==================== icache_param
**icache_param: signal wires by layer**

Two of the layers only.
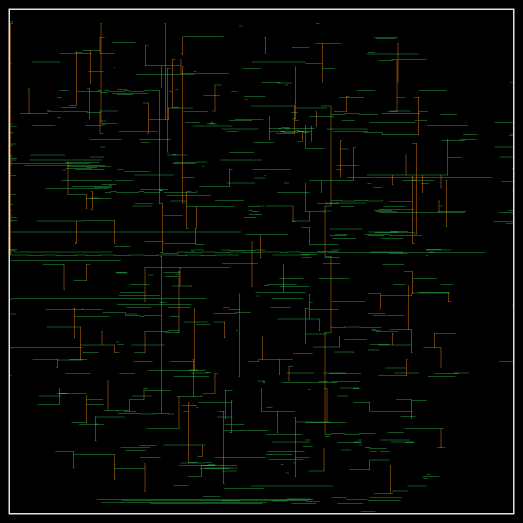
**icache_param: congestion heat map**

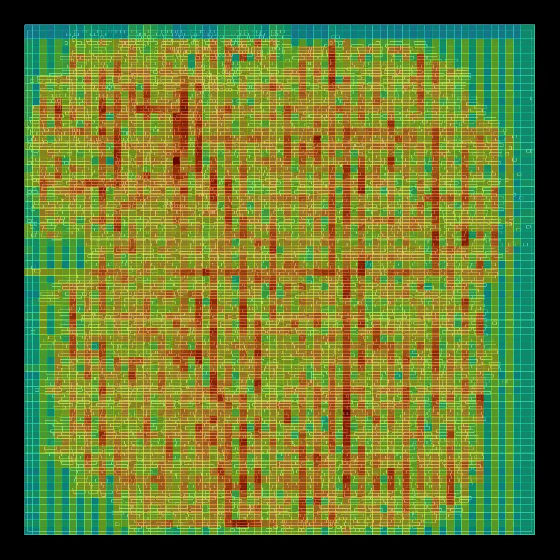
**icache_param: where the registers sit**

Bar = 100 µm.
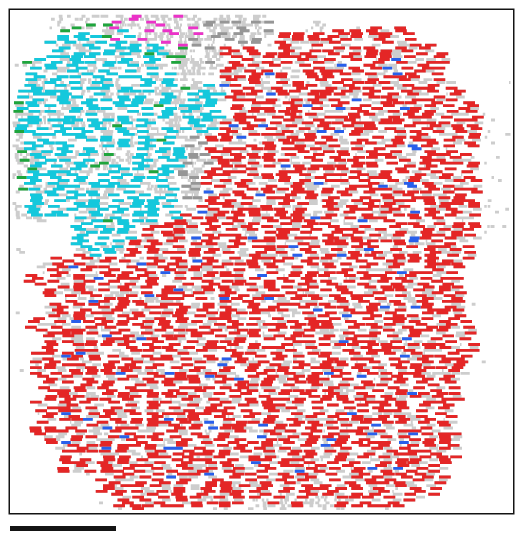
==> src/rtl/icache_param_pkg.sv <==
// Shared definitions for the parametrised instruction cache.
// Holds the FSM state encoding, the fetch-enable polarity and a constant clog2 helper.
// No logic of its own; imported by icache_param and icache_line_array.
package icache_param_pkg;

    typedef enum logic [1:0] {
        ST_IDLE   = 2'd0,
        ST_REFILL = 2'd1,
        ST_FILL   = 2'd2
    } state_t;

    // Fetch enable is active-low, the same polarity as rom_ce_n.
    localparam logic CE_ENABLE = 1'b0;

    function automatic int clog2(input int value);
        int res;
        res = 0;
        for (int i = 0; i < 31; i++) begin
            if ((1 << res) < value) res++;
        end
        return res;
    endfunction

endpackage

==> src/rtl/icache_line_array.sv <==
// Valid/tag/data storage for the direct-mapped icache: combinational read of one word.
// Latency: read is same-cycle; whole-line write and flush take effect at the next edge.
// No backpressure: write is accepted every cycle wr_en is high; flush wins over a write.
// Ports: rd_idx/rd_off -> rd_vld/rd_tag/rd_dat; wr_en/wr_idx/wr_tag/wr_line; flush_i clears valid.
module icache_line_array
    import icache_param_pkg::*;
#(
    parameter int LINES      = 16,
    parameter int LINE_WORDS = 4,
    parameter int DATA_W     = 32,
    parameter int TAG_W      = 26,
    parameter int IDX_W      = 4,
    parameter int OFF_SZ     = 2
) (
    input  logic                              clk,
    input  logic                              rst,
    input  logic                              flush_i,
    input  logic [IDX_W-1:0]                  rd_idx,
    input  logic [OFF_SZ-1:0]                 rd_off,
    output logic                              rd_vld,
    output logic [TAG_W-1:0]                  rd_tag,
    output logic [DATA_W-1:0]                 rd_dat,
    input  logic                              wr_en,
    input  logic [IDX_W-1:0]                  wr_idx,
    input  logic [TAG_W-1:0]                  wr_tag,
    input  logic [LINE_WORDS-1:0][DATA_W-1:0] wr_line
);

    logic [LINES-1:0]                  valid;
    logic [TAG_W-1:0]                  tag_ram  [LINES];
    logic [LINE_WORDS-1:0][DATA_W-1:0] data_ram [LINES];

    always_ff @(posedge clk or posedge rst) begin
        if (rst) begin
            valid <= '0;
        end else if (flush_i) begin
            valid <= '0;
        end else if (wr_en) begin
            valid[wr_idx] <= 1'b1;
        end
    end

    // Tag and data need no reset: they are only observed behind a valid bit.
    always_ff @(posedge clk) begin
        if (wr_en && !flush_i) begin
            tag_ram[wr_idx]  <= wr_tag;
            data_ram[wr_idx] <= wr_line;
        end
    end

    assign rd_vld = valid[rd_idx];
    assign rd_tag = tag_ram[rd_idx];
    assign rd_dat = data_ram[rd_idx][rd_off];

endmodule

==> src/rtl/icache_param.sv <==
// Direct-mapped instruction cache between if_pc and if_id with multi-beat bus refill.
// Latency: hits return inst_o in the PC cycle; a miss stalls for the lookup, one cycle per beat, and FILL.
// Backpressure: stall_o holds the fetch stage during refill; bus_stall_i freezes the current beat.
// Ports: pc_i/ce_n_i/flush_i in, inst_o/stall_o out; bus_req_o/bus_addr_o/bus_data_i/bus_stall_i refill bus;
//        hit_cnt_o/miss_cnt_o saturating statistics.
module icache_param
    import icache_param_pkg::*;
#(
    parameter int ADDR_W     = 32,
    parameter int DATA_W     = 32,
    parameter int LINES      = 16,
    parameter int LINE_WORDS = 4,
    parameter int CNT_W      = 16
) (
    input  logic              clk,
    input  logic              rst,
    input  logic [ADDR_W-1:0] pc_i,
    input  logic              ce_n_i,
    input  logic              flush_i,
    output logic [DATA_W-1:0] inst_o,
    output logic              stall_o,
    output logic              bus_req_o,
    output logic [ADDR_W-1:0] bus_addr_o,
    input  logic [DATA_W-1:0] bus_data_i,
    input  logic              bus_stall_i,
    output logic [CNT_W-1:0]  hit_cnt_o,
    output logic [CNT_W-1:0]  miss_cnt_o
);

    localparam int OFF_W   = clog2(LINE_WORDS);
    localparam int IDX_W   = clog2(LINES);
    localparam int TAG_W   = ADDR_W - IDX_W - OFF_W - 2;
    // Single-word lines still need a 1-bit beat/offset vector; it is forced to zero.
    localparam int OFF_SZ  = (OFF_W > 0) ? OFF_W : 1;
    localparam int LINE_SH = OFF_W + 2;

    localparam logic [OFF_SZ-1:0] LAST_BEAT = OFF_SZ'(LINE_WORDS - 1);
    localparam logic [ADDR_W-1:0] LINE_MASK = ~ADDR_W'(LINE_WORDS * 4 - 1);
    localparam logic [CNT_W-1:0]  CNT_MAX   = '1;

    state_t                            state, state_nx;
    logic [OFF_SZ-1:0]                 beat;
    logic [ADDR_W-1:0]                 miss_addr;
    logic [LINE_WORDS-1:0][DATA_W-1:0] line_buf;
    logic [LINE_WORDS-1:0][DATA_W-1:0] wr_line;

    logic [TAG_W-1:0]  pc_tag;
    logic [IDX_W-1:0]  pc_idx;
    logic [OFF_SZ-1:0] pc_off;
    logic              rd_vld;
    logic [TAG_W-1:0]  rd_tag;
    logic [DATA_W-1:0] rd_dat;

    logic lookup_en, hit, miss, beat_acc, last_acc;

    assign pc_tag = pc_i[ADDR_W-1 -: TAG_W];
    assign pc_idx = pc_i[LINE_SH +: IDX_W];
    assign pc_off = (OFF_W > 0) ? pc_i[2 +: OFF_SZ] : '0;

    icache_line_array #(
        .LINES      (LINES),
        .LINE_WORDS (LINE_WORDS),
        .DATA_W     (DATA_W),
        .TAG_W      (TAG_W),
        .IDX_W      (IDX_W),
        .OFF_SZ     (OFF_SZ)
    ) u_array (
        .clk     (clk),
        .rst     (rst),
        .flush_i (flush_i),
        .rd_idx  (pc_idx),
        .rd_off  (pc_off),
        .rd_vld  (rd_vld),
        .rd_tag  (rd_tag),
        .rd_dat  (rd_dat),
        .wr_en   (last_acc),
        .wr_idx  (miss_addr[LINE_SH +: IDX_W]),
        .wr_tag  (miss_addr[ADDR_W-1 -: TAG_W]),
        .wr_line (wr_line)
    );

    always_ff @(posedge clk or posedge rst) begin
        if (rst) state <= ST_IDLE;
        else     state <= state_nx;
    end

    always_comb begin
        state_nx   = state;
        lookup_en  = (state == ST_IDLE) && (ce_n_i == CE_ENABLE) && !flush_i;
        hit        = lookup_en && rd_vld && (rd_tag == pc_tag);
        miss       = lookup_en && !hit;
        beat_acc   = (state == ST_REFILL) && !bus_stall_i && !flush_i;
        last_acc   = beat_acc && (beat == LAST_BEAT);
        // The final beat goes straight into the array, bypassing the line buffer.
        wr_line             = line_buf;
        wr_line[LAST_BEAT]  = bus_data_i;

        if (flush_i) begin
            state_nx = ST_IDLE;
        end else begin
            unique case (state)
                ST_IDLE:   if (miss)     state_nx = ST_REFILL;
                ST_REFILL: if (last_acc) state_nx = ST_FILL;
                ST_FILL:                 state_nx = ST_IDLE;
                default:                 state_nx = ST_IDLE;
            endcase
        end

        // Outputs are forced low while reset is asserted, independent of the clock.
        // A flush cycle with fetch enabled reports a stall so the PC is retried.
        stall_o    = !rst && ((state != ST_IDLE) || ((ce_n_i == CE_ENABLE) && !hit));
        bus_req_o  = !rst && (state == ST_REFILL);
        bus_addr_o = bus_req_o ? (miss_addr + (ADDR_W'(beat) << 2)) : '0;
        inst_o     = (!rst && hit) ? rd_dat : '0;
    end

    always_ff @(posedge clk or posedge rst) begin
        if (rst) begin
            beat       <= '0;
            miss_addr  <= '0;
            line_buf   <= '0;
            hit_cnt_o  <= '0;
            miss_cnt_o <= '0;
        end else begin
            if (flush_i)       beat <= '0;
            else if (beat_acc) beat <= last_acc ? '0 : beat + 1'b1;

            if (beat_acc) line_buf[beat] <= bus_data_i;
            if (miss)     miss_addr      <= pc_i & LINE_MASK;

            if (hit && (hit_cnt_o != CNT_MAX))   hit_cnt_o  <= hit_cnt_o + 1'b1;
            if (miss && (miss_cnt_o != CNT_MAX)) miss_cnt_o <= miss_cnt_o + 1'b1;
        end
    end

endmodule

==> config.mk <==
export PLATFORM = sky130hd
export DESIGN_NAME = icache_param
export DESIGN_NICKNAME = d
export VERILOG_FILES = /design/src/rtl/icache_param_pkg.sv /design/src/rtl/icache_line_array.sv /design/src/rtl/icache_param.sv
export SDC_FILE = /design/constraint.sdc
export NUM_CORES = 2
export LEC_CHECK = 0
export CAP_MARGIN = 20
export CORE_MARGIN = 2
export CORE_UTILIZATION = 45
export CTS_CLUSTER_SIZE = 16
export DETAILED_ROUTE_END_ITERATION = 12
export HOLD_SLACK_MARGIN = 0.05
export MAX_ROUTING_LAYER = met4
export PLACE_DENSITY = 0.57
export SLEW_MARGIN = 5
export SYNTH_ARGS = -nofsm -noshare
export SYNTH_HDL_FRONTEND = slang
export SYNTH_SLANG_ARGS = --single-unit
==> constraint.sdc <==
create_clock -name clk -period 14.1 [get_ports clk]
set_input_delay 2.115 -clock clk [delete_from_list [all_inputs] [get_ports clk]]
set_output_delay 2.115 -clock clk [all_outputs]
set_load 0.05 [all_outputs]
==> commit_impl_results.txt <==
Update PnR metrics after Yosys + OpenROAD run

* Reg-to-Reg Start: state[1]
* Reported max-cap violation count: 0
- Combinational-cell power consumption: 0.729 mW
* Worst path top cell family by delay: buffers and inverters
* Switching power as a share of total power: 0.210
* DR iter-0 viols: 3774
* Skew-Pair Late Insertion Delay: 910 ps
- The run finished with clean final reports.
- Per the synthesis report, the simple-gate share of the synthesized area is 0.0135.
* Number of warnings the tools reported: 54
- Number of stages on the worst hold path: 1
- For the pin with the worst max-slew slack, the measured transition is 1120 ps.
- The repair_antennas step left the layout with diodes totalling 9.
* Min-delay src: state[1]
- Period Utilization, post-route: 0.709
- Per the final report, the share of cell area in non-clock buffers is 0.0215.
- Internal power consumption: 13.2 mW
- During synthesis, Yosys emitted a total of 0 warnings.
- Clock sink total: 2608
- After detailed routing, the total wire length is 227 mm.
## Picture notes: 'signal wires by layer' of icache_param
| colour | layer | wire length |
|---|---|---|
| orange | metal 4 | 4020 µm |
| green | metal 3 | 11700 µm |

## Picture notes: 'congestion heat map' of icache_param
final cell utilization of the core: 0.518
average wire length per cell after detail routing: 29.7 µm
GRT met3 Usage: 0.0365
highest-utilization routing layer at the global route stage: met2

## Picture notes: 'where the registers sit' of icache_param
| colour | signal | flops |
|---|---|---|
| cyan | u_array.tag_ram | 384 |
| magenta | miss_cnt_o | 16 |
| blue | line_buf | 96 |
| green | miss_addr | 28 |
| red | u_array.data_ram | 2048 |
total area of sequential cells: 77400 µm²
share of the final layout cell area in sequential cells: 0.680
power drawn by the sequential cells: 9.02 mW


==================== tdm_demux_1to8
**tdm_demux_1to8: selected gate families**

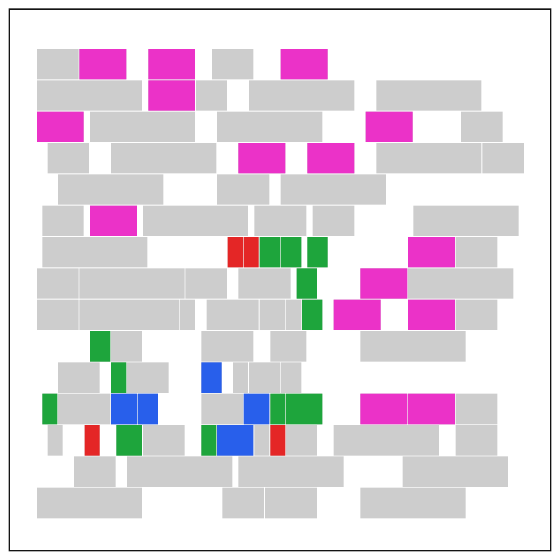
--- src/rtl/tdm_demux_1to8.sv ---
// Purpose : receive end of the 8:1 TDM lane; locates slot 0 via fsync and
//           rebuilds an 8-channel parallel word, presented atomically.
// Latency : dout/frame_valid visible the cycle after the slot-7 sample is
//           accepted; sync_err the cycle after the offending sample.
// Backpr. : none; one sample accepted per din_valid cycle, gaps allowed.
//
// Ports:
//   clk, rst_n          single clock, async active-low reset
//   din[WIDTH]          serial sample, qualified by din_valid
//   fsync               marks din as slot 0 (ignored when din_valid=0)
//   dout[8*WIDTH]       last complete frame, channel k at dout[k*WIDTH +: WIDTH]
//   frame_valid         one-cycle strobe, dout just updated
//   slot[3]             slot index the next accepted sample will fill
//   locked              high while framing is established
//   sync_err            one-cycle strobe, framing violation seen
module tdm_demux_1to8 #(
  parameter int WIDTH = 1
) (
  input  logic               clk,
  input  logic               rst_n,
  input  logic [WIDTH-1:0]   din,
  input  logic               din_valid,
  input  logic               fsync,
  output logic [8*WIDTH-1:0] dout,
  output logic               frame_valid,
  output logic [2:0]         slot,
  output logic               locked,
  output logic               sync_err
);

  typedef enum logic {
    HUNT = 1'b0,
    RUN  = 1'b1
  } state_t;

  state_t               state_q, state_d;
  logic [2:0]           cnt_q, cnt_d;
  // Slots 0..6 held here; slot 7 goes straight from din into dout.
  logic [7*WIDTH-1:0]   shadow_q, shadow_d;
  logic [8*WIDTH-1:0]   dout_q, dout_d;
  logic                 fv_q, fv_d;
  logic                 se_q, se_d;

  always_ff @(posedge clk or negedge rst_n) begin
    if (!rst_n) begin
      state_q  <= HUNT;
      cnt_q    <= '0;
      shadow_q <= '0;
      dout_q   <= '0;
      fv_q     <= 1'b0;
      se_q     <= 1'b0;
    end else begin
      state_q  <= state_d;
      cnt_q    <= cnt_d;
      shadow_q <= shadow_d;
      dout_q   <= dout_d;
      fv_q     <= fv_d;
      se_q     <= se_d;
    end
  end

  always_comb begin
    state_d  = state_q;
    cnt_d    = cnt_q;
    shadow_d = shadow_q;
    dout_d   = dout_q;
    fv_d     = 1'b0;
    se_d     = 1'b0;

    if (din_valid) begin
      case (state_q)
        HUNT: begin
          if (fsync) begin
            shadow_d[0 +: WIDTH] = din;
            cnt_d                = 3'd1;
            state_d              = RUN;
          end
        end
        RUN: begin
          if (fsync) begin
            // A marker anywhere but slot 0 restarts the frame in place;
            // stale slots 1..6 get overwritten before the next completion.
            se_d                 = (cnt_q != 3'd0);
            shadow_d[0 +: WIDTH] = din;
            cnt_d                = 3'd1;
          end else if (cnt_q == 3'd0) begin
            se_d    = 1'b1;
            state_d = HUNT;
            cnt_d   = 3'd0;
          end else if (cnt_q == 3'd7) begin
            dout_d = {din, shadow_q};
            fv_d   = 1'b1;
            cnt_d  = 3'd0;
          end else begin
            for (int k = 1; k < 7; k++) begin
              if (cnt_q == 3'(k)) shadow_d[k*WIDTH +: WIDTH] = din;
            end
            cnt_d = cnt_q + 3'd1;
          end
        end
        default: state_d = HUNT;
      endcase
    end
  end

  assign dout        = dout_q;
  assign frame_valid = fv_q;
  assign sync_err    = se_q;
  assign slot        = cnt_q;
  assign locked      = (state_q == RUN);

endmodule

--- config.mk ---
export PLATFORM = sky130hd
export DESIGN_NAME = tdm_demux_1to8
export DESIGN_NICKNAME = d
export VERILOG_FILES = /design/src/rtl/tdm_demux_1to8.sv
export SDC_FILE = /design/constraint.sdc
export NUM_CORES = 1
export LEC_CHECK = 0
export CAP_MARGIN = 20
export CORE_MARGIN = 2
export CORE_UTILIZATION = 53
export CTS_CLUSTER_SIZE = 25
export DETAILED_ROUTE_END_ITERATION = 10
export GPL_TIMING_DRIVEN = 0
export PLACE_DENSITY = 0.81
export SLEW_MARGIN = 20
export SYNTH_ARGS = -nofsm -noshare
export SYNTH_HDL_FRONTEND = slang
export SYNTH_SLANG_ARGS = --single-unit
--- constraint.sdc ---
create_clock -name clk -period 2.7 [get_ports clk]
set_input_delay 0.54 -clock clk [delete_from_list [all_inputs] [get_ports clk]]
set_output_delay 0.54 -clock clk [all_outputs]
set_load 0.02 [all_outputs]
==> commit_impl_results.txt <==
Update PnR metrics after Yosys + OpenROAD run

* Highest-utilization routing layer at the global route stage: met2
- According to the finish report, the design has a final net count of 110.
- Flip-flops with a built-in enable: 0
- Hold timing on the final database bottoms out at a slack of 512 ps.
* Overall Global Routing Usage: 0.181
- Max Buffers Root-to-Sink: 2
- Xor and xnor area share after synthesis: 0
- Counting instances, the worst hold path has a depth of 1.
- The layout has 134 filler cells.
- Grouping non-sequential cells by family puts the most area in multiplexers.
- In the power breakdown, the biggest contributor is sequential cells.
- Power attributed to combinational cells is 0.373 mW.
- After legalization and detailed placement, the total HPWL measured 1.18 mm.
- R2R Setup Slk: 600 ps
- After detailed routing, the number of vias per cell comes to 5.12.
- Clock tree from TritonCTS: built
* Net count of the mapped netlist: 87
* Yosys cell count: 75
- Combinational fraction of the cell area: 0.354
- For the worst flop-to-flop path, the logic depth is 5.
- PnR Total Power: 0.974 mW
* Sink of the worst hold path: shadow_q[4]
- GRT met3 Usage: 0.0462
- Among all cell types in the netlist, the one instantiated most often is sky130_fd_sc_hd__dfrtp_1.
* Clock sink total: 21
* Share of post-route cells with drive strength above 1: 0.237
- Per the slew report, the remaining headroom to the max-slew limit stands at 0.408.
* Synthesized area divided by synthesized cell count: 13.0 µm²
* Non-Clock Buffer Area Fraction: 0.152
- For this design the top-level I/O count stands at 19.
* Most numerous logic cells after layout: sky130_fd_sc_hd__dfrtp_1 (21), sky130_fd_sc_hd__clkdlybuf4s50_1 (18), sky130_fd_sc_hd__mux2_2 (15)
- Ranked by total area, the top cell class in this layout is sequential cells.
- Entering global routing, the biggest net connects 22 pins.
- The layout report gives the register share of total cell area as 0.433.
- The initial utilization of the core area, before any placement, comes to 0.564.
* Root cell of the clock tree: sky130_fd_sc_hd__clkbuf_4
- The register with the most flip-flops in the layout has 8 of them.
- As logged by OpenROAD, the buffers inserted on ports number 18.
* Outcome: complete, no violations
- Final worst slack: 596 ps
- Static leakage power: 0.566 nW
* Total die size: 2200 µm²
Notes on 'selected gate families' of tdm_demux_1to8 above:
| colour | family | cells |
|---|---|---|
| green | NAND gates | 12 |
| red | inverters | 4 |
| magenta | multiplexers | 15 |
| blue | inverting AOI/OAI gates | 5 |


==================== led_trail_fader
**led_trail_fader: selected gate families**

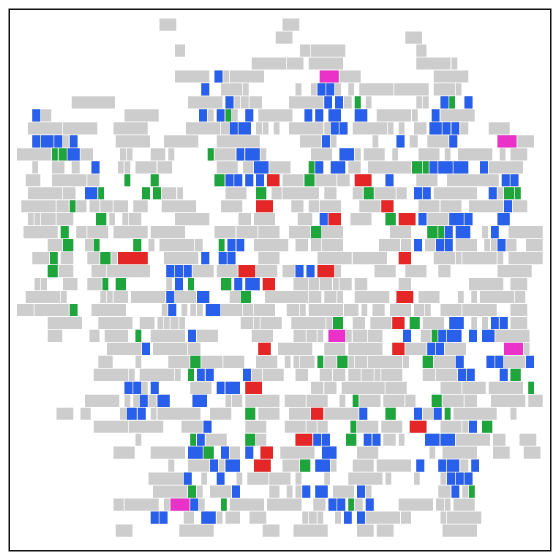
**led_trail_fader: congestion heat map**

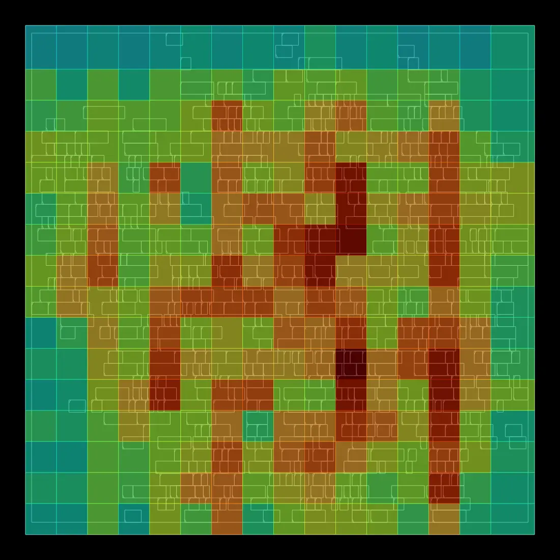
`src/rtl/led_trail_fader.sv`:
```
// LED trail fader: every LED lit by the bouncer jumps to full brightness and
// then fades out in fixed steps, giving a comet tail behind the moving LED.
// Brightness is rendered with a shared free-running PWM counter. With enable
// low the block is a plain two-stage register from pos_in to led_out.
module led_trail_fader #(
  parameter int N_LEDS     = 10,
  parameter int PWM_BITS   = 8,
  parameter int DECAY_DIV  = 500000,
  parameter int DECAY_STEP = 32
) (
  input  logic              clk,
  input  logic              reset,
  input  logic              enable,
  input  logic [N_LEDS-1:0] pos_in,
  output logic [N_LEDS-1:0] led_out
);

  // A one-cycle decay interval still needs a one-bit counter.
  localparam int PRE_W = (DECAY_DIV > 1) ? $clog2(DECAY_DIV) : 1;
  localparam logic [PWM_BITS-1:0] MAX_B    = '1;
  localparam logic [PWM_BITS-1:0] STEP_B   = PWM_BITS'(DECAY_STEP);
  localparam logic [PRE_W-1:0]    PRE_LAST = PRE_W'(DECAY_DIV - 1);

  logic [N_LEDS-1:0]   pos_q;
  logic [PWM_BITS-1:0] b     [N_LEDS];
  logic [PWM_BITS-1:0] b_nxt [N_LEDS];
  logic [N_LEDS-1:0]   led_nxt;
  logic [PWM_BITS-1:0] pwm_cnt;
  logic [PRE_W-1:0]    pre_cnt;
  logic                tick;

  // Single input register; the bouncer output is already on this clock.
  always_ff @(posedge clk) begin
    if (reset) pos_q <= '0;
    else       pos_q <= pos_in;
  end

  // Decay prescaler; tick is a registered one-cycle pulse at the wrap point.
  always_ff @(posedge clk) begin
    if (reset || !enable) begin
      pre_cnt <= '0;
      tick    <= 1'b0;
    end else begin
      tick    <= (pre_cnt == PRE_LAST);
      pre_cnt <= (pre_cnt == PRE_LAST) ? '0 : pre_cnt + PRE_W'(1);
    end
  end

  // PWM ramp runs only in fade mode and freezes in bypass.
  always_ff @(posedge clk) begin
    if (reset)       pwm_cnt <= '0;
    else if (enable) pwm_cnt <= pwm_cnt + PWM_BITS'(1);
  end

  // Per-LED brightness and output: load beats decay, decay saturates at 0.
  always_comb begin
    for (int i = 0; i < N_LEDS; i++) begin
      b_nxt[i]   = b[i];
      led_nxt[i] = pos_q[i];
      if (!enable) begin
        b_nxt[i] = '0;
      end else begin
        led_nxt[i] = (b[i] == MAX_B) || (b[i] > pwm_cnt);
        if (pos_q[i])
          b_nxt[i] = MAX_B;
        else if (tick)
          b_nxt[i] = (b[i] > STEP_B) ? b[i] - STEP_B : '0;
      end
    end
  end

  // Brightness and output registers.
  always_ff @(posedge clk) begin
    if (reset) begin
      for (int i = 0; i < N_LEDS; i++) b[i] <= '0;
      led_out <= '0;
    end else begin
      b       <= b_nxt;
      led_out <= led_nxt;
    end
  end

endmodule

```
`config.mk`:
```
export PLATFORM = sky130hd
export DESIGN_NAME = led_trail_fader
export DESIGN_NICKNAME = d
export VERILOG_FILES = /design/src/rtl/led_trail_fader.sv
export SDC_FILE = /design/constraint.sdc
export NUM_CORES = 1
export LEC_CHECK = 0
export CAP_MARGIN = 10
export CORE_UTILIZATION = 45
export DETAILED_ROUTE_END_ITERATION = 16
export GPL_TIMING_DRIVEN = 1
export PLACE_DENSITY = 0.69
export REMOVE_ABC_BUFFERS = 1
export SLEW_MARGIN = 0
export SYNTH_ARGS = -nofsm -noshare
export SYNTH_HDL_FRONTEND = slang
export SYNTH_SLANG_ARGS = --single-unit
```
`constraint.sdc`:
```
create_clock -name clk -period 1.9 [get_ports clk]
set_input_delay 0.285 -clock clk [delete_from_list [all_inputs] [get_ports clk]]
set_output_delay 0.285 -clock clk [all_outputs]
set_load 0.02 [all_outputs]
```
==> commit_impl_results.txt <==
Update PnR metrics after Yosys + OpenROAD run

- Top pwr grp: sequential cells
- Worst slack, placed: -6.65 ps
* Share of post-route cells with drive strength above 1: 0.0857
* Combinational fraction of the cell area: 0.544
- The tool flagged a number of max-cap violations equal to 0.
* Min-delay src: pre_cnt[0]
* Outcome: complete, no violations
- Non-Clock Buffer Area Fraction: 0.0784
- Vertical extent of the die: 113 µm
* Number of warnings the tools reported: 26
- The routed layout has 4943 vias.
- Number of stages on the worst hold path: 1
* Final non-filler cell total: 859
- Number of global-route vias before repair: 4809
- Grouping stages by cell kind, the critical path spends the most delay in AND-OR/OR-AND gates.
- Power dissipated by switching net loads: 1.14 mW
- Async SR Flop Fraction: 0
- Wire length after detailed routing: 12.8 mm
- Crit path from: pwm_cnt[5]
- For this configuration, the core starts out at a cell density of 0.463.
* Highest-utilization routing layer at the global route stage: met2
- The cell type that accounts for the most area after synthesis is sky130_fd_sc_hd__dfxtp_1.
- Total placed instance area: 6110 µm²
- Post-Syn Area: 5570 µm²
- The initial antenna violation count was 0.
- The critical path contains buffers and inverters numbering 2 combined.
- Flip-flops with a built-in enable: 0
- Design Area, Final: 6480 µm²
Notes on 'selected gate families' of led_trail_fader above:
| colour | family | cells |
|---|---|---|
| green | NAND gates | 67 |
| blue | inverting AOI/OAI gates | 159 |
| magenta | multiplexers | 5 |
| red | AND-OR and OR-AND gates | 21 |

Notes on 'congestion heat map' of led_trail_fader above:
final cell utilization of the core: 0.539
Overall Global Routing Usage: 0.214
grt met1 use: 0.242


==================== neurochip_cfg_loader
`src/rtl/neurochip_cfg_loader.sv`:
```
// Configuration chain loader: accepts bytes over a valid/ready handshake and
// shifts them MSB first into a serial chain of CHAIN_LEN bits, keeping a
// running CRC-8 of the shifted bits and flagging completion or starvation.
module neurochip_cfg_loader #(
    parameter int CHAIN_LEN = 256,
    parameter int TIMEOUT   = 1024
) (
    input  logic       clk_i,
    input  logic       rst_ni,
    input  logic       start_i,
    input  logic       abort_i,
    input  logic [7:0] in_data_i,
    input  logic       in_valid_i,
    output logic       in_ready_o,
    output logic       cfg_en_o,
    output logic       cfg_bit_o,
    output logic       busy_o,
    output logic       done_o,
    output logic       err_o,
    output logic [7:0] crc_o
);

    localparam int NUM_BYTES = CHAIN_LEN / 8;
    localparam int BIT_W     = $clog2(CHAIN_LEN + 1);
    localparam int BYTE_W    = $clog2(NUM_BYTES + 1);
    localparam logic [BIT_W-1:0]  LAST_BIT   = BIT_W'(CHAIN_LEN - 1);
    localparam logic [BYTE_W-1:0] BYTE_LIMIT = BYTE_W'(NUM_BYTES);
    localparam logic [15:0]       STARVE_MAX = 16'(TIMEOUT - 1);

    typedef enum logic [2:0] {IDLE, FETCH, SHIFT, DONE, ERR} state_e;

    state_e             state_q, state_d;
    logic [7:0]         hold_q, hold_d;
    logic               hold_vld_q, hold_vld_d;
    logic [7:0]         shift_q, shift_d;
    logic [BIT_W-1:0]   bit_cnt_q, bit_cnt_d;
    logic [BYTE_W-1:0]  byte_cnt_q, byte_cnt_d;
    logic [15:0]        starve_q, starve_d;
    logic [7:0]         crc_q, crc_d;

    logic in_load;
    logic launch;
    logic kill;
    logic byte_end;
    logic last_bit;
    logic hold_drain;
    logic in_ready;
    logic handshake;
    logic starve_hit;

    // A load is active in FETCH/SHIFT; start only counts outside a load and
    // abort only inside one, so the two can never both take effect.
    assign in_load    = (state_q == FETCH) || (state_q == SHIFT);
    assign launch     = start_i && !in_load;
    assign kill       = abort_i && in_load;
    // Bytes are always whole, so the low three counter bits mark byte boundaries.
    assign byte_end   = (state_q == SHIFT) && (bit_cnt_q[2:0] == 3'b111);
    assign last_bit   = byte_end && (bit_cnt_q == LAST_BIT);
    // The holding byte leaves when FETCH hands it over or SHIFT reloads mid-stream,
    // which lets a new byte land in the same cycle.
    assign hold_drain = hold_vld_q && ((state_q == FETCH) || (byte_end && !last_bit));
    assign in_ready   = in_load && (!hold_vld_q || hold_drain) && (byte_cnt_q < BYTE_LIMIT);
    assign handshake  = in_valid_i && in_ready;
    assign starve_hit = (state_q == FETCH) && !hold_vld_q && !handshake && (starve_q == STARVE_MAX);

    // State register; reset drops straight to IDLE so every output clears at once.
    always_ff @(posedge clk_i or negedge rst_ni) begin
        if (!rst_ni) begin
            state_q <= IDLE;
        end else begin
            state_q <= state_d;
        end
    end

    // Next-state selection; abort beats every other transition while loading.
    always_comb begin
        state_d = state_q;
        case (state_q)
            IDLE, DONE, ERR: begin
                if (start_i) state_d = FETCH;
            end
            FETCH: begin
                if (abort_i)         state_d = IDLE;
                else if (hold_vld_q) state_d = SHIFT;
                else if (starve_hit) state_d = ERR;
            end
            SHIFT: begin
                if (abort_i) begin
                    state_d = IDLE;
                end else if (byte_end) begin
                    if (last_bit)        state_d = DONE;
                    else if (hold_vld_q) state_d = SHIFT;
                    else                 state_d = FETCH;
                end
            end
            default: state_d = IDLE;
        endcase
    end

    // Datapath next values: holding byte, shifter, counters and CRC.
    always_comb begin
        hold_d     = hold_q;
        hold_vld_d = hold_vld_q;
        shift_d    = shift_q;
        bit_cnt_d  = bit_cnt_q;
        byte_cnt_d = byte_cnt_q;
        starve_d   = starve_q;
        crc_d      = crc_q;
        if (launch) begin
            hold_vld_d = 1'b0;
            bit_cnt_d  = '0;
            byte_cnt_d = '0;
            starve_d   = '0;
            crc_d      = 8'h00;
        end else if (kill) begin
            hold_vld_d = 1'b0;
        end else begin
            if (state_q == SHIFT) begin
                shift_d   = {shift_q[6:0], 1'b0};
                bit_cnt_d = bit_cnt_q + 1'b1;
                crc_d     = {crc_q[6:0], 1'b0} ^ ((crc_q[7] ^ shift_q[7]) ? 8'h07 : 8'h00);
            end
            if (hold_drain) begin
                shift_d    = hold_q;
                hold_vld_d = 1'b0;
            end
            if (handshake) begin
                hold_d     = in_data_i;
                hold_vld_d = 1'b1;
                byte_cnt_d = byte_cnt_q + 1'b1;
                starve_d   = '0;
            end else if ((state_q == FETCH) && !hold_vld_q) begin
                starve_d = starve_q + 1'b1;
            end
        end
    end

    // Datapath registers, all cleared by reset.
    always_ff @(posedge clk_i or negedge rst_ni) begin
        if (!rst_ni) begin
            hold_q     <= 8'h00;
            hold_vld_q <= 1'b0;
            shift_q    <= 8'h00;
            bit_cnt_q  <= '0;
            byte_cnt_q <= '0;
            starve_q   <= '0;
            crc_q      <= 8'h00;
        end else begin
            hold_q     <= hold_d;
            hold_vld_q <= hold_vld_d;
            shift_q    <= shift_d;
            bit_cnt_q  <= bit_cnt_d;
            byte_cnt_q <= byte_cnt_d;
            starve_q   <= starve_d;
            crc_q      <= crc_d;
        end
    end

    // Outputs decode from the current state so the chain only sees data in SHIFT.
    always_comb begin
        in_ready_o = in_ready;
        cfg_en_o   = (state_q == SHIFT);
        cfg_bit_o  = (state_q == SHIFT) && shift_q[7];
        busy_o     = in_load;
        done_o     = (state_q == DONE);
        err_o      = (state_q == ERR);
        crc_o      = crc_q;
    end

endmodule

```
`config.mk`:
```
export PLATFORM = sky130hd
export DESIGN_NAME = neurochip_cfg_loader
export DESIGN_NICKNAME = d
export VERILOG_FILES = /design/src/rtl/neurochip_cfg_loader.sv
export SDC_FILE = /design/constraint.sdc
export NUM_CORES = 1
export LEC_CHECK = 0
export CAP_MARGIN = 40
export CORE_ASPECT_RATIO = 0.8
export CORE_MARGIN = 1
export CORE_UTILIZATION = 31
export CTS_CLUSTER_DIAMETER = 50
export DETAILED_ROUTE_END_ITERATION = 8
export PLACE_DENSITY = 0.55
export RECOVER_POWER = 25
export SYNTH_ARGS = -nofsm -noshare
export SYNTH_HDL_FRONTEND = slang
export SYNTH_SLANG_ARGS = --single-unit
```
`constraint.sdc`:
```
create_clock -name clk_i -period 3 [get_ports clk_i]
set_input_delay 0.45 -clock clk_i [delete_from_list [all_inputs] [get_ports clk_i]]
set_output_delay 0.45 -clock clk_i [all_outputs]
set_load 0.05 [all_outputs]
```
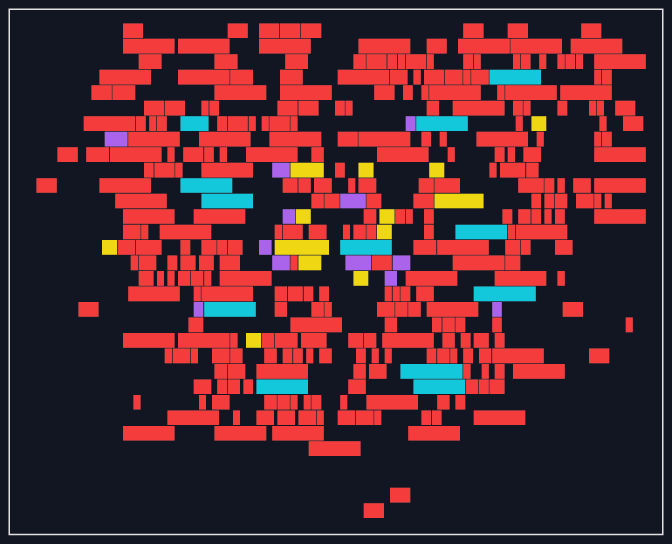
**Above:** neurochip_cfg_loader (sizing map).
| colour | size | cells | share |
|---|---|---|---|
| purple | _2 cells | 12 | 3.5% |
| red | _0 and _1 cells | 310 | 89% |
| yellow | _3 and _4 cells | 13 | 3.7% |
| cyan | _6 and larger | 12 | 3.5% |
area added between synthesis and finish: 21.4%
Design Area, Final: 3810 µm²
final worst slack: 179 ps
total of plain and repair buffers excluding clock buffers: 34

==> commit_impl_results.txt <==
Update PnR metrics after Yosys + OpenROAD run

- CP max-delay cell: sky130_fd_sc_hd__clkdlybuf4s50_1
- Count of final max-slew check failures: 32
- Skew-Pair Late Insertion Delay: 330 ps
* Final setup fails: 0
- Timing-limited maximum frequency: 354 MHz
- PnR Total Power: 3.04 mW
- First-pass GRT wire length: 11.4 mm
- Reported max-cap violation count: 1
- Final cell utilization of the core: 0.392
- Violations in the final reports: capacitance limit, slew limit
* Yosys cell count: 315
- The endpoint of the worst hold path is reported as bit_cnt_q[7].
* Outcome: finished, violations left
- Gate count of the mapped netlist: 315
- Count of pins on the block boundary: 27
- For this design, the CTS-stage hold fixing added 0 buffers.
* Reg power frac: 0.357
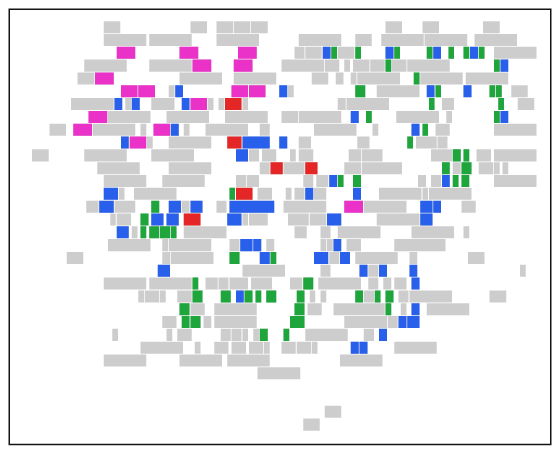
**Above:** neurochip_cfg_loader (selected gate families).
| colour | family | cells |
|---|---|---|
| red | AND-OR and OR-AND gates | 6 |
| magenta | multiplexers | 16 |
| green | NAND gates | 56 |
| blue | inverting AOI/OAI gates | 55 |
combinational fraction of the cell area: 0.392
most frequent logic cell in the layout: sky130_fd_sc_hd__dfrtp_1


==================== dual_issue_sequencer
**dual_issue_sequencer: met4 routing**

Bar = 50 µm.
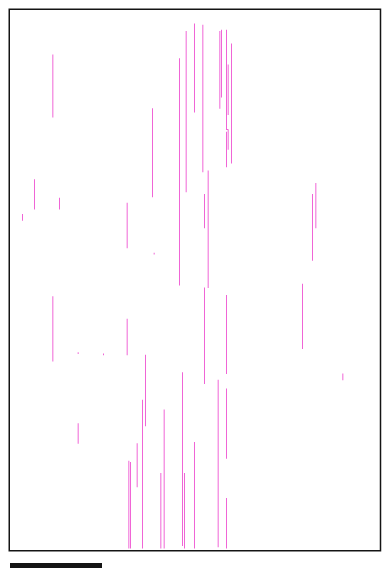
### src/rtl/dual_issue_sequencer_pkg.sv
// ---------------------------------------------------------------------------
// issue_pkg
// Shared types and constants for the dual-issue front end.
//   issue_slot_t : one queued instruction (83 bits) carrying its PC, raw
//                  encoding, register specifiers and class flags.
//   REG_X0       : architectural zero register; writes to it never create
//                  a dependency.
//   ISSUE_SLOT_W : packed width of issue_slot_t.
// ---------------------------------------------------------------------------
package issue_pkg;

    localparam logic [4:0] REG_X0       = 5'd0;
    localparam int         ISSUE_SLOT_W = 83;

    typedef struct packed {
        logic [31:0] pc;
        logic [31:0] instr;
        logic [4:0]  rs1;
        logic [4:0]  rs2;
        logic [4:0]  rd;
        logic        is_load;
        logic        is_store;
        logic        is_branch;
        logic        is_jump;
    } issue_slot_t;

endpackage

### src/rtl/dual_issue_sequencer_pair.sv
// ---------------------------------------------------------------------------
// dual_issue_unit
// Pairing rules for the two oldest queued instructions.
//   valid0 / valid1 : slot0 / slot1 hold real instructions
//   slot0 / slot1   : older / younger instruction
//   issue0          : slot0 may issue
//   issue1          : slot1 may issue alongside slot0 in the same cycle
// ---------------------------------------------------------------------------
module dual_issue_unit
    import issue_pkg::*;
(
    input  logic        valid0,
    input  logic        valid1,
    input  issue_slot_t slot0,
    input  issue_slot_t slot1,
    output logic        issue0,
    output logic        issue1
);

    logic raw_hazard;
    logic waw_hazard;
    logic has_control;
    logic both_mem;

    // A write to x0 is discarded, so it can never feed or clobber the
    // younger instruction.
    assign raw_hazard  = (slot0.rd != REG_X0) &&
                         ((slot0.rd == slot1.rs1) || (slot0.rd == slot1.rs2));
    assign waw_hazard  = (slot0.rd != REG_X0) && (slot0.rd == slot1.rd);

    // Control transfers always issue alone; only one lane has a memory port.
    assign has_control = slot0.is_branch || slot0.is_jump ||
                         slot1.is_branch || slot1.is_jump;
    assign both_mem    = (slot0.is_load || slot0.is_store) &&
                         (slot1.is_load || slot1.is_store);

    assign issue0 = valid0;
    assign issue1 = valid0 && valid1 &&
                    !(raw_hazard || waw_hazard || has_control || both_mem);

endmodule

### src/rtl/dual_issue_sequencer.sv
// ---------------------------------------------------------------------------
// dual_issue_sequencer
// Circular instruction buffer between fetch and the two execute lanes.
// Accepts one or two instructions per cycle and issues the two oldest
// entries in program order, pairing them when dual_issue_unit allows.
//   clk, rst_n        : clock, synchronous active-low reset
//   fetch_valid/two   : fetch offers one (two=0) or two instructions
//   fetch_slot0/1     : older / younger fetched instruction
//   fetch_ready       : room for two more entries (and not flushing)
//   flush             : discard every queued entry
//   issue_ready       : lanes accept this cycle's issue
//   issue0_valid/slot : oldest entry, lane 0
//   issue1_valid/slot : second-oldest entry, lane 1
//   dual_cnt          : saturating count of two-instruction issue cycles
//   single_cnt        : saturating count of one-instruction issue cycles
// ---------------------------------------------------------------------------
module dual_issue_sequencer
    import issue_pkg::*;
#(
    parameter int DEPTH = 4,
    parameter int CNT_W = 32
)(
    input  logic             clk,
    input  logic             rst_n,
    input  logic             fetch_valid,
    input  logic             fetch_two,
    input  issue_slot_t      fetch_slot0,
    input  issue_slot_t      fetch_slot1,
    output logic             fetch_ready,
    input  logic             flush,
    input  logic             issue_ready,
    output logic             issue0_valid,
    output issue_slot_t      issue0_slot,
    output logic             issue1_valid,
    output issue_slot_t      issue1_slot,
    output logic [CNT_W-1:0] dual_cnt,
    output logic [CNT_W-1:0] single_cnt
);

    localparam int               PTR_W       = $clog2(DEPTH);
    localparam logic [PTR_W:0]   READY_LIMIT = (PTR_W+1)'(DEPTH - 2);

    issue_slot_t      entries [DEPTH];
    logic [PTR_W-1:0] rd_ptr;
    logic [PTR_W-1:0] wr_ptr;
    logic [PTR_W-1:0] rd_ptr_plus1;
    logic [PTR_W-1:0] wr_ptr_plus1;
    logic [PTR_W:0]   count;
    logic [PTR_W:0]   push_n;
    logic [PTR_W:0]   pop_n;
    logic [1:0]       pop;
    logic             push;
    logic             has_one;
    logic             has_two;
    logic             unit_issue0;
    logic             unit_issue1;

    assign rd_ptr_plus1 = rd_ptr + 1'b1;
    assign wr_ptr_plus1 = wr_ptr + 1'b1;
    assign has_one      = (count != '0);
    assign has_two      = (count >= (PTR_W+1)'(2));

    // Readiness depends only on occupancy and flush, never on issue_ready,
    // so fetch sees no combinational path through the execute lanes.
    assign fetch_ready  = (count <= READY_LIMIT) && !flush;
    assign push         = fetch_valid && fetch_ready;
    assign push_n       = !push    ? '0 :
                          fetch_two ? (PTR_W+1)'(2) : (PTR_W+1)'(1);

    assign issue0_slot  = entries[rd_ptr];
    assign issue1_slot  = entries[rd_ptr_plus1];

    dual_issue_unit u_pair (
        .valid0 (has_one),
        .valid1 (has_two),
        .slot0  (issue0_slot),
        .slot1  (issue1_slot),
        .issue0 (unit_issue0),
        .issue1 (unit_issue1)
    );

    assign issue0_valid = unit_issue0 && !flush;
    assign issue1_valid = unit_issue1 && !flush;
    assign pop          = issue_ready ? ({1'b0, issue0_valid} + {1'b0, issue1_valid})
                                      : 2'd0;
    assign pop_n        = {{(PTR_W-1){1'b0}}, pop};

    // Entry storage has no reset: the pointers and count decide what is
    // live, so stale contents are never presented as valid.
    always_ff @(posedge clk) begin
        if (push) begin
            entries[wr_ptr] <= fetch_slot0;
            if (fetch_two) begin
                entries[wr_ptr_plus1] <= fetch_slot1;
            end
        end
    end

    // Queue bookkeeping. Flush empties the queue; push is already blocked
    // by fetch_ready and pop by the gated valids during a flush cycle.
    always_ff @(posedge clk) begin
        if (!rst_n) begin
            rd_ptr <= '0;
            wr_ptr <= '0;
            count  <= '0;
        end else if (flush) begin
            rd_ptr <= '0;
            wr_ptr <= '0;
            count  <= '0;
        end else begin
            wr_ptr <= wr_ptr + push_n[PTR_W-1:0];
            rd_ptr <= rd_ptr + pop_n[PTR_W-1:0];
            count  <= count + push_n - pop_n;
        end
    end

    // Issue statistics saturate so long runs never appear to drop back.
    always_ff @(posedge clk) begin
        if (!rst_n) begin
            dual_cnt   <= '0;
            single_cnt <= '0;
        end else begin
            if (pop == 2'd2 && dual_cnt != '1) begin
                dual_cnt <= dual_cnt + 1'b1;
            end
            if (pop == 2'd1 && single_cnt != '1) begin
                single_cnt <= single_cnt + 1'b1;
            end
        end
    end

endmodule

### config.mk
export PLATFORM = sky130hd
export DESIGN_NAME = dual_issue_sequencer
export DESIGN_NICKNAME = d
export VERILOG_FILES = /design/src/rtl/dual_issue_sequencer_pkg.sv /design/src/rtl/dual_issue_sequencer_pair.sv /design/src/rtl/dual_issue_sequencer.sv
export SDC_FILE = /design/constraint.sdc
export NUM_CORES = 1
export LEC_CHECK = 0
export CAP_MARGIN = 20
export CORE_ASPECT_RATIO = 1.5
export CORE_MARGIN = 8
export CORE_UTILIZATION = 42
export CTS_CLUSTER_DIAMETER = 80
export DETAILED_ROUTE_END_ITERATION = 8
export PLACE_DENSITY = 0.69
export RECOVER_POWER = 100
export SLEW_MARGIN = 5
export SYNTH_ARGS = -nofsm -noshare
export SYNTH_HDL_FRONTEND = slang
export SYNTH_HIERARCHICAL = 1
export SYNTH_SLANG_ARGS = --single-unit
### constraint.sdc
create_clock -name clk -period 11.82 [get_ports clk]
set_clock_uncertainty 0.1 [all_clocks]
set_input_delay 1.773 -clock clk [delete_from_list [all_inputs] [get_ports clk]]
set_output_delay 1.773 -clock clk [all_outputs]
set_load 0.01 [all_outputs]
==> commit_impl_results.txt <==
Update PnR metrics after Yosys + OpenROAD run

- The report lists the number of cells resized after CTS as 0.
- Pins over their slew limit in the final report were tallied at 700.
* Clock network share of area: 0.0467
* Worst path top cell family by delay: buffers and inverters
* Reported max-cap violation count: 16
- The register with the most flip-flops in the layout has 332 of them.
- Power attributed to the clock group is 1.27 mW.
* Dominant comb cell: multiplexers
* Tap cells: 676
- First-pass GRT wire length: 95.4 mm
- The mapped netlist covers 21800 µm².
- Outcome: finished, violations left
* Violations in the final reports: capacitance limit, slew limit
- At the placement stage, the worst setup path has a slack of 5910 ps.
- Min-delay src: dual_cnt[31]
- The biggest area contributor in the post-synthesis netlist is sky130_fd_sc_hd__edfxtp_1.
- Placeable core region: 51400 µm²
* Post-detail-place hpwl: 42.9 mm
* Gate count of the mapped netlist: 1391
Notes on 'met4 routing' of dual_issue_sequencer above:
main direction: vertical
share of all routed wire: 2.8%
longest straight run: 124 µm
wire length on this layer: 1780 µm
nets with wire on the layer: 29
routed vias: 14600
wire length after detailed routing: 63.8 mm


==================== instr_decode_reg
**instr_decode_reg: selected gate families**

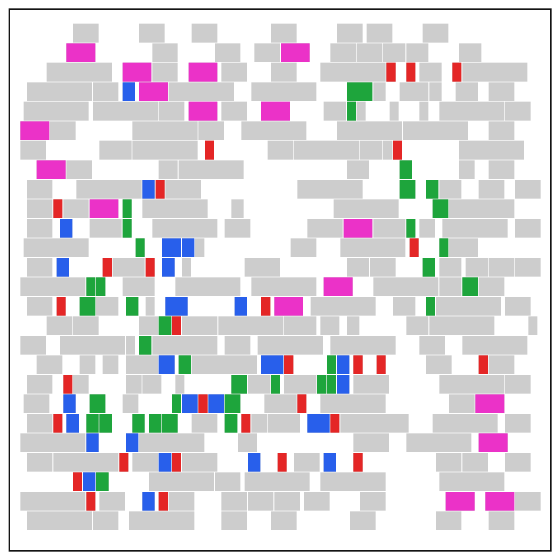
==> config.mk <==
export PLATFORM = sky130hd
export DESIGN_NAME = instr_decode_reg
export DESIGN_NICKNAME = d
export VERILOG_FILES = /design/src/rtl/instr_decode_reg.sv
export SDC_FILE = /design/constraint.sdc
export NUM_CORES = 1
export LEC_CHECK = 0
export CAP_MARGIN = 20
export CORE_UTILIZATION = 46
export CTS_BUF_LIST = sky130_fd_sc_hd__clkbuf_4 sky130_fd_sc_hd__clkbuf_8 sky130_fd_sc_hd__clkbuf_16
export DETAILED_ROUTE_END_ITERATION = 7
export PLACE_DENSITY_LB_ADDON = 0.3
export RECOVER_POWER = 100
export SYNTH_ARGS = -nofsm -noshare
export SYNTH_HDL_FRONTEND = slang
export SYNTH_SLANG_ARGS = --single-unit
export TNS_END_PERCENT = 5
==> constraint.sdc <==
create_clock -name clock -period 2.3 [get_ports clock]
set_input_delay 0.46 -clock clock [delete_from_list [all_inputs] [get_ports clock]]
set_output_delay 0.46 -clock clock [all_outputs]
set_load 0.02 [all_outputs]
==> src/rtl/instr_decode_reg.sv <==
// Instruction register and decode stage for the i281 multicycle CPU.
// Latches and decodes the instruction word, and holds the flags register and a retired-instruction counter.
module instr_decode_reg #(
  parameter int COUNT_WIDTH = 16
) (
  input  logic                   clock,
  input  logic                   reset,
  input  logic                   ir_load,
  input  logic [15:0]            instr_in,
  input  logic                   flags_load,
  input  logic [3:0]             flags_in,
  output logic [26:0]            opcode_out,
  output logic [7:0]             imm_out,
  output logic [3:0]             flags_reg,
  output logic [COUNT_WIDTH-1:0] retired
);

  localparam logic [22:0] ONEHOT_NOOP = 23'h000001;

  logic [3:0]  opcode;
  logic [1:0]  rx_d, ry_d;
  logic [7:0]  imm_d;
  logic [22:0] onehot_d;

  logic [22:0]            onehot_q;
  logic [1:0]             rx_q, ry_q;
  logic [7:0]             imm_q;
  logic [3:0]             flags_q;
  logic [COUNT_WIDTH-1:0] retired_q;

  assign opcode = instr_in[15:12];
  assign rx_d   = instr_in[11:10];
  assign ry_d   = instr_in[9:8];
  assign imm_d  = instr_in[7:0];

  always_comb begin
    // NOTE: default first, so every path assigns onehot_d and no latch is inferred.
    onehot_d = '0;
    unique case (opcode)
      4'b0000: onehot_d[0]  = 1'b1;
      4'b0001: onehot_d[5'd1 + 5'(ry_d)] = 1'b1;
      4'b0010: onehot_d[5]  = 1'b1;
      4'b0011: onehot_d[6]  = 1'b1;
      4'b0100: onehot_d[7]  = 1'b1;
      4'b0101: onehot_d[8]  = 1'b1;
      4'b0110: onehot_d[9]  = 1'b1;
      4'b0111: onehot_d[10] = 1'b1;
      4'b1000: onehot_d[11] = 1'b1;
      4'b1001: onehot_d[12] = 1'b1;
      4'b1010: onehot_d[13] = 1'b1;
      4'b1011: onehot_d[14] = 1'b1;
      // Shift direction lives in bit 8 only; bit 9 is don't-care.
      4'b1100: onehot_d[instr_in[8] ? 16 : 15] = 1'b1;
      4'b1101: onehot_d[17] = 1'b1;
      4'b1110: onehot_d[18] = 1'b1;
      4'b1111: onehot_d[5'd19 + 5'(rx_d)] = 1'b1;
      default: onehot_d = ONEHOT_NOOP;
    endcase
  end

  // Decode, fields and counter share one enable so the outputs change atomically.
  always_ff @(posedge clock or posedge reset) begin
    if (reset) begin
      onehot_q  <= ONEHOT_NOOP;
      rx_q      <= '0;
      ry_q      <= '0;
      imm_q     <= '0;
      retired_q <= '0;
    end else if (ir_load) begin
      // NOTE: non-blocking assignments keep every register sampling pre-edge values.
      onehot_q  <= onehot_d;
      rx_q      <= rx_d;
      ry_q      <= ry_d;
      imm_q     <= imm_d;
      retired_q <= retired_q + COUNT_WIDTH'(1);
    end
  end

  always_ff @(posedge clock or posedge reset) begin
    if (reset)           flags_q <= '0;
    else if (flags_load) flags_q <= flags_in;
  end

  assign opcode_out = {rx_q, ry_q, onehot_q};
  assign imm_out    = imm_q;
  assign flags_reg  = flags_q;
  assign retired    = retired_q;

endmodule

==> commit_impl_results.txt <==
Update PnR metrics after Yosys + OpenROAD run

* Outcome: complete, no violations
- Final Skew: 2.13 ps
- Flip-flop cell with the highest count after synthesis: sky130_fd_sc_hd__dfrtp_1
- After layout, the worst setup slack is 330 ps.
- Entering global routing, the biggest net connects 25 pins.
- Amount of wire on met3 after detailed routing: 286 µm
- Fill cells in the final layout number 437.
* Hold buffer count at cts: 0
* Internal power consumption: 1.62 mW
- Per the summary, power density relative to cell area is 669 nW/µm².
* Highest-utilization routing layer at the global route stage: met2
* Floorplan utilization: 0.481
- Routed vias: 1889
* Crit path from: onehot_q[0]
- Combinational fraction of the cell area: 0.270
- Share of the synthesized area in the top cell type: 0.547
- According to the timing report, the data required time at the worst endpoint equals 1840 ps.
- Total placed instance area: 3360 µm²
- Yosys instantiated no cell more often than sky130_fd_sc_hd__dfrtp_1.
- Of the synthesized area, sequential elements account for 0.557.
- In the placement report, post-DP HPWL is listed as 3.74 mm.
- Reg-to-Reg Start: retired[2]
* Share of the final layout cell area in sequential cells: 0.403
* Maximum vdd ir drop: 375 µV
- The final report gives the standard cell area, fillers excluded, as 3420 µm².
- Share of post-route cells with drive strength above 1: 0.118
* Combined area of the multi-input logic cells: 922 µm²
- Most frequent logic cell in the layout: sky130_fd_sc_hd__dlygate4sd3_1
* Time the final worst path needs with I/O delays and setup: 1970 ps
- The worst setup path is of the register to primary output kind.
- The post-route utilization of the core is recorded as 0.665.
* Average wire length per cell after detail routing: 13.3 µm
- Final non-filler cell total: 375
- Worst slack, placed: 278 ps
- The library cells used most frequently in the layout, excluding fill and tap cells, are sky130_fd_sc_hd__dlygate4sd3_1 (63), sky130_fd_sc_hd__dfrtp_1 (54), sky130_fd_sc_hd__inv_1 (29).
- Count of pins on the block boundary: 79
- Synthesized area divided by synthesized cell count: 11.2 µm²
- Syn. warnings: 0
* Clock distribution power: 0.584 mW
- The largest share of the power goes to sequential cells.
- And+or+nand+nor area frac: 0.136
* # H-tree levels: 2
- The power report puts the net switching power at 0.672 mW.
- Leading cell category by total area: sequential cells
* Flip-flops with a built-in enable: 0
## Picture notes: 'selected gate families' of instr_decode_reg
| colour | family | cells | most used |
|---|---|---|---|
| green | NAND gates | 36 | nand2_1 |
| blue | inverting AOI/OAI gates | 25 | o21ai_0 |
| red | inverters | 30 | inv_1 |
| magenta | multiplexers | 17 | mux2_2 |


==================== fetch_sequencer
**fetch_sequencer: met4 routing**

Bar = 20 µm.
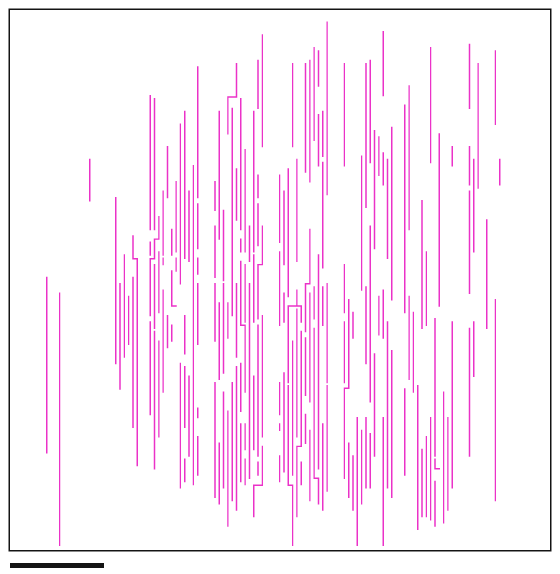
**fetch_sequencer: congestion heat map**

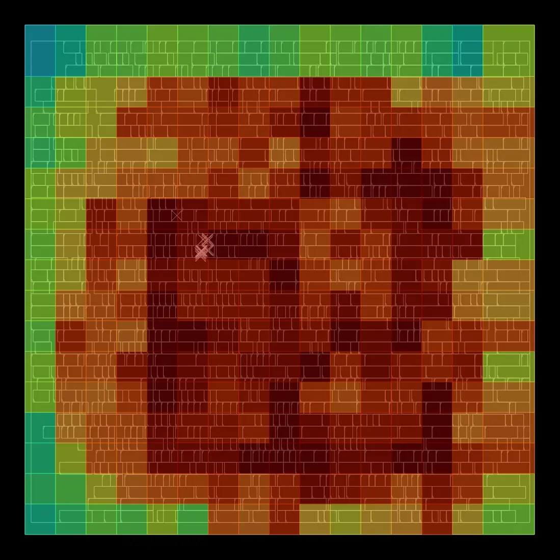
**fetch_sequencer: signal wires by layer**

Two of the layers only.
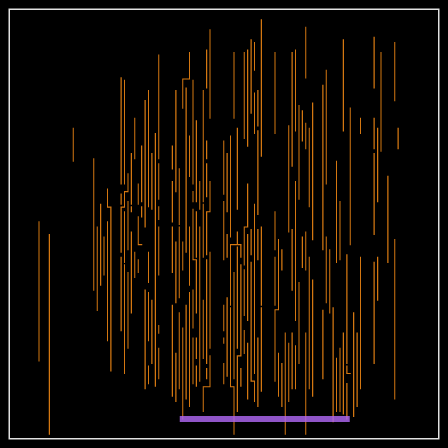
## config.mk

```make
export PLATFORM = sky130hd
export DESIGN_NAME = fetch_sequencer
export DESIGN_NICKNAME = d
export VERILOG_FILES = /design/src/rtl/fetch_pkg.sv /design/src/rtl/pc_register.sv /design/src/rtl/fetch_sequencer.sv
export SDC_FILE = /design/constraint.sdc
export NUM_CORES = 1
export LEC_CHECK = 0
export ABC_AREA = 1
export CAP_MARGIN = 0
export CORE_UTILIZATION = 46
export CTS_CLUSTER_DIAMETER = 60
export DETAILED_ROUTE_END_ITERATION = 7
export PLACE_DENSITY = 0.81
export SYNTH_ARGS = -nofsm -noshare
export SYNTH_HDL_FRONTEND = slang
export SYNTH_SLANG_ARGS = --single-unit
```

## constraint.sdc

```tcl
create_clock -name clock -period 1.69 [get_ports clock]
set_clock_uncertainty 0.05 [all_clocks]
set_input_delay 0.338 -clock clock [delete_from_list [all_inputs] [get_ports clock]]
set_output_delay 0.338 -clock clock [all_outputs]
set_load 0.05 [all_outputs]
```

## src/rtl/fetch_pkg.sv

```systemverilog
// fetch_pkg
//   Shared definitions for the instruction-fetch slice: FSM state encoding,
//   address width, sequential PC step and the default reset vector.
//   word_align() clears the two byte-offset bits of an address.
package fetch_pkg;

    localparam int ADDR_W = 32;
    localparam logic [ADDR_W-1:0] INSTR_STEP           = 32'd4;
    localparam logic [ADDR_W-1:0] DEFAULT_RESET_VECTOR = 32'h0000_0000;

    typedef enum logic [1:0] {
        IDLE,
        ISSUE,
        REQ
    } fetch_state_t;

    function automatic logic [ADDR_W-1:0] word_align(input logic [ADDR_W-1:0] addr);
        return addr & 32'hFFFF_FFFC;
    endfunction

endpackage

```

## src/rtl/pc_register.sv

```systemverilog
// pc_register
//   Architectural register with synchronous reset-to-vector and load enable.
//   Ports:
//     clock  - clock, rising edge
//     reset  - synchronous active-high reset, loads RESET_VALUE
//     load   - capture d on the next edge
//     d      - next value
//     q      - current value
module pc_register
    import fetch_pkg::*;
#(
    parameter logic [ADDR_W-1:0] RESET_VALUE = DEFAULT_RESET_VECTOR
) (
    input  logic              clock,
    input  logic              reset,
    input  logic              load,
    input  logic [ADDR_W-1:0] d,
    output logic [ADDR_W-1:0] q
);

    always_ff @(posedge clock) begin
        if (reset) begin
            q <= RESET_VALUE;
        end else if (load) begin
            q <= d;
        end
    end

endmodule

```

## src/rtl/fetch_sequencer.sv

```systemverilog
// fetch_sequencer
//   Owns the program counter, runs a single-outstanding req/ack transaction
//   with instruction memory and presents fetched words to decode through a
//   stallable one-entry output register.
//   Ports:
//     clock, reset              - clock; synchronous active-high reset
//     branch_valid/target       - redirect pulse from execute and its target
//     stall                     - decode cannot accept the presented instruction
//     imem_req/addr             - fetch request (Mealy) and word-aligned address
//     imem_ack/rdata            - completion strobe and instruction word
//     instr_valid/instr/instr_pc- output register towards decode
//     pc                        - next address to be fetched
//
//   state | meaning
//   ------+-----------------------------------------------------------
//   IDLE  | first cycle after reset, no request
//   ISSUE | may issue a fetch of pc when the output slot is free
//   REQ   | request outstanding, holding req_addr until imem_ack
module fetch_sequencer
    import fetch_pkg::*;
#(
    parameter logic [ADDR_W-1:0] RESET_VECTOR = DEFAULT_RESET_VECTOR
) (
    input  logic              clock,
    input  logic              reset,
    input  logic              branch_valid,
    input  logic [ADDR_W-1:0] branch_target,
    input  logic              stall,
    output logic              imem_req,
    output logic [ADDR_W-1:0] imem_addr,
    input  logic              imem_ack,
    input  logic [ADDR_W-1:0] imem_rdata,
    output logic              instr_valid,
    output logic [ADDR_W-1:0] instr,
    output logic [ADDR_W-1:0] instr_pc,
    output logic [ADDR_W-1:0] pc
);

    fetch_state_t      state;
    logic              discard;
    logic [ADDR_W-1:0] req_addr;

    logic              slot_free;
    logic              consume;
    logic              issue;
    logic              complete;
    logic              pc_load;
    logic [ADDR_W-1:0] pc_next;

    assign slot_free = !instr_valid || !stall;
    assign consume   = instr_valid && !stall;
    // A redirect suppresses a new issue so the fetch starts from the new pc
    assign issue     = (state == ISSUE) && slot_free && !branch_valid;
    assign imem_req  = (state == REQ) || issue;
    assign imem_addr = (state == REQ) ? req_addr : pc;
    assign complete  = imem_req && imem_ack;

    always_comb begin
        pc_load = 1'b0;
        pc_next = pc;
        if (branch_valid) begin
            pc_load = 1'b1;
            pc_next = word_align(branch_target);
        end else if (complete && !discard) begin
            pc_load = 1'b1;
            pc_next = pc + INSTR_STEP;
        end
    end

    pc_register #(
        .RESET_VALUE(RESET_VECTOR)
    ) u_pc (
        .clock(clock),
        .reset(reset),
        .load (pc_load),
        .d    (pc_next),
        .q    (pc)
    );

    always_ff @(posedge clock) begin
        if (reset) begin
            state       <= IDLE;
            discard     <= 1'b0;
            req_addr    <= '0;
            instr_valid <= 1'b0;
            instr       <= '0;
            instr_pc    <= '0;
        end else begin
            case (state)
                IDLE: state <= ISSUE;
                ISSUE: begin
                    if (issue) begin
                        req_addr <= pc;
                        state    <= imem_ack ? ISSUE : REQ;
                    end
                end
                REQ: begin
                    if (imem_ack) begin
                        state <= ISSUE;
                    end
                end
                default: state <= IDLE;
            endcase

            if (branch_valid) begin
                instr_valid <= 1'b0;
                // Data returning for the old path must not reach decode
                if (complete) begin
                    discard <= 1'b0;
                end else if (state == REQ) begin
                    discard <= 1'b1;
                end
            end else if (complete && !discard) begin
                instr       <= imem_rdata;
                instr_pc    <= imem_addr;
                instr_valid <= 1'b1;
            end else begin
                if (complete) begin
                    discard <= 1'b0;
                end
                if (consume) begin
                    instr_valid <= 1'b0;
                end
            end
        end
    end

endmodule

```

==> commit_impl_results.txt <==
Update PnR metrics after Yosys + OpenROAD run

- PnR Total Power: 9.45 mW
- For reference, the mux area share after synthesis is 0.00510.
* Post-layout net count: 1222
- Logic depth of the worst setup path including buffers: 9
* Switching power as a share of total power: 0.327
* Final setup fails: 148
* Skew-Pair Late Insertion Delay: 430 ps
- Synthesized area divided by synthesized cell count: 6.61 µm²
- CP max-delay cell: sky130_fd_sc_hd__dfxtp_1
- The routed layout reports a DRC error count of 39.
- Clock distribution power: 3.74 mW
- Core Rows: 40
- R2R Setup Slk: -530 ps
- Total of plain and repair buffers excluding clock buffers: 293
- Count of final max-slew check failures: 0
* Yosys cell count: 891
* Synth cell types: 28
* Tally of clock buffers in the finished layout: 21
* Violations in the final reports: DRC, setup timing
- Type of element launching the critical path: register
* Highest-utilization routing layer at the global route stage: met2
- For reference, the top cells by count after synthesis are sky130_fd_sc_hd__nand2_1 (301), sky130_fd_sc_hd__dfxtp_1 (126), sky130_fd_sc_hd__a21oi_1 (123).
- The tool warning count for the run is 31.
* Slew of the pin with the lowest slew margin: 611 ps
- Outcome: finished, violations left
- Number of stages on the worst hold path: 3
- Flop count: 126
- Counting endpoints that fail hold in the final report gives 0.
- Number of synthesized register bits: 126
* Number of post-CTS setup repair buffers: 5
* Floorplan utilization: 0.480
- Sum Neg Setup Slack: -34110 ps
- Number of global-route vias before repair: 6869
- Setup repair after global routing could not meet its margin everywhere.
- Final worst slack: -530 ps
* Number of logic inverters in the finished layout: 61
* Reported max-cap violation count: 0
- Async SR Flop Fraction: 0
- Crit path from: u_pc.q[18]
- Relative slew slack: 0.592
* Cell count after placement: 1268
- After clock tree synthesis, the flow added hold-fix buffers numbering 0.
* Final cell utilization of the core: 0.892
- Share of post-route cells with drive strength above 1: 0.376
Notes on 'met4 routing' of fetch_sequencer above:
nets with wire on the layer: 161
share of all routed wire: 10%

Notes on 'congestion heat map' of fetch_sequencer above:
average wire length per cell after detail routing: 25.2 µm
Global Route met2 Usage: 0.573

Notes on 'signal wires by layer' of fetch_sequencer above:
| colour | layer | wire length |
|---|---|---|
| orange | metal 4 | 3470 µm |
| purple | metal 5 | 44.2 µm |
wire length after detailed routing: 33.6 mm
Overall Global Routing Usage: 0.347
routed vias: 8513


==================== pipeline_sequencer
**pipeline_sequencer: signal wires by layer**

Two of the layers only.
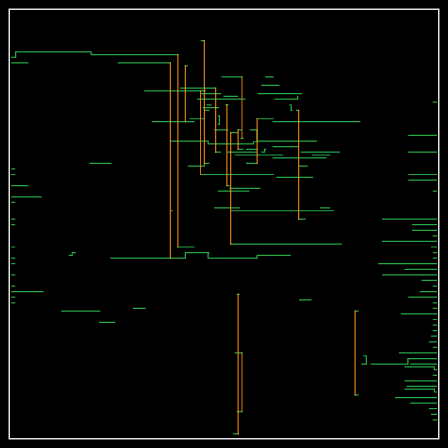
**pipeline_sequencer: congestion heat map**

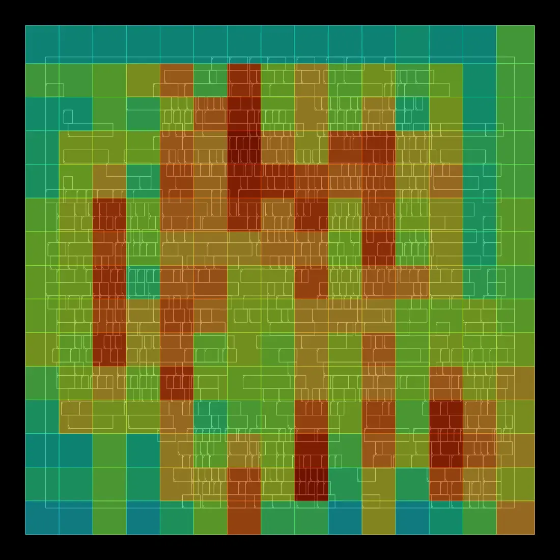
[config.mk]
export PLATFORM = sky130hd
export DESIGN_NAME = pipeline_sequencer
export DESIGN_NICKNAME = d
export VERILOG_FILES = /design/src/rtl/mips_pkg.sv /design/src/rtl/forwarding_unit.sv /design/src/rtl/pipeline_sequencer.sv
export SDC_FILE = /design/constraint.sdc
export NUM_CORES = 1
export LEC_CHECK = 0
export ABC_AREA = 1
export ABC_CLOCK_PERIOD_IN_PS = 2750
export CAP_MARGIN = 20
export CORE_MARGIN = 4
export CORE_UTILIZATION = 45
export CTS_CLUSTER_DIAMETER = 50
export DETAILED_ROUTE_END_ITERATION = 10
export PLACE_DENSITY = 0.85
export SLEW_MARGIN = 20
export SYNTH_ARGS = -nofsm -noshare
export SYNTH_HDL_FRONTEND = slang
export SYNTH_SLANG_ARGS = --single-unit
[constraint.sdc]
create_clock -name clk -period 2.75 [get_ports clk]
set_input_delay 0.4125 -clock clk [delete_from_list [all_inputs] [get_ports clk]]
set_output_delay 0.4125 -clock clk [all_outputs]
set_load 0.01 [all_outputs]
[src/rtl/mips_pkg.sv]
// Shared types and constants for the MIPS pipeline control blocks.
package mips_pkg;

    // Sequencer states; the encoding is visible on the state output.
    typedef enum logic [1:0] {
        FILL     = 2'd0,
        HALTED   = 2'd1,
        RUNNING  = 2'd2,
        STEPPING = 2'd3
    } seq_state_t;

    // EX operand source selects.
    localparam logic [1:0] FWD_REG = 2'b00;  // value read from the register file
    localparam logic [1:0] FWD_WB  = 2'b01;  // result being written back
    localparam logic [1:0] FWD_MEM = 2'b10;  // ALU result held in EX/MEM

    // $zero is hardwired, so it never creates a dependency.
    localparam logic [4:0] REG_ZERO = 5'd0;

endpackage

[src/rtl/forwarding_unit.sv]
// Operand bypass select for one EX-stage source register.
// MEM wins over WB because it holds the younger result.
module forwarding_unit
    import mips_pkg::*;
(
    input  logic [4:0] srcReg,
    input  logic       memRegWrite,
    input  logic [4:0] memWriteReg,
    input  logic       wbRegWrite,
    input  logic [4:0] wbWriteReg,
    input  logic       wbSuppress,
    output logic [1:0] fwdSel
);

    logic memHit;
    logic wbHit;

    assign memHit = memRegWrite & (memWriteReg != REG_ZERO) & (memWriteReg == srcReg);
    // A suppressed writeback is not a real result, so it must not be bypassed.
    assign wbHit  = wbRegWrite & (wbWriteReg != REG_ZERO) & (wbWriteReg == srcReg) & ~wbSuppress;

    // Priority select: MEM result, then WB result, then register file.
    always_comb begin
        fwdSel = FWD_REG;
        if (memHit) begin
            fwdSel = FWD_MEM;
        end else if (wbHit) begin
            fwdSel = FWD_WB;
        end
    end

endmodule

[src/rtl/pipeline_sequencer.sv]
// Central sequencer for the 5-stage pipeline: run/halt/step control,
// post-reset fill with writeback suppressed, load-use stall detection,
// EX forwarding selects and performance counters.
module pipeline_sequencer
    import mips_pkg::*;
#(
    parameter int FILL_CYCLES  = 4,
    parameter bit START_HALTED = 1'b0,
    parameter int STALL_CNT_W  = 16
) (
    input  logic                   clk,
    input  logic                   rst,
    input  logic                   run_req,
    input  logic                   halt_req,
    input  logic                   step_req,
    input  logic                   clr_counters,
    input  logic [4:0]             id_rs,
    input  logic [4:0]             id_rt,
    input  logic                   id_uses_rt,
    input  logic [4:0]             ex_rs,
    input  logic [4:0]             ex_rt,
    input  logic                   ex_mem_to_reg,
    input  logic                   ex_reg_write,
    input  logic [4:0]             ex_write_reg,
    input  logic                   mem_reg_write,
    input  logic [4:0]             mem_write_reg,
    input  logic                   wb_reg_write,
    input  logic [4:0]             wb_write_reg,
    output logic                   pipe_en,
    output logic                   if_stall,
    output logic                   ex_bubble,
    output logic                   wb_suppress,
    output logic [1:0]             fwd_a,
    output logic [1:0]             fwd_b,
    output logic                   step_done,
    output logic [1:0]             state,
    output logic [31:0]            cycle_count,
    output logic [STALL_CNT_W-1:0] stall_count
);

    localparam logic [3:0] FILL_LAST = 4'(FILL_CYCLES - 1);

    seq_state_t             stateReg;
    seq_state_t             stateNext;
    logic [3:0]             fillCount;
    logic                   pipeEnReg;
    logic                   wbSuppressReg;
    logic                   stepDoneReg;
    logic [31:0]            cycleCount;
    logic [STALL_CNT_W-1:0] stallCount;

    logic loadInEx;
    logic rsMatch;
    logic rtMatch;
    logic hazard;
    logic stallNow;
    logic advancing;

    // Next-state decode; requests are ignored while the pipeline fills.
    always_comb begin
        stateNext = stateReg;
        case (stateReg)
            FILL: begin
                if (fillCount == FILL_LAST) begin
                    stateNext = START_HALTED ? HALTED : RUNNING;
                end
            end
            HALTED: begin
                if (halt_req) begin
                    stateNext = HALTED;
                end else if (step_req) begin
                    stateNext = STEPPING;
                end else if (run_req) begin
                    stateNext = RUNNING;
                end
            end
            RUNNING: begin
                if (halt_req) begin
                    stateNext = HALTED;
                end
            end
            STEPPING: begin
                stateNext = HALTED;
            end
            default: begin
                stateNext = FILL;
            end
        endcase
    end

    // State register with outputs registered from the next state so they
    // change together with the state and never glitch.
    always_ff @(posedge clk or negedge rst) begin
        if (!rst) begin
            stateReg      <= FILL;
            fillCount     <= 4'd0;
            pipeEnReg     <= 1'b1;
            wbSuppressReg <= 1'b1;
            stepDoneReg   <= 1'b0;
        end else begin
            stateReg      <= stateNext;
            if (stateReg == FILL) begin
                fillCount <= fillCount + 4'd1;
            end
            pipeEnReg     <= (stateNext != HALTED);
            wbSuppressReg <= (stateNext == FILL) || (stateNext == HALTED);
            stepDoneReg   <= (stateNext == STEPPING);
        end
    end

    // Load-use hazard: a load in EX whose destination feeds the ID instruction.
    assign loadInEx = ex_mem_to_reg & ex_reg_write & (ex_write_reg != REG_ZERO);
    assign rsMatch  = (ex_write_reg == id_rs);
    assign rtMatch  = id_uses_rt & (ex_write_reg == id_rt);
    assign hazard   = loadInEx & (rsMatch | rtMatch);

    // A frozen pipeline cannot stall, and fill-phase garbage is never a hazard.
    assign stallNow  = hazard & pipeEnReg & (stateReg != FILL);
    assign advancing = pipeEnReg & (stateReg != FILL);

    // Performance counters; clear takes priority over counting.
    always_ff @(posedge clk or negedge rst) begin
        if (!rst) begin
            cycleCount <= 32'd0;
            stallCount <= '0;
        end else if (clr_counters) begin
            cycleCount <= 32'd0;
            stallCount <= '0;
        end else begin
            if (advancing) begin
                cycleCount <= cycleCount + 32'd1;
            end
            if (stallNow && (stallCount != {STALL_CNT_W{1'b1}})) begin
                stallCount <= stallCount + STALL_CNT_W'(1);
            end
        end
    end

    forwarding_unit fwdUnitA (
        .srcReg      (ex_rs),
        .memRegWrite (mem_reg_write),
        .memWriteReg (mem_write_reg),
        .wbRegWrite  (wb_reg_write),
        .wbWriteReg  (wb_write_reg),
        .wbSuppress  (wbSuppressReg),
        .fwdSel      (fwd_a)
    );

    forwarding_unit fwdUnitB (
        .srcReg      (ex_rt),
        .memRegWrite (mem_reg_write),
        .memWriteReg (mem_write_reg),
        .wbRegWrite  (wb_reg_write),
        .wbWriteReg  (wb_write_reg),
        .wbSuppress  (wbSuppressReg),
        .fwdSel      (fwd_b)
    );

    assign pipe_en     = pipeEnReg;
    assign wb_suppress = wbSuppressReg;
    assign step_done   = stepDoneReg;
    assign if_stall    = stallNow;
    assign ex_bubble   = stallNow;
    assign state       = stateReg;
    assign cycle_count = cycleCount;
    assign stall_count = stallCount;

endmodule
==> commit_impl_results.txt <==
Update PnR metrics after Yosys + OpenROAD run

- Outcome: complete, no violations
- Total area of sequential cells: 1430 µm²
* Tap cells: 108
* Combinational gates: 465
- Area share of and-or/or-and cells after synthesis: 0.0682
* Slew of the pin with the lowest slew margin: 503 ps
* Clock tree from TritonCTS: built
- Capture point of the critical path: fwd_a[1]
- Per the synthesis report, the XOR/XNOR share of the synthesized area is 0.0670.
- The first TritonRoute pass finished after 5 iterations.
- Delay of the slowest critical-path stage: 610 ps
- Entering global routing, the biggest net connects 48 pins.
* PnR Total Power: 2.58 mW
* Number of post-CTS setup repair buffers: 0
* Flip-flops with a built-in enable: 0
- The finished layout holds 826 standard cells, fillers aside.
- Number of antenna violations at the first check in global routing: 0
* Data required time at the worst endpoint: 2340 ps
- Gpl congestion: 0.958
- Cell Chain, Critical Path: clkdlybuf4s50_1, xnor2_1, nand3_1, nor4_1, clkdlybuf4s50_1
Notes on 'signal wires by layer' of pipeline_sequencer above:
| colour | layer | wire length |
|---|---|---|
| green | metal 3 | 728 µm |
| orange | metal 4 | 347 µm |

Notes on 'congestion heat map' of pipeline_sequencer above:
highest-utilization routing layer at the global route stage: met2
grt met1 use: 0.261
average wire length per cell after detail routing: 14.1 µm
final cell utilization of the core: 0.618
Overall Global Routing Usage: 0.219


==================== sprite_life_bar
$ cat src/rtl/sprite_life_pkg.sv
// Shared types, palette and glyph ROMs for the HUD lives bar.
package sprite_life_pkg;

   typedef enum logic [1:0] {
      ST_ALIVE  = 2'd0,
      ST_INVULN = 2'd1,
      ST_DEAD   = 2'd2
   } life_state_e;

   // Palette indices and their colours
   localparam logic [1:0]  PAL_CLEAR = 2'd0;
   localparam logic [1:0]  PAL_BLACK = 2'd1;
   localparam logic [1:0]  PAL_RED   = 2'd2;
   localparam logic [23:0] RGB_BLACK = 24'h000000;
   localparam logic [23:0] RGB_RED   = 24'hF05650;

   // Glyph geometry in glyph pixels
   localparam int GLYPH_H     = 9;
   localparam int LIFE_W      = 20;
   localparam int HEART_W     = 9;
   localparam int RETRY_W     = 31;
   localparam int RETRY_SHIFT = 4;

   // "LIFE" label, red on transparent; column 0 is the MSB of each row
   localparam logic [19:0] LIFE_ROM [GLYPH_H] = '{
      20'b0000_0_000_0_0000_0_0000_00,
      20'b1000_0_111_0_1111_0_1111_00,
      20'b1000_0_010_0_1000_0_1000_00,
      20'b1000_0_010_0_1000_0_1000_00,
      20'b1000_0_010_0_1110_0_1110_00,
      20'b1000_0_010_0_1000_0_1000_00,
      20'b1000_0_010_0_1000_0_1000_00,
      20'b1111_0_111_0_1000_0_1111_00,
      20'b0000_0_000_0_0000_0_0000_00
   };

   // Empty heart: black outline only
   localparam logic [8:0] HEART_EMPTY [GLYPH_H] = '{
      9'b011000110,
      9'b100101001,
      9'b100010001,
      9'b100000001,
      9'b100000001,
      9'b010000010,
      9'b001000100,
      9'b000101000,
      9'b000010000
   };

   // Filled heart: red interior drawn inside the empty-heart outline
   localparam logic [8:0] HEART_FILLED [GLYPH_H] = '{
      9'b000000000,
      9'b011000110,
      9'b011101110,
      9'b011111110,
      9'b011111110,
      9'b001111100,
      9'b000111000,
      9'b000010000,
      9'b000000000
   };

   // "RETRY" banner, black on transparent
   localparam logic [30:0] RETRY_ROM [GLYPH_H] = '{
      31'b0_0000_0_0000_0_00000_0_0000_0_00000_0000,
      31'b0_1110_0_1111_0_11111_0_1110_0_10001_0000,
      31'b0_1001_0_1000_0_00100_0_1001_0_10001_0000,
      31'b0_1001_0_1000_0_00100_0_1001_0_01010_0000,
      31'b0_1110_0_1110_0_00100_0_1110_0_00100_0000,
      31'b0_1010_0_1000_0_00100_0_1010_0_00100_0000,
      31'b0_1001_0_1000_0_00100_0_1001_0_00100_0000,
      31'b0_1001_0_1111_0_00100_0_1001_0_00100_0000,
      31'b0_0000_0_0000_0_00000_0_0000_0_00000_0000
   };

   function automatic logic [1:0] life_pix(input logic [3:0] row, input logic [4:0] col);
      logic [1:0] pix;
      pix = PAL_CLEAR;
      if (row < 4'(GLYPH_H) && col < 5'(LIFE_W) && LIFE_ROM[row][5'(LIFE_W - 1) - col])
         pix = PAL_RED;
      return pix;
   endfunction

   function automatic logic [1:0] heart_pix(input logic [3:0] row, input logic [3:0] col,
                                            input logic filled);
      logic [1:0] pix;
      pix = PAL_CLEAR;
      if (row < 4'(GLYPH_H) && col < 4'(HEART_W)) begin
         if (HEART_EMPTY[row][4'(HEART_W - 1) - col])
            pix = PAL_BLACK;
         else if (filled && HEART_FILLED[row][4'(HEART_W - 1) - col])
            pix = PAL_RED;
      end
      return pix;
   endfunction

   function automatic logic [1:0] retry_pix(input logic [3:0] row, input logic [4:0] col);
      logic [1:0] pix;
      pix = PAL_CLEAR;
      if (row < 4'(GLYPH_H) && col < 5'(RETRY_W) && RETRY_ROM[row][5'(RETRY_W - 1) - col])
         pix = PAL_BLACK;
      return pix;
   endfunction

endpackage

$ cat src/rtl/life_state_fsm.sv
// Life state machine: input edge detection, ALIVE/INVULN/DEAD FSM,
// lives count, invulnerability countdown and free-running frame counter.
module life_state_fsm
   import sprite_life_pkg::*;
#(
   parameter int MAX_LIVES     = 3,
   parameter int INVULN_FRAMES = 60,
   parameter int BLINK_FRAMES  = 8,
   localparam int LIVES_W      = $clog2(MAX_LIVES + 1)
) (
   input  logic               clk,
   input  logic               rst_n,
   input  logic               v_sync,
   input  logic               crushed,
   input  logic               heal,
   input  logic               restart,
   output life_state_e        state,
   output logic [LIVES_W-1:0] lives,
   output logic               blink,
   output logic               is_dead,
   output logic               invuln
);

   localparam int                 BLINK_BIT = $clog2(BLINK_FRAMES);
   localparam logic [LIVES_W-1:0] FULL      = LIVES_W'(MAX_LIVES);
   localparam logic [LIVES_W-1:0] ONE_LIFE  = LIVES_W'(1);
   localparam logic [7:0]         INV_LOAD  = 8'(INVULN_FRAMES);

   // Raw inputs packed as {restart, heal, crushed, v_sync}
   logic [3:0] raw_in, prev_q, ev_q;
   logic       vsync_ev, crush_ev, heal_ev, restart_ev;

   life_state_e        state_q, state_nxt;
   logic [LIVES_W-1:0] lives_q, lives_nxt;
   logic [7:0]         inv_q, inv_nxt;
   logic [7:0]         frame_q, frame_nxt;

   assign raw_in     = {restart, heal, crushed, v_sync};
   assign vsync_ev   = ev_q[0];
   assign crush_ev   = ev_q[1];
   assign heal_ev    = ev_q[2];
   assign restart_ev = ev_q[3];

   // Rising-edge detectors; events are registered so they act one clock later
   always_ff @(posedge clk) begin
      if (!rst_n) begin
         prev_q <= '0;
         ev_q   <= '0;
      end else begin
         prev_q <= raw_in;
         ev_q   <= raw_in & ~prev_q;
      end
   end

   // State, lives and counter registers
   always_ff @(posedge clk) begin
      if (!rst_n) begin
         state_q <= ST_ALIVE;
         lives_q <= FULL;
         inv_q   <= '0;
         frame_q <= '0;
      end else begin
         state_q <= state_nxt;
         lives_q <= lives_nxt;
         inv_q   <= inv_nxt;
         frame_q <= frame_nxt;
      end
   end

   // Next state with priority restart > crush > heal; a crush that lands
   // suppresses both heal and the countdown tick of the same cycle
   always_comb begin
      state_nxt = state_q;
      lives_nxt = lives_q;
      inv_nxt   = inv_q;
      frame_nxt = frame_q + 8'(vsync_ev);
      if (restart_ev) begin
         state_nxt = ST_ALIVE;
         lives_nxt = FULL;
         inv_nxt   = '0;
      end else if (crush_ev && state_q == ST_ALIVE) begin
         if (lives_q <= ONE_LIFE) begin
            state_nxt = ST_DEAD;
            lives_nxt = '0;
            inv_nxt   = '0;
         end else begin
            state_nxt = ST_INVULN;
            lives_nxt = lives_q - ONE_LIFE;
            inv_nxt   = INV_LOAD;
         end
      end else begin
         if (heal_ev && state_q != ST_DEAD && lives_q < FULL)
            lives_nxt = lives_q + ONE_LIFE;
         if (state_q == ST_INVULN && vsync_ev) begin
            if (inv_q <= 8'd1) begin
               inv_nxt   = '0;
               state_nxt = ST_ALIVE;
            end else begin
               inv_nxt = inv_q - 8'd1;
            end
         end
      end
   end

   // Decoded outputs
   always_comb begin
      state   = state_q;
      lives   = lives_q;
      blink   = frame_q[BLINK_BIT];
      is_dead = (state_q == ST_DEAD);
      invuln  = (state_q == ST_INVULN);
   end

endmodule

$ cat src/rtl/sprite_life_bar.sv
// HUD lives bar: "LIFE" label plus MAX_LIVES hearts, and a RETRY banner
// while dead. Pixel path is purely combinational from i_x/i_y and state.
module sprite_life_bar
   import sprite_life_pkg::*;
#(
   parameter int MAX_LIVES     = 3,
   parameter int SCALE_SHIFT   = 2,
   parameter int POS_X         = 360,
   parameter int POS_Y         = 10,
   parameter int RETRY_X       = 400,
   parameter int RETRY_Y       = 280,
   parameter int INVULN_FRAMES = 60,
   parameter int BLINK_FRAMES  = 8
) (
   input  logic                               i_clk,
   input  logic                               i_rst_n,
   input  logic [15:0]                        i_x,
   input  logic [15:0]                        i_y,
   input  logic                               i_v_sync,
   input  logic                               i_crushed,
   input  logic                               i_heal,
   input  logic                               i_restart,
   output logic [7:0]                         o_red,
   output logic [7:0]                         o_green,
   output logic [7:0]                         o_blue,
   output logic                               o_sprite_hit,
   output logic [$clog2(MAX_LIVES+1)-1:0]     o_lives,
   output logic                               o_is_dead,
   output logic                               o_invuln
);

   localparam int LIVES_W  = $clog2(MAX_LIVES + 1);
   localparam int BAR_COLS = LIFE_W + HEART_W * MAX_LIVES;

   life_state_e        state;
   logic [LIVES_W-1:0] lives;
   logic               blink;

   logic [15:0] bar_dx, bar_dy, gx, gy, hc;
   logic [15:0] ret_dx, ret_dy, rx, ry;
   logic        in_bar, in_banner;
   logic [3:0]  heart_idx, heart_col;
   logic        heart_filled;
   logic [1:0]  bar_pix, pal;

   life_state_fsm #(
      .MAX_LIVES     (MAX_LIVES),
      .INVULN_FRAMES (INVULN_FRAMES),
      .BLINK_FRAMES  (BLINK_FRAMES)
   ) u_fsm (
      .clk     (i_clk),
      .rst_n   (i_rst_n),
      .v_sync  (i_v_sync),
      .crushed (i_crushed),
      .heal    (i_heal),
      .restart (i_restart),
      .state   (state),
      .lives   (lives),
      .blink   (blink),
      .is_dead (o_is_dead),
      .invuln  (o_invuln)
   );

   assign o_lives = lives;

   // Glyph coordinates; left/above the box wraps to a huge offset and falls outside
   always_comb begin
      bar_dx    = i_x - 16'(POS_X);
      bar_dy    = i_y - 16'(POS_Y);
      gx        = bar_dx >> SCALE_SHIFT;
      gy        = bar_dy >> SCALE_SHIFT;
      in_bar    = (gx < 16'(BAR_COLS)) && (gy < 16'(GLYPH_H));
      ret_dx    = i_x - 16'(RETRY_X);
      ret_dy    = i_y - 16'(RETRY_Y);
      rx        = ret_dx >> RETRY_SHIFT;
      ry        = ret_dy >> RETRY_SHIFT;
      in_banner = (rx < 16'(RETRY_W)) && (ry < 16'(GLYPH_H)) && (state == ST_DEAD);
   end

   // Heart index and column by comparing against each 9-column slot, no divider
   always_comb begin
      hc        = gx - 16'(LIFE_W);
      heart_idx = '0;
      heart_col = '0;
      for (int k = 0; k < MAX_LIVES; k++) begin
         if (hc >= 16'(HEART_W * k) && hc < 16'(HEART_W * (k + 1))) begin
            heart_idx = 4'(k);
            heart_col = 4'(hc - 16'(HEART_W * k));
         end
      end
   end

   // Heart fill: lives held, plus the just-lost heart blinking while invulnerable
   always_comb begin
      heart_filled = (heart_idx < 4'(lives)) ||
                     ((state == ST_INVULN) && (heart_idx == 4'(lives)) && blink);
   end

   // Palette index; an opaque bar pixel wins over the banner
   always_comb begin
      if (gx < 16'(LIFE_W))
         bar_pix = life_pix(gy[3:0], gx[4:0]);
      else
         bar_pix = heart_pix(gy[3:0], heart_col, heart_filled);
      pal = PAL_CLEAR;
      if (in_bar && bar_pix != PAL_CLEAR)
         pal = bar_pix;
      else if (in_banner)
         pal = retry_pix(ry[3:0], rx[4:0]);
   end

   // Palette to colour
   always_comb begin
      {o_red, o_green, o_blue} = 24'h000000;
      o_sprite_hit = (pal != PAL_CLEAR);
      case (pal)
         PAL_BLACK: {o_red, o_green, o_blue} = RGB_BLACK;
         PAL_RED:   {o_red, o_green, o_blue} = RGB_RED;
         default:   {o_red, o_green, o_blue} = 24'h000000;
      endcase
   end

endmodule
$ cat config.mk
export PLATFORM = sky130hd
export DESIGN_NAME = sprite_life_bar
export DESIGN_NICKNAME = d
export VERILOG_FILES = /design/src/rtl/sprite_life_pkg.sv /design/src/rtl/life_state_fsm.sv /design/src/rtl/sprite_life_bar.sv
export SDC_FILE = /design/constraint.sdc
export NUM_CORES = 1
export LEC_CHECK = 0
export ABC_CLOCK_PERIOD_IN_PS = 14300
export CAP_MARGIN = 25
export CELL_PAD_IN_SITES_DETAIL_PLACEMENT = 1
export CELL_PAD_IN_SITES_GLOBAL_PLACEMENT = 1
export CORE_MARGIN = 1.5
export CORE_UTILIZATION = 43
export DETAILED_ROUTE_END_ITERATION = 7
export GPL_ROUTABILITY_DRIVEN = 1
export PLACE_DENSITY = 0.94
export RECOVER_POWER = 100
export SLEW_MARGIN = 10
export SYNTH_ARGS = -nofsm -noshare
export SYNTH_HDL_FRONTEND = slang
export SYNTH_SLANG_ARGS = --single-unit
$ cat constraint.sdc
create_clock -name i_clk -period 14.3 [get_ports i_clk]
set_input_delay 1.43 -clock i_clk [delete_from_list [all_inputs] [get_ports i_clk]]
set_output_delay 1.43 -clock i_clk [all_outputs]
set_load 0.05 [all_outputs]
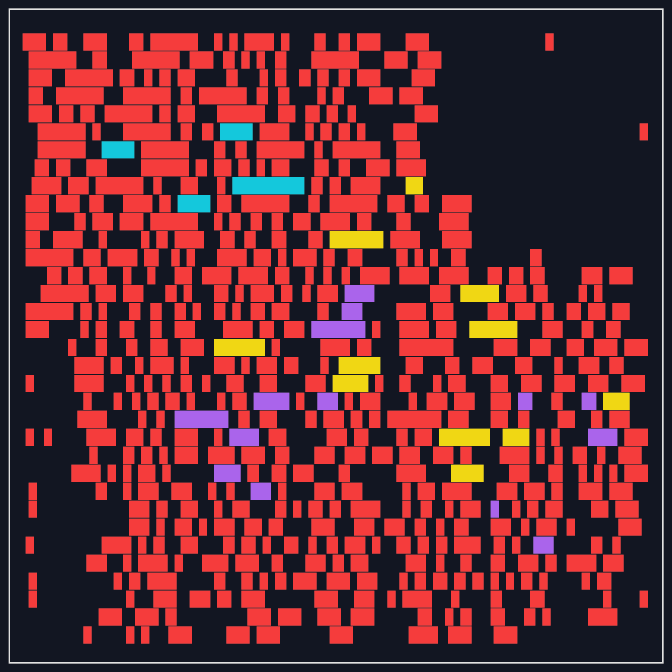
**Above:** sprite_life_bar (sizing map).
| colour | size | cells | share |
|---|---|---|---|
| purple | _2 cells | 14 | 2.6% |
| red | _0 and _1 cells | 519 | 95% |
| yellow | _3 and _4 cells | 11 | 2.0% |
| cyan | _6 and larger | 4 | 0.73% |

==> commit_impl_results.txt <==
Update PnR metrics after Yosys + OpenROAD run

- Share of the synthesized area in the top cell type: 0.127
- The checks that failed: DRC.
- Of the total synthesized cell area, the portion taken by AND, OR, NAND and NOR gates is 0.276.
- Once synthesis finished, the tally of register bits stood at 24.
* Count of buffer and inverter cells on the critical path: 5
* Top fanout value on the critical path: 14
* # H-tree levels: 1
- PnR Total Power: 0.293 mW
- Hold buffer count at cts: 0
- Combinational-cell power consumption: 0.161 mW
- Pins over their slew limit in the final report were tallied at 0.
* Final Skew: 3.23 ps
* Combinational gates: 442
- The worst register-to-register path has a setup slack of 12030 ps.
* Outcome: finished, violations left
- The number of gates resized after CTS was 0.
- Total placed instance area: 4340 µm²
- Largest net degree at the start of global routing: 15
- For this run, the top clock speed supported by timing is 105 MHz.
- In this run the tools logged warnings totalling 53.
* Synthesized area divided by synthesized cell count: 7.50 µm²
- Multi-input logic gates represent a cell area share of 0.707.
- Vias per std cell: 5.99
* Diode count: 0
* Power share of the clock group: 0.203
- The finished design was reported to have a net count of 627.
* Delay of the slowest critical-path stage: 940 ps
* Crit path from: i_x[4]
- Number of remaining DRC errors: 1

==================== frame_buffer_alt_flat
**frame_buffer_alt_flat: congestion heat map**

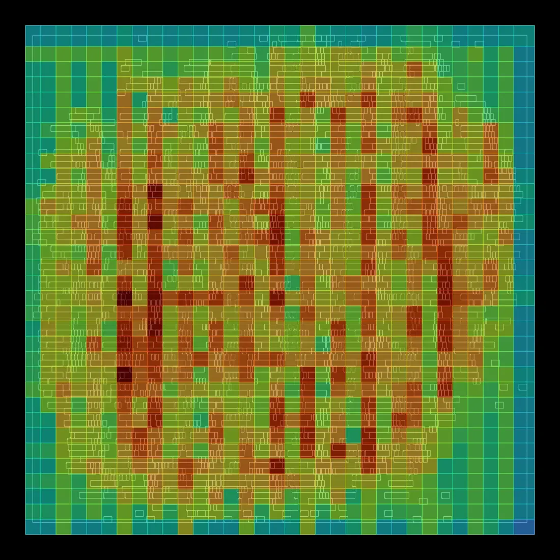
===== src/rtl/frame_buffer_alt_if.sv =====
// Bus interface for frame_buffer_alt: write/read enables (active-low),
// write data, registered read data and the two frame-done pulses.
// Pixel source / consumer side uses the master modport, the buffer uses slave.
interface frame_buffer_alt_if #(
  parameter int DATA_WIDTH = 32
);
  logic                  wr_en_in;
  logic                  rd_en_in;
  logic [DATA_WIDTH-1:0] data_in;
  logic [DATA_WIDTH-1:0] data_out;
  logic                  wr_frame_done;
  logic                  rd_frame_done;

  modport master (
    output wr_en_in,
    output rd_en_in,
    output data_in,
    input  data_out,
    input  wr_frame_done,
    input  rd_frame_done
  );

  modport slave (
    input  wr_en_in,
    input  rd_en_in,
    input  data_in,
    output data_out,
    output wr_frame_done,
    output rd_frame_done
  );
endinterface


===== src/rtl/frame_buffer_alt.sv =====
// frame_buffer_alt: single-clock simple dual-port frame buffer with
// independent auto-incrementing write and read address counters.
// Writes land at wr_addr, reads return mem[rd_addr] one clock later;
// both counters wrap modulo DEPTH and pulse a frame-done flag on wrap.
// Simultaneous access to the same address is read-before-write.
// Optional macro FB_OUT_REG_EN adds a second output register stage
// (2-clock read latency) and delays rd_frame_done to stay aligned.
module frame_buffer_alt #(
  parameter int DATA_WIDTH = 32,
  parameter int ADDR_WIDTH = 4
) (
  input logic               clk,
  input logic               reset,
  frame_buffer_alt_if.slave bus
);
  localparam int DEPTH = 2 ** ADDR_WIDTH;
  localparam logic [ADDR_WIDTH-1:0] LAST_ADDR = {ADDR_WIDTH{1'b1}};
  localparam logic [ADDR_WIDTH-1:0] ADDR_ONE  = {{(ADDR_WIDTH-1){1'b0}}, 1'b1};

  logic [DATA_WIDTH-1:0] mem_r [DEPTH];

  logic [ADDR_WIDTH-1:0] wr_addr_r;
  logic [ADDR_WIDTH-1:0] rd_addr_r;
  logic [DATA_WIDTH-1:0] data_r;
  logic                  wr_done_r;
  logic                  rd_done_r;

  logic                  wr_fire_s;
  logic                  rd_fire_s;

  // Reset dominates both enables: no access happens on a reset edge.
  assign wr_fire_s = reset & ~bus.wr_en_in;
  assign rd_fire_s = reset & ~bus.rd_en_in;

  // Memory array write port; contents deliberately survive reset.
  always_ff @(posedge clk) begin
    if (wr_fire_s) begin
      mem_r[wr_addr_r] <= bus.data_in;
    end
  end

  // Write address counter and write-wrap pulse.
  always_ff @(posedge clk) begin
    if (!reset) begin
      wr_addr_r <= {ADDR_WIDTH{1'b0}};
      wr_done_r <= 1'b0;
    end else if (wr_fire_s) begin
      wr_addr_r <= wr_addr_r + ADDR_ONE;
      wr_done_r <= (wr_addr_r == LAST_ADDR);
    end else begin
      wr_done_r <= 1'b0;
    end
  end

  // Read port (old contents on a same-address collision), read counter and wrap pulse.
  always_ff @(posedge clk) begin
    if (!reset) begin
      rd_addr_r <= {ADDR_WIDTH{1'b0}};
      data_r    <= {DATA_WIDTH{1'b0}};
      rd_done_r <= 1'b0;
    end else if (rd_fire_s) begin
      rd_addr_r <= rd_addr_r + ADDR_ONE;
      data_r    <= mem_r[rd_addr_r];
      rd_done_r <= (rd_addr_r == LAST_ADDR);
    end else begin
      rd_done_r <= 1'b0;
    end
  end

`ifdef FB_OUT_REG_EN
  logic [DATA_WIDTH-1:0] data2_r;
  logic                  rd_fire_d_r;
  logic                  rd_done2_r;

  // Second output stage: advances only when the first stage just loaded.
  always_ff @(posedge clk) begin
    if (!reset) begin
      data2_r     <= {DATA_WIDTH{1'b0}};
      rd_fire_d_r <= 1'b0;
      rd_done2_r  <= 1'b0;
    end else begin
      rd_fire_d_r <= rd_fire_s;
      rd_done2_r  <= rd_done_r;
      if (rd_fire_d_r) begin
        data2_r <= data_r;
      end else begin
        data2_r <= data2_r;
      end
    end
  end

  assign bus.data_out      = data2_r;
  assign bus.rd_frame_done = rd_done2_r;
`else
  assign bus.data_out      = data_r;
  assign bus.rd_frame_done = rd_done_r;
`endif

  assign bus.wr_frame_done = wr_done_r;

endmodule


===== src/flat_wrapper.sv =====
// flat-port wrapper written by rule: the top's interface ports become plain ports
module frame_buffer_alt_flat 
#(
  parameter int DATA_WIDTH = 32,
  parameter int ADDR_WIDTH = 4
)
  (clk, reset, bus_wr_en_in, bus_rd_en_in, bus_data_in, bus_data_out, bus_wr_frame_done, bus_rd_frame_done);
  frame_buffer_alt_if #(.DATA_WIDTH(DATA_WIDTH)) bus_i ();
  input logic clk;
  input logic reset;
  input wire logic [$bits(bus_i.wr_en_in)-1:0] bus_wr_en_in;
  input wire logic [$bits(bus_i.rd_en_in)-1:0] bus_rd_en_in;
  input wire logic [$bits(bus_i.data_in)-1:0] bus_data_in;
  output wire logic [$bits(bus_i.data_out)-1:0] bus_data_out;
  output wire logic [$bits(bus_i.wr_frame_done)-1:0] bus_wr_frame_done;
  output wire logic [$bits(bus_i.rd_frame_done)-1:0] bus_rd_frame_done;
  assign bus_i.wr_en_in = bus_wr_en_in;
  assign bus_i.rd_en_in = bus_rd_en_in;
  assign bus_i.data_in = bus_data_in;
  assign bus_data_out = bus_i.data_out;
  assign bus_wr_frame_done = bus_i.wr_frame_done;
  assign bus_rd_frame_done = bus_i.rd_frame_done;
  frame_buffer_alt #(.DATA_WIDTH(DATA_WIDTH), .ADDR_WIDTH(ADDR_WIDTH)) u_core (.clk(clk), .reset(reset), .bus(bus_i));
endmodule

===== config.mk =====
export PLATFORM = sky130hd
export DESIGN_NAME = frame_buffer_alt_flat
export DESIGN_NICKNAME = d
export VERILOG_FILES = /design/src/rtl/frame_buffer_alt_if.sv /design/src/rtl/frame_buffer_alt.sv /design/src/flat_wrapper.sv
export SDC_FILE = /design/constraint.sdc
export NUM_CORES = 1
export LEC_CHECK = 0
export ABC_AREA = 1
export CORE_MARGIN = 3
export CORE_UTILIZATION = 46
export DETAILED_ROUTE_END_ITERATION = 6
export PLACE_DENSITY = 0.62
export SLEW_MARGIN = 10
export SYNTH_ARGS = -nofsm -noshare
export SYNTH_HDL_FRONTEND = slang
export SYNTH_SLANG_ARGS = --single-unit

===== constraint.sdc =====
create_clock -name clk -period 7.94 [get_ports clk]
set_clock_uncertainty 0.2 [all_clocks]
set_input_delay 0.794 -clock clk [delete_from_list [all_inputs] [get_ports clk]]
set_output_delay 0.794 -clock clk [all_outputs]
set_load 0.01 [all_outputs]

==> commit_impl_results.txt <==
Update PnR metrics after Yosys + OpenROAD run

- The run finished with clean final reports.
- Adder-cell area share of the yosys netlist: 0.00325
* Final worst slack: 4520 ps
- The group that draws the most power in this run is sequential cells.
- For the worst-skew pair, the clock arrives at the later sink with an insertion delay of 620 ps.
- Data required time at the worst endpoint: 7950 ps
- The timing report gives the biggest stage delay along the critical path as 960 ps.
- In this run the critical register-to-register path is launched from u_core.rd_addr_r[1].
- The share of the core area taken by cells at floorplan is 0.469.
- Most numerous logic cells after layout: sky130_fd_sc_hd__nand2_1 (620), sky130_fd_sc_hd__edfxtp_1 (512), sky130_fd_sc_hd__nand3_1 (355)
- For the pin with the worst max-slew slack, the measured transition is 1180 ps.
- Detailed-routed wire length on met2: 27.8 mm
- Note that the worst hold path type here is register to register.
* PnR Total Power: 6.33 mW
- Vertical extent of the die: 230 µm
- The number of setup buffers added after CTS is 0.
* Gpl congestion: 0.823
- The first global-routing pass estimated 87.8 mm of wire.
* CP max-delay cell: sky130_fd_sc_hd__nor2_4
* Data arrival time of the worst path: 3430 ps
- Detailed placement ended at an HPWL of 31.6 mm.
- TritonCTS built the clock tree.
- Clock network share of area: 0.0717
- DR iter-0 viols: 1310
* Tally of clock buffers in the finished layout: 68
- Number of fill cells in the layout: 4259
* Worst Path Class, Setup: primary input to register
- The synthesized design contains 554 register bits.
* Mux frac, synth: 0
- Yosys mapped a number of flops with a built-in enable equal to 512.
Notes on 'congestion heat map' of frame_buffer_alt_flat above:
final cell utilization of the core: 0.531
grt met1 use: 0.290
highest-utilization routing layer at the global route stage: met2
Overall Global Routing Usage: 0.218


==================== bcd_to_bin
**bcd_to_bin: signal wires by layer**

Two of the layers only.
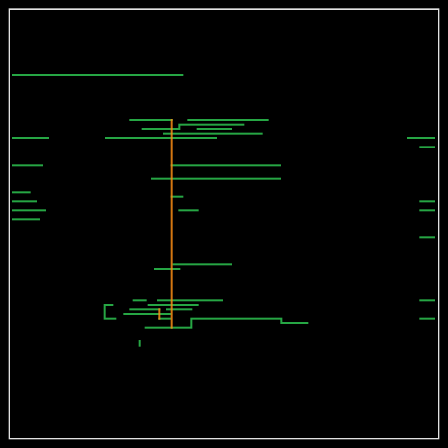
**bcd_to_bin: where the registers sit**

Bar = 20 µm.
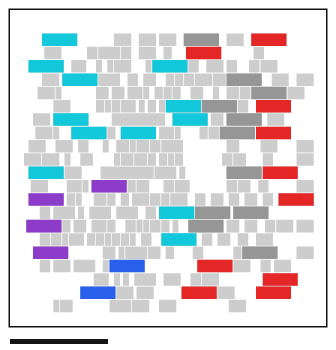
**bcd_to_bin: sizing map**

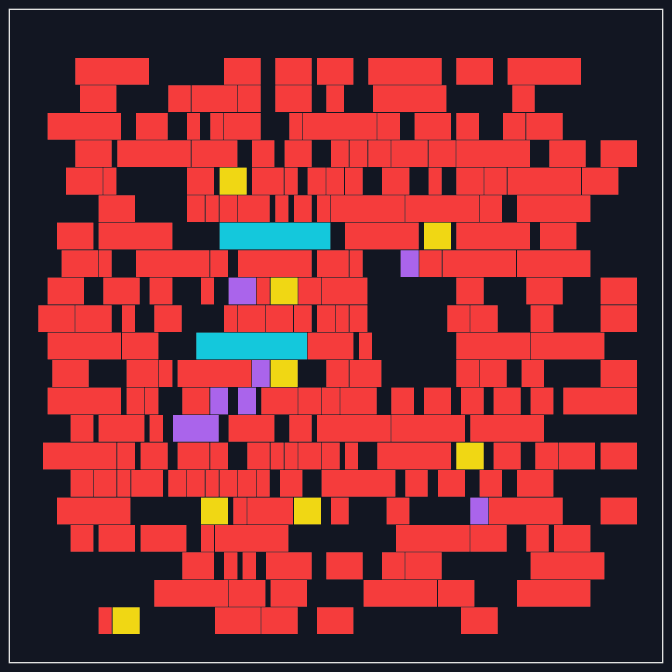
===== src/rtl/bcd_to_bin.sv =====
// Sequential 3-digit BCD to 10-bit binary converter (reverse double-dabble, 12-cycle latency).
// Optional input digit validation is enabled by defining BCD_TO_BIN_DIGIT_CHECK_EN.
module bcd_to_bin (
  input  logic        clk,
  input  logic        rst_n,
  input  logic        start,
  input  logic [11:0] bcd_in,
  output logic        busy,
  output logic        done,
  output logic [9:0]  bin_out,
  output logic        err
);

  localparam logic [1:0] IDLE  = 2'd0;
  localparam logic [1:0] SHIFT = 2'd1;
  localparam logic [1:0] DONE  = 2'd2;

  logic [1:0]  r_state;
  logic [11:0] r_digits;
  logic [9:0]  r_result;
  logic [3:0]  r_cnt;
  logic        r_done;
  logic [9:0]  r_bin;

  logic [21:0] w_shifted;
  logic [11:0] w_digits_adj;
  logic [3:0]  w_nib;

  // One reverse double-dabble step: shift right, then correct each BCD digit >= 8 by -3.
  always_comb begin
    w_shifted    = {r_digits, r_result} >> 1;
    w_digits_adj = '0;
    w_nib        = '0;
    for (int unsigned d = 0; d < 3; d++) begin
      w_nib = w_shifted[10 + 4*d +: 4];
      w_digits_adj[4*d +: 4] = (w_nib >= 4'd8) ? (w_nib - 4'd3) : w_nib;
    end
  end

`ifdef BCD_TO_BIN_DIGIT_CHECK_EN
  logic r_inv;
  logic r_err;
  logic w_invalid;

  always_comb begin
    w_invalid = (bcd_in[11:8] > 4'd9) || (bcd_in[7:4] > 4'd9) || (bcd_in[3:0] > 4'd9);
  end
`endif

  always_ff @(posedge clk) begin
    if (!rst_n) begin
      r_state  <= IDLE;
      r_digits <= '0;
      r_result <= '0;
      r_cnt    <= '0;
      r_done   <= 1'b0;
      r_bin    <= '0;
`ifdef BCD_TO_BIN_DIGIT_CHECK_EN
      r_inv    <= 1'b0;
      r_err    <= 1'b0;
`endif
    end else begin
      r_done <= 1'b0;
      case (r_state)
        IDLE: begin
          if (start) begin
            r_result <= '0;
            r_cnt    <= '0;
`ifdef BCD_TO_BIN_DIGIT_CHECK_EN
            if (w_invalid) begin
              // Invalid digits bypass the shifter; the cleared result yields bin_out = 0.
              r_digits <= '0;
              r_inv    <= 1'b1;
              r_state  <= DONE;
            end else begin
              r_digits <= bcd_in;
              r_inv    <= 1'b0;
              r_state  <= SHIFT;
            end
`else
            r_digits <= bcd_in;
            r_state  <= SHIFT;
`endif
          end
        end
        SHIFT: begin
          r_digits <= w_digits_adj;
          r_result <= w_shifted[9:0];
          if (r_cnt == 4'd9) begin
            r_state <= DONE;
          end else begin
            r_cnt <= r_cnt + 4'd1;
          end
        end
        DONE: begin
          r_done  <= 1'b1;
          r_bin   <= r_result;
`ifdef BCD_TO_BIN_DIGIT_CHECK_EN
          r_err   <= r_inv;
`endif
          r_state <= IDLE;
        end
        default: r_state <= IDLE;
      endcase
    end
  end

  assign busy    = (r_state == SHIFT) || (r_state == DONE);
  assign done    = r_done;
  assign bin_out = r_bin;
`ifdef BCD_TO_BIN_DIGIT_CHECK_EN
  assign err     = r_err;
`else
  assign err     = 1'b0;
`endif

endmodule


===== config.mk =====
export PLATFORM = sky130hd
export DESIGN_NAME = bcd_to_bin
export DESIGN_NICKNAME = d
export VERILOG_FILES = /design/src/rtl/bcd_to_bin.sv
export SDC_FILE = /design/constraint.sdc
export NUM_CORES = 1
export LEC_CHECK = 0
export ABC_CLOCK_PERIOD_IN_PS = 2200
export CAP_MARGIN = 25
export CORE_MARGIN = 2
export CORE_UTILIZATION = 50
export DETAILED_ROUTE_END_ITERATION = 8
export GPL_TIMING_DRIVEN = 0
export PLACE_DENSITY = 0.75
export SLEW_MARGIN = 40
export SYNTH_ARGS = -nofsm -noshare
export SYNTH_HDL_FRONTEND = slang
export SYNTH_SLANG_ARGS = --single-unit

===== constraint.sdc =====
create_clock -name clk -period 2.2 [get_ports clk]
set_input_delay 0.44 -clock clk [delete_from_list [all_inputs] [get_ports clk]]
set_output_delay 0.44 -clock clk [all_outputs]
set_load 0.01 [all_outputs]

==> commit_impl_results.txt <==
Update PnR metrics after Yosys + OpenROAD run

- The run finished with clean final reports.
* Count of buffer and inverter cells on the critical path: 2
- Vias per std cell: 5.56
- In the final report, the number of pins over their slew limit comes to 0.
* Clock-pin slew on the worst setup and hold paths: 110 ps
- Placeable core region: 3420 µm²
- First-pass GRT wire length: 6.53 mm
- In the global route stage, met3 resource usage came out at 0.0573.
- After layout, the inverter instance count without clock inverters stands at 8.
- Tally of clock buffers in the finished layout: 6
- Final tally of hold violations: 0
- Number of antenna violations at the first check in global routing: 0
- Dominant cell type by area after synthesis: sky130_fd_sc_hd__dfxtp_1
- Share of the synthesized area in the top cell type: 0.426
- Maximum vdd ir drop: 403 µV
About 'signal wires by layer' of bcd_to_bin:
| colour | layer | wire length |
|---|---|---|
| orange | metal 4 | 32.6 µm |
| green | metal 3 | 256 µm |
wire length after detailed routing: 3.83 mm
Overall Global Routing Usage: 0.201
routed vias: 1523
average wire length per cell after detail routing: 14.0 µm

About 'where the registers sit' of bcd_to_bin:
| colour | signal | flops |
|---|---|---|
| blue | r_state | 2 |
| cyan | r_digits | 12 |
| red | bin_out | 10 |
| purple | r_cnt | 4 |
not coloured: 11
power drawn by the sequential cells: 0.830 mW
total area of sequential cells: 781 µm²
share of the final layout cell area in sequential cells: 0.347
final cell utilization of the core: 0.659

About 'sizing map' of bcd_to_bin:
| colour | size | cells | share | most used |
|---|---|---|---|---|
| yellow | _3 and _4 cells | 8 | 3.5% | clkbuf_4 |
| purple | _2 cells | 7 | 3.1% | buf_2 |
| red | _0 and _1 cells | 211 | 93% | dfxtp_1 |
| cyan | _6 and larger | 2 | 0.88% | bufinv_16 |
total of plain and repair buffers excluding clock buffers: 38
area added between synthesis and finish: 22.9%
final worst slack: 100 ps
Design Area, Final: 2250 µm²


==================== rr_arbiter8_flat
**rr_arbiter8_flat: sizing map**

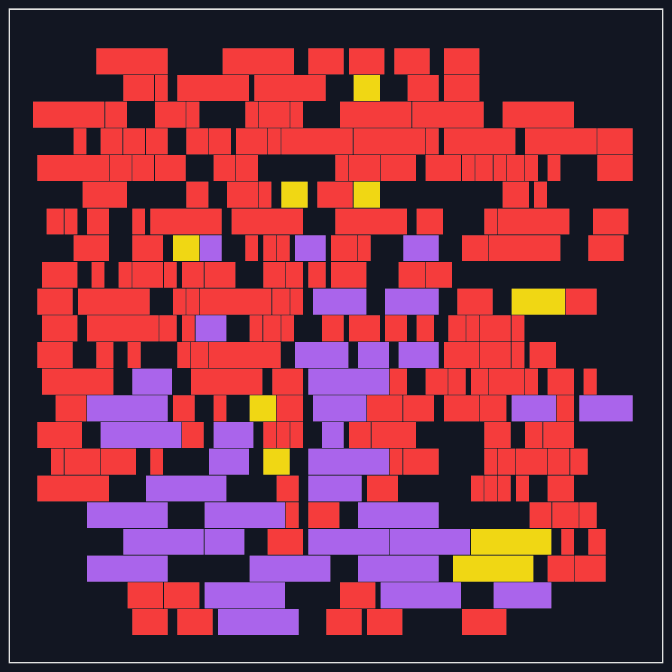
**rr_arbiter8_flat: signal wires by layer**

Two of the layers only.
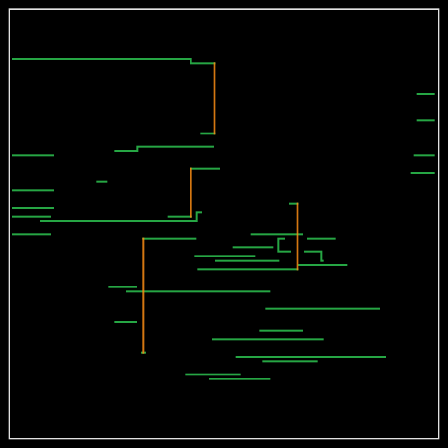
$ cat src/rtl/rr_arbiter8_if.sv
// Request/grant bundle shared between the requesters and the round-robin arbiter.
// The master drives requests and completion; the slave (arbiter) drives grants.
interface rr_arbiter8_if;
    logic [7:0] req;
    logic       done;
    logic [7:0] gnt;
    logic [2:0] gnt_idx;
    logic       gnt_valid;
    logic       timeout;

    modport master (
        output req,
        output done,
        input  gnt,
        input  gnt_idx,
        input  gnt_valid,
        input  timeout
    );

    modport slave (
        input  req,
        input  done,
        output gnt,
        output gnt_idx,
        output gnt_valid,
        output timeout
    );
endinterface

$ cat src/rtl/rr_arbiter8.sv
// Eight-way round-robin arbiter with registered one-hot and binary grant outputs.
// A grant is held until done, request drop, or the optional hold limit expires.
module rr_arbiter8 #(
    parameter int HOLD_MAX = 15
) (
    input  logic             clk,
    input  logic             rst,
    rr_arbiter8_if.slave     bus
);

    typedef enum logic {IDLE, GRANT} state_t;

    localparam logic [7:0] HOLD_LIM = 8'(HOLD_MAX);

    state_t     state_reg, state_next;
    logic [2:0] ptr_reg, ptr_next;
    logic [7:0] cnt_reg, cnt_next;
    logic [7:0] gnt_reg, gnt_next;
    logic [2:0] idx_reg, idx_next;
    logic       valid_reg, valid_next;
    logic       timeout_reg, timeout_next;

    logic [2:0] cand [8];
    logic [2:0] sel_idx;
    logic [7:0] sel_onehot;
    logic       hold_expired;

    // Candidate k is the requester k places above the priority pointer.
    generate
        for (genvar gi = 0; gi < 8; gi++) begin : g_cand
            assign cand[gi]       = ptr_reg + 3'(gi);
            assign sel_onehot[gi] = (sel_idx == 3'(gi));
        end
    endgenerate

    // Scan from the farthest candidate down so the nearest set request wins.
    always_comb begin
        sel_idx = ptr_reg;
        for (int k = 7; k >= 0; k--) begin
            if (bus.req[cand[k]]) begin
                sel_idx = cand[k];
            end
        end
    end

    assign hold_expired = (HOLD_LIM != 8'd0) && (cnt_reg == HOLD_LIM);

    always_comb begin
        state_next   = state_reg;
        ptr_next     = ptr_reg;
        cnt_next     = cnt_reg;
        gnt_next     = gnt_reg;
        idx_next     = idx_reg;
        valid_next   = valid_reg;
        timeout_next = 1'b0;

        case (state_reg)
            IDLE: begin
                if (bus.req != 8'h00) begin
                    idx_next   = sel_idx;
                    gnt_next   = sel_onehot;
                    valid_next = 1'b1;
                    cnt_next   = 8'd1;
                    state_next = GRANT;
                end
            end
            GRANT: begin
                if (bus.done || !bus.req[idx_reg] || hold_expired) begin
                    // done outranks the limit, so a tie never flags a timeout.
                    timeout_next = !bus.done && bus.req[idx_reg] && hold_expired;
                    gnt_next     = 8'h00;
                    valid_next   = 1'b0;
                    ptr_next     = idx_reg + 3'd1;
                    state_next   = IDLE;
                end else if (cnt_reg != 8'hFF) begin
                    cnt_next = cnt_reg + 8'd1;
                end
            end
            default: begin
                state_next = IDLE;
            end
        endcase
    end

    always_ff @(posedge clk) begin
        if (rst) begin
            state_reg   <= IDLE;
            ptr_reg     <= 3'd0;
            cnt_reg     <= 8'd0;
            gnt_reg     <= 8'h00;
            idx_reg     <= 3'd0;
            valid_reg   <= 1'b0;
            timeout_reg <= 1'b0;
        end else begin
            state_reg   <= state_next;
            ptr_reg     <= ptr_next;
            cnt_reg     <= cnt_next;
            gnt_reg     <= gnt_next;
            idx_reg     <= idx_next;
            valid_reg   <= valid_next;
            timeout_reg <= timeout_next;
        end
    end

    assign bus.gnt       = gnt_reg;
    assign bus.gnt_idx   = idx_reg;
    assign bus.gnt_valid = valid_reg;
    assign bus.timeout   = timeout_reg;

endmodule

$ cat src/flat_wrapper.sv
// flat-port wrapper written by rule: the top's interface ports become plain ports
module rr_arbiter8_flat 
#(
    parameter int HOLD_MAX = 15
)
  (clk, rst, bus_req, bus_done, bus_gnt, bus_gnt_idx, bus_gnt_valid, bus_timeout);
  rr_arbiter8_if bus_i ();
  input  logic clk;
  input  logic rst;
  input wire logic [$bits(bus_i.req)-1:0] bus_req;
  input wire logic [$bits(bus_i.done)-1:0] bus_done;
  output wire logic [$bits(bus_i.gnt)-1:0] bus_gnt;
  output wire logic [$bits(bus_i.gnt_idx)-1:0] bus_gnt_idx;
  output wire logic [$bits(bus_i.gnt_valid)-1:0] bus_gnt_valid;
  output wire logic [$bits(bus_i.timeout)-1:0] bus_timeout;
  assign bus_i.req = bus_req;
  assign bus_i.done = bus_done;
  assign bus_gnt = bus_i.gnt;
  assign bus_gnt_idx = bus_i.gnt_idx;
  assign bus_gnt_valid = bus_i.gnt_valid;
  assign bus_timeout = bus_i.timeout;
  rr_arbiter8 #(.HOLD_MAX(HOLD_MAX)) u_core (.clk(clk), .rst(rst), .bus(bus_i));
endmodule
$ cat config.mk
export PLATFORM = sky130hd
export DESIGN_NAME = rr_arbiter8_flat
export DESIGN_NICKNAME = d
export VERILOG_FILES = /design/src/rtl/rr_arbiter8_if.sv /design/src/rtl/rr_arbiter8.sv /design/src/flat_wrapper.sv
export SDC_FILE = /design/constraint.sdc
export NUM_CORES = 1
export LEC_CHECK = 0
export CORE_MARGIN = 2
export CORE_UTILIZATION = 55
export CTS_BUF_LIST = sky130_fd_sc_hd__clkbuf_4
export DETAILED_ROUTE_END_ITERATION = 12
export PLACE_DENSITY = 0.78
export SETUP_SLACK_MARGIN = 0.05
export SYNTH_ARGS = -nofsm -noshare
export SYNTH_HDL_FRONTEND = slang
export SYNTH_SLANG_ARGS = --single-unit
$ cat constraint.sdc
create_clock -name clk -period 4.3 [get_ports clk]
set_input_delay 0.43 -clock clk [delete_from_list [all_inputs] [get_ports clk]]
set_output_delay 0.43 -clock clk [all_outputs]
set_load 0.05 [all_outputs]
==> commit_impl_results.txt <==
Update PnR metrics after Yosys + OpenROAD run

- Flip-flop cell with the highest count after synthesis: sky130_fd_sc_hd__dfxtp_1
- The die is 66.4 µm wide.
* Cell Chain, Critical Path: clkinv_1, ha_1, mux4_2, a21oi_1, a32o_1, o2111ai_1, or3_1, o21ai_2, a32o_1
- Across all register-to-register paths, the minimum setup slack is 1040 ps.
* Vertical extent of the die: 66.4 µm
- Per Yosys stat, the portion of area used by sequential elements is 0.234.
* Final worst slack: 1040 ps
- Amount of wire on met3 after detailed routing: 323 µm
- The multi-input combinational cells in the finished layout cover a total of 1540 µm².
- In the final layout, flip-flops and latches occupy 500 µm².
- The tree built by TritonCTS fans out to 25 sinks.
- The initial antenna violation count is 0.
- Gate count of the mapped netlist: 225
* Clock tree from TritonCTS: built
- The flow ran to the end, and the final reports show no timing, DRC or antenna violations.
About 'sizing map' of rr_arbiter8_flat:
| colour | size | cells | share | most used |
|---|---|---|---|---|
| red | _0 and _1 cells | 195 | 81% | dfxtp_1 |
| yellow | _3 and _4 cells | 9 | 3.8% | clkbuf_4 |
| purple | _2 cells | 36 | 15% | mux4_2 |

About 'signal wires by layer' of rr_arbiter8_flat:
| colour | layer | wire length |
|---|---|---|
| orange | metal 4 | 46.2 µm |
| green | metal 3 | 324 µm |



==> screenshots <==
Where the registers sit.
image #1
Bar = 20 µm.
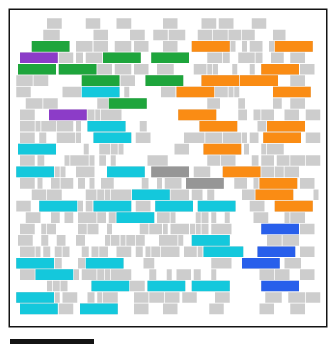
image #2
Bar = 50 µm.
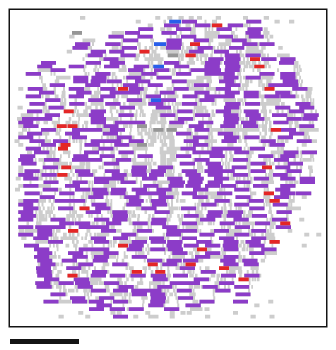
image #3
Bar = 20 µm.
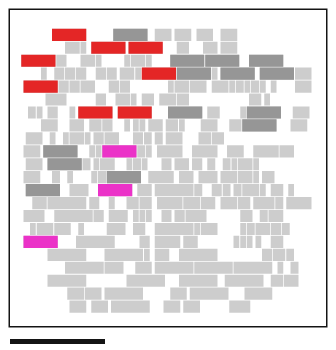
image #4
Bar = 20 µm.
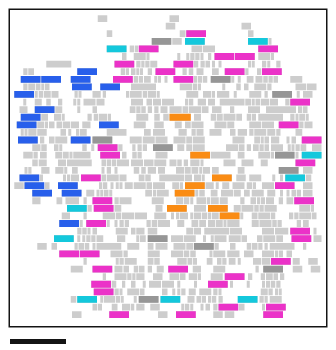
image #5
Bar = 50 µm.
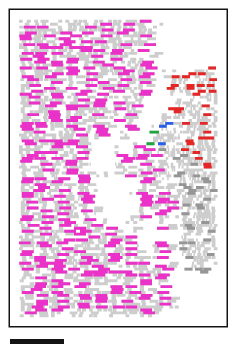
image #6
Bar = 20 µm.
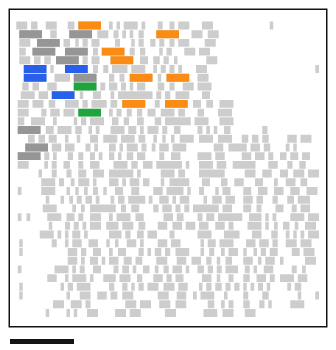
image #4: led_trail_fader
image #3: rr_arbiter8_flat
image #2: frame_buffer_alt_flat
image #6: sprite_life_bar
image #5: dual_issue_sequencer
image #1: instr_decode_reg
The one with the smallest die is image #3.
The one with the fewest cells is image #3.

Key to image #6:
| colour | signal | flops |
|---|---|---|
| orange | u_fsm.inv_q | 8 |
| green | u_fsm.state | 2 |
| blue | u_fsm.frame_q | 4 |
not coloured: 10


==> layout pictures side by side <==
Where the registers sit.
Plate I
Bar = 20 µm.
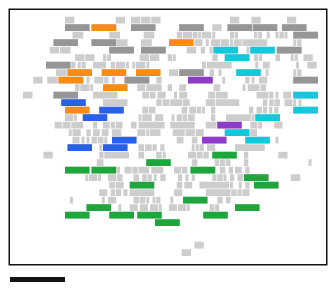
Plate II
Bar = 20 µm.
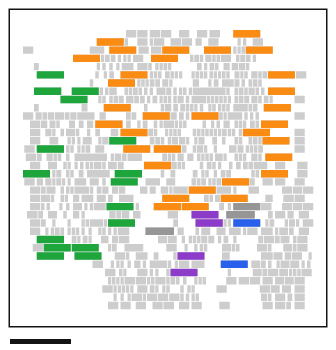
Plate III
Bar = 10 µm.
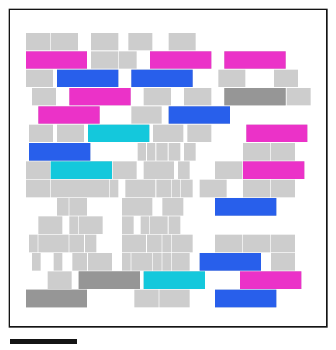
Plate IV
Bar = 20 µm.
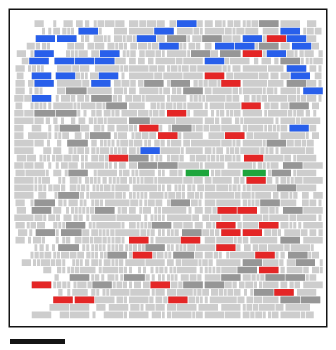
- fewest sequential cells: Plate III
Plate III is tdm_demux_1to8.
Plate II is pipeline_sequencer.
Plate IV is fetch_sequencer.
Plate I is neurochip_cfg_loader.

Power figures rest on the tool's default switching activity, not on a simulated workload.
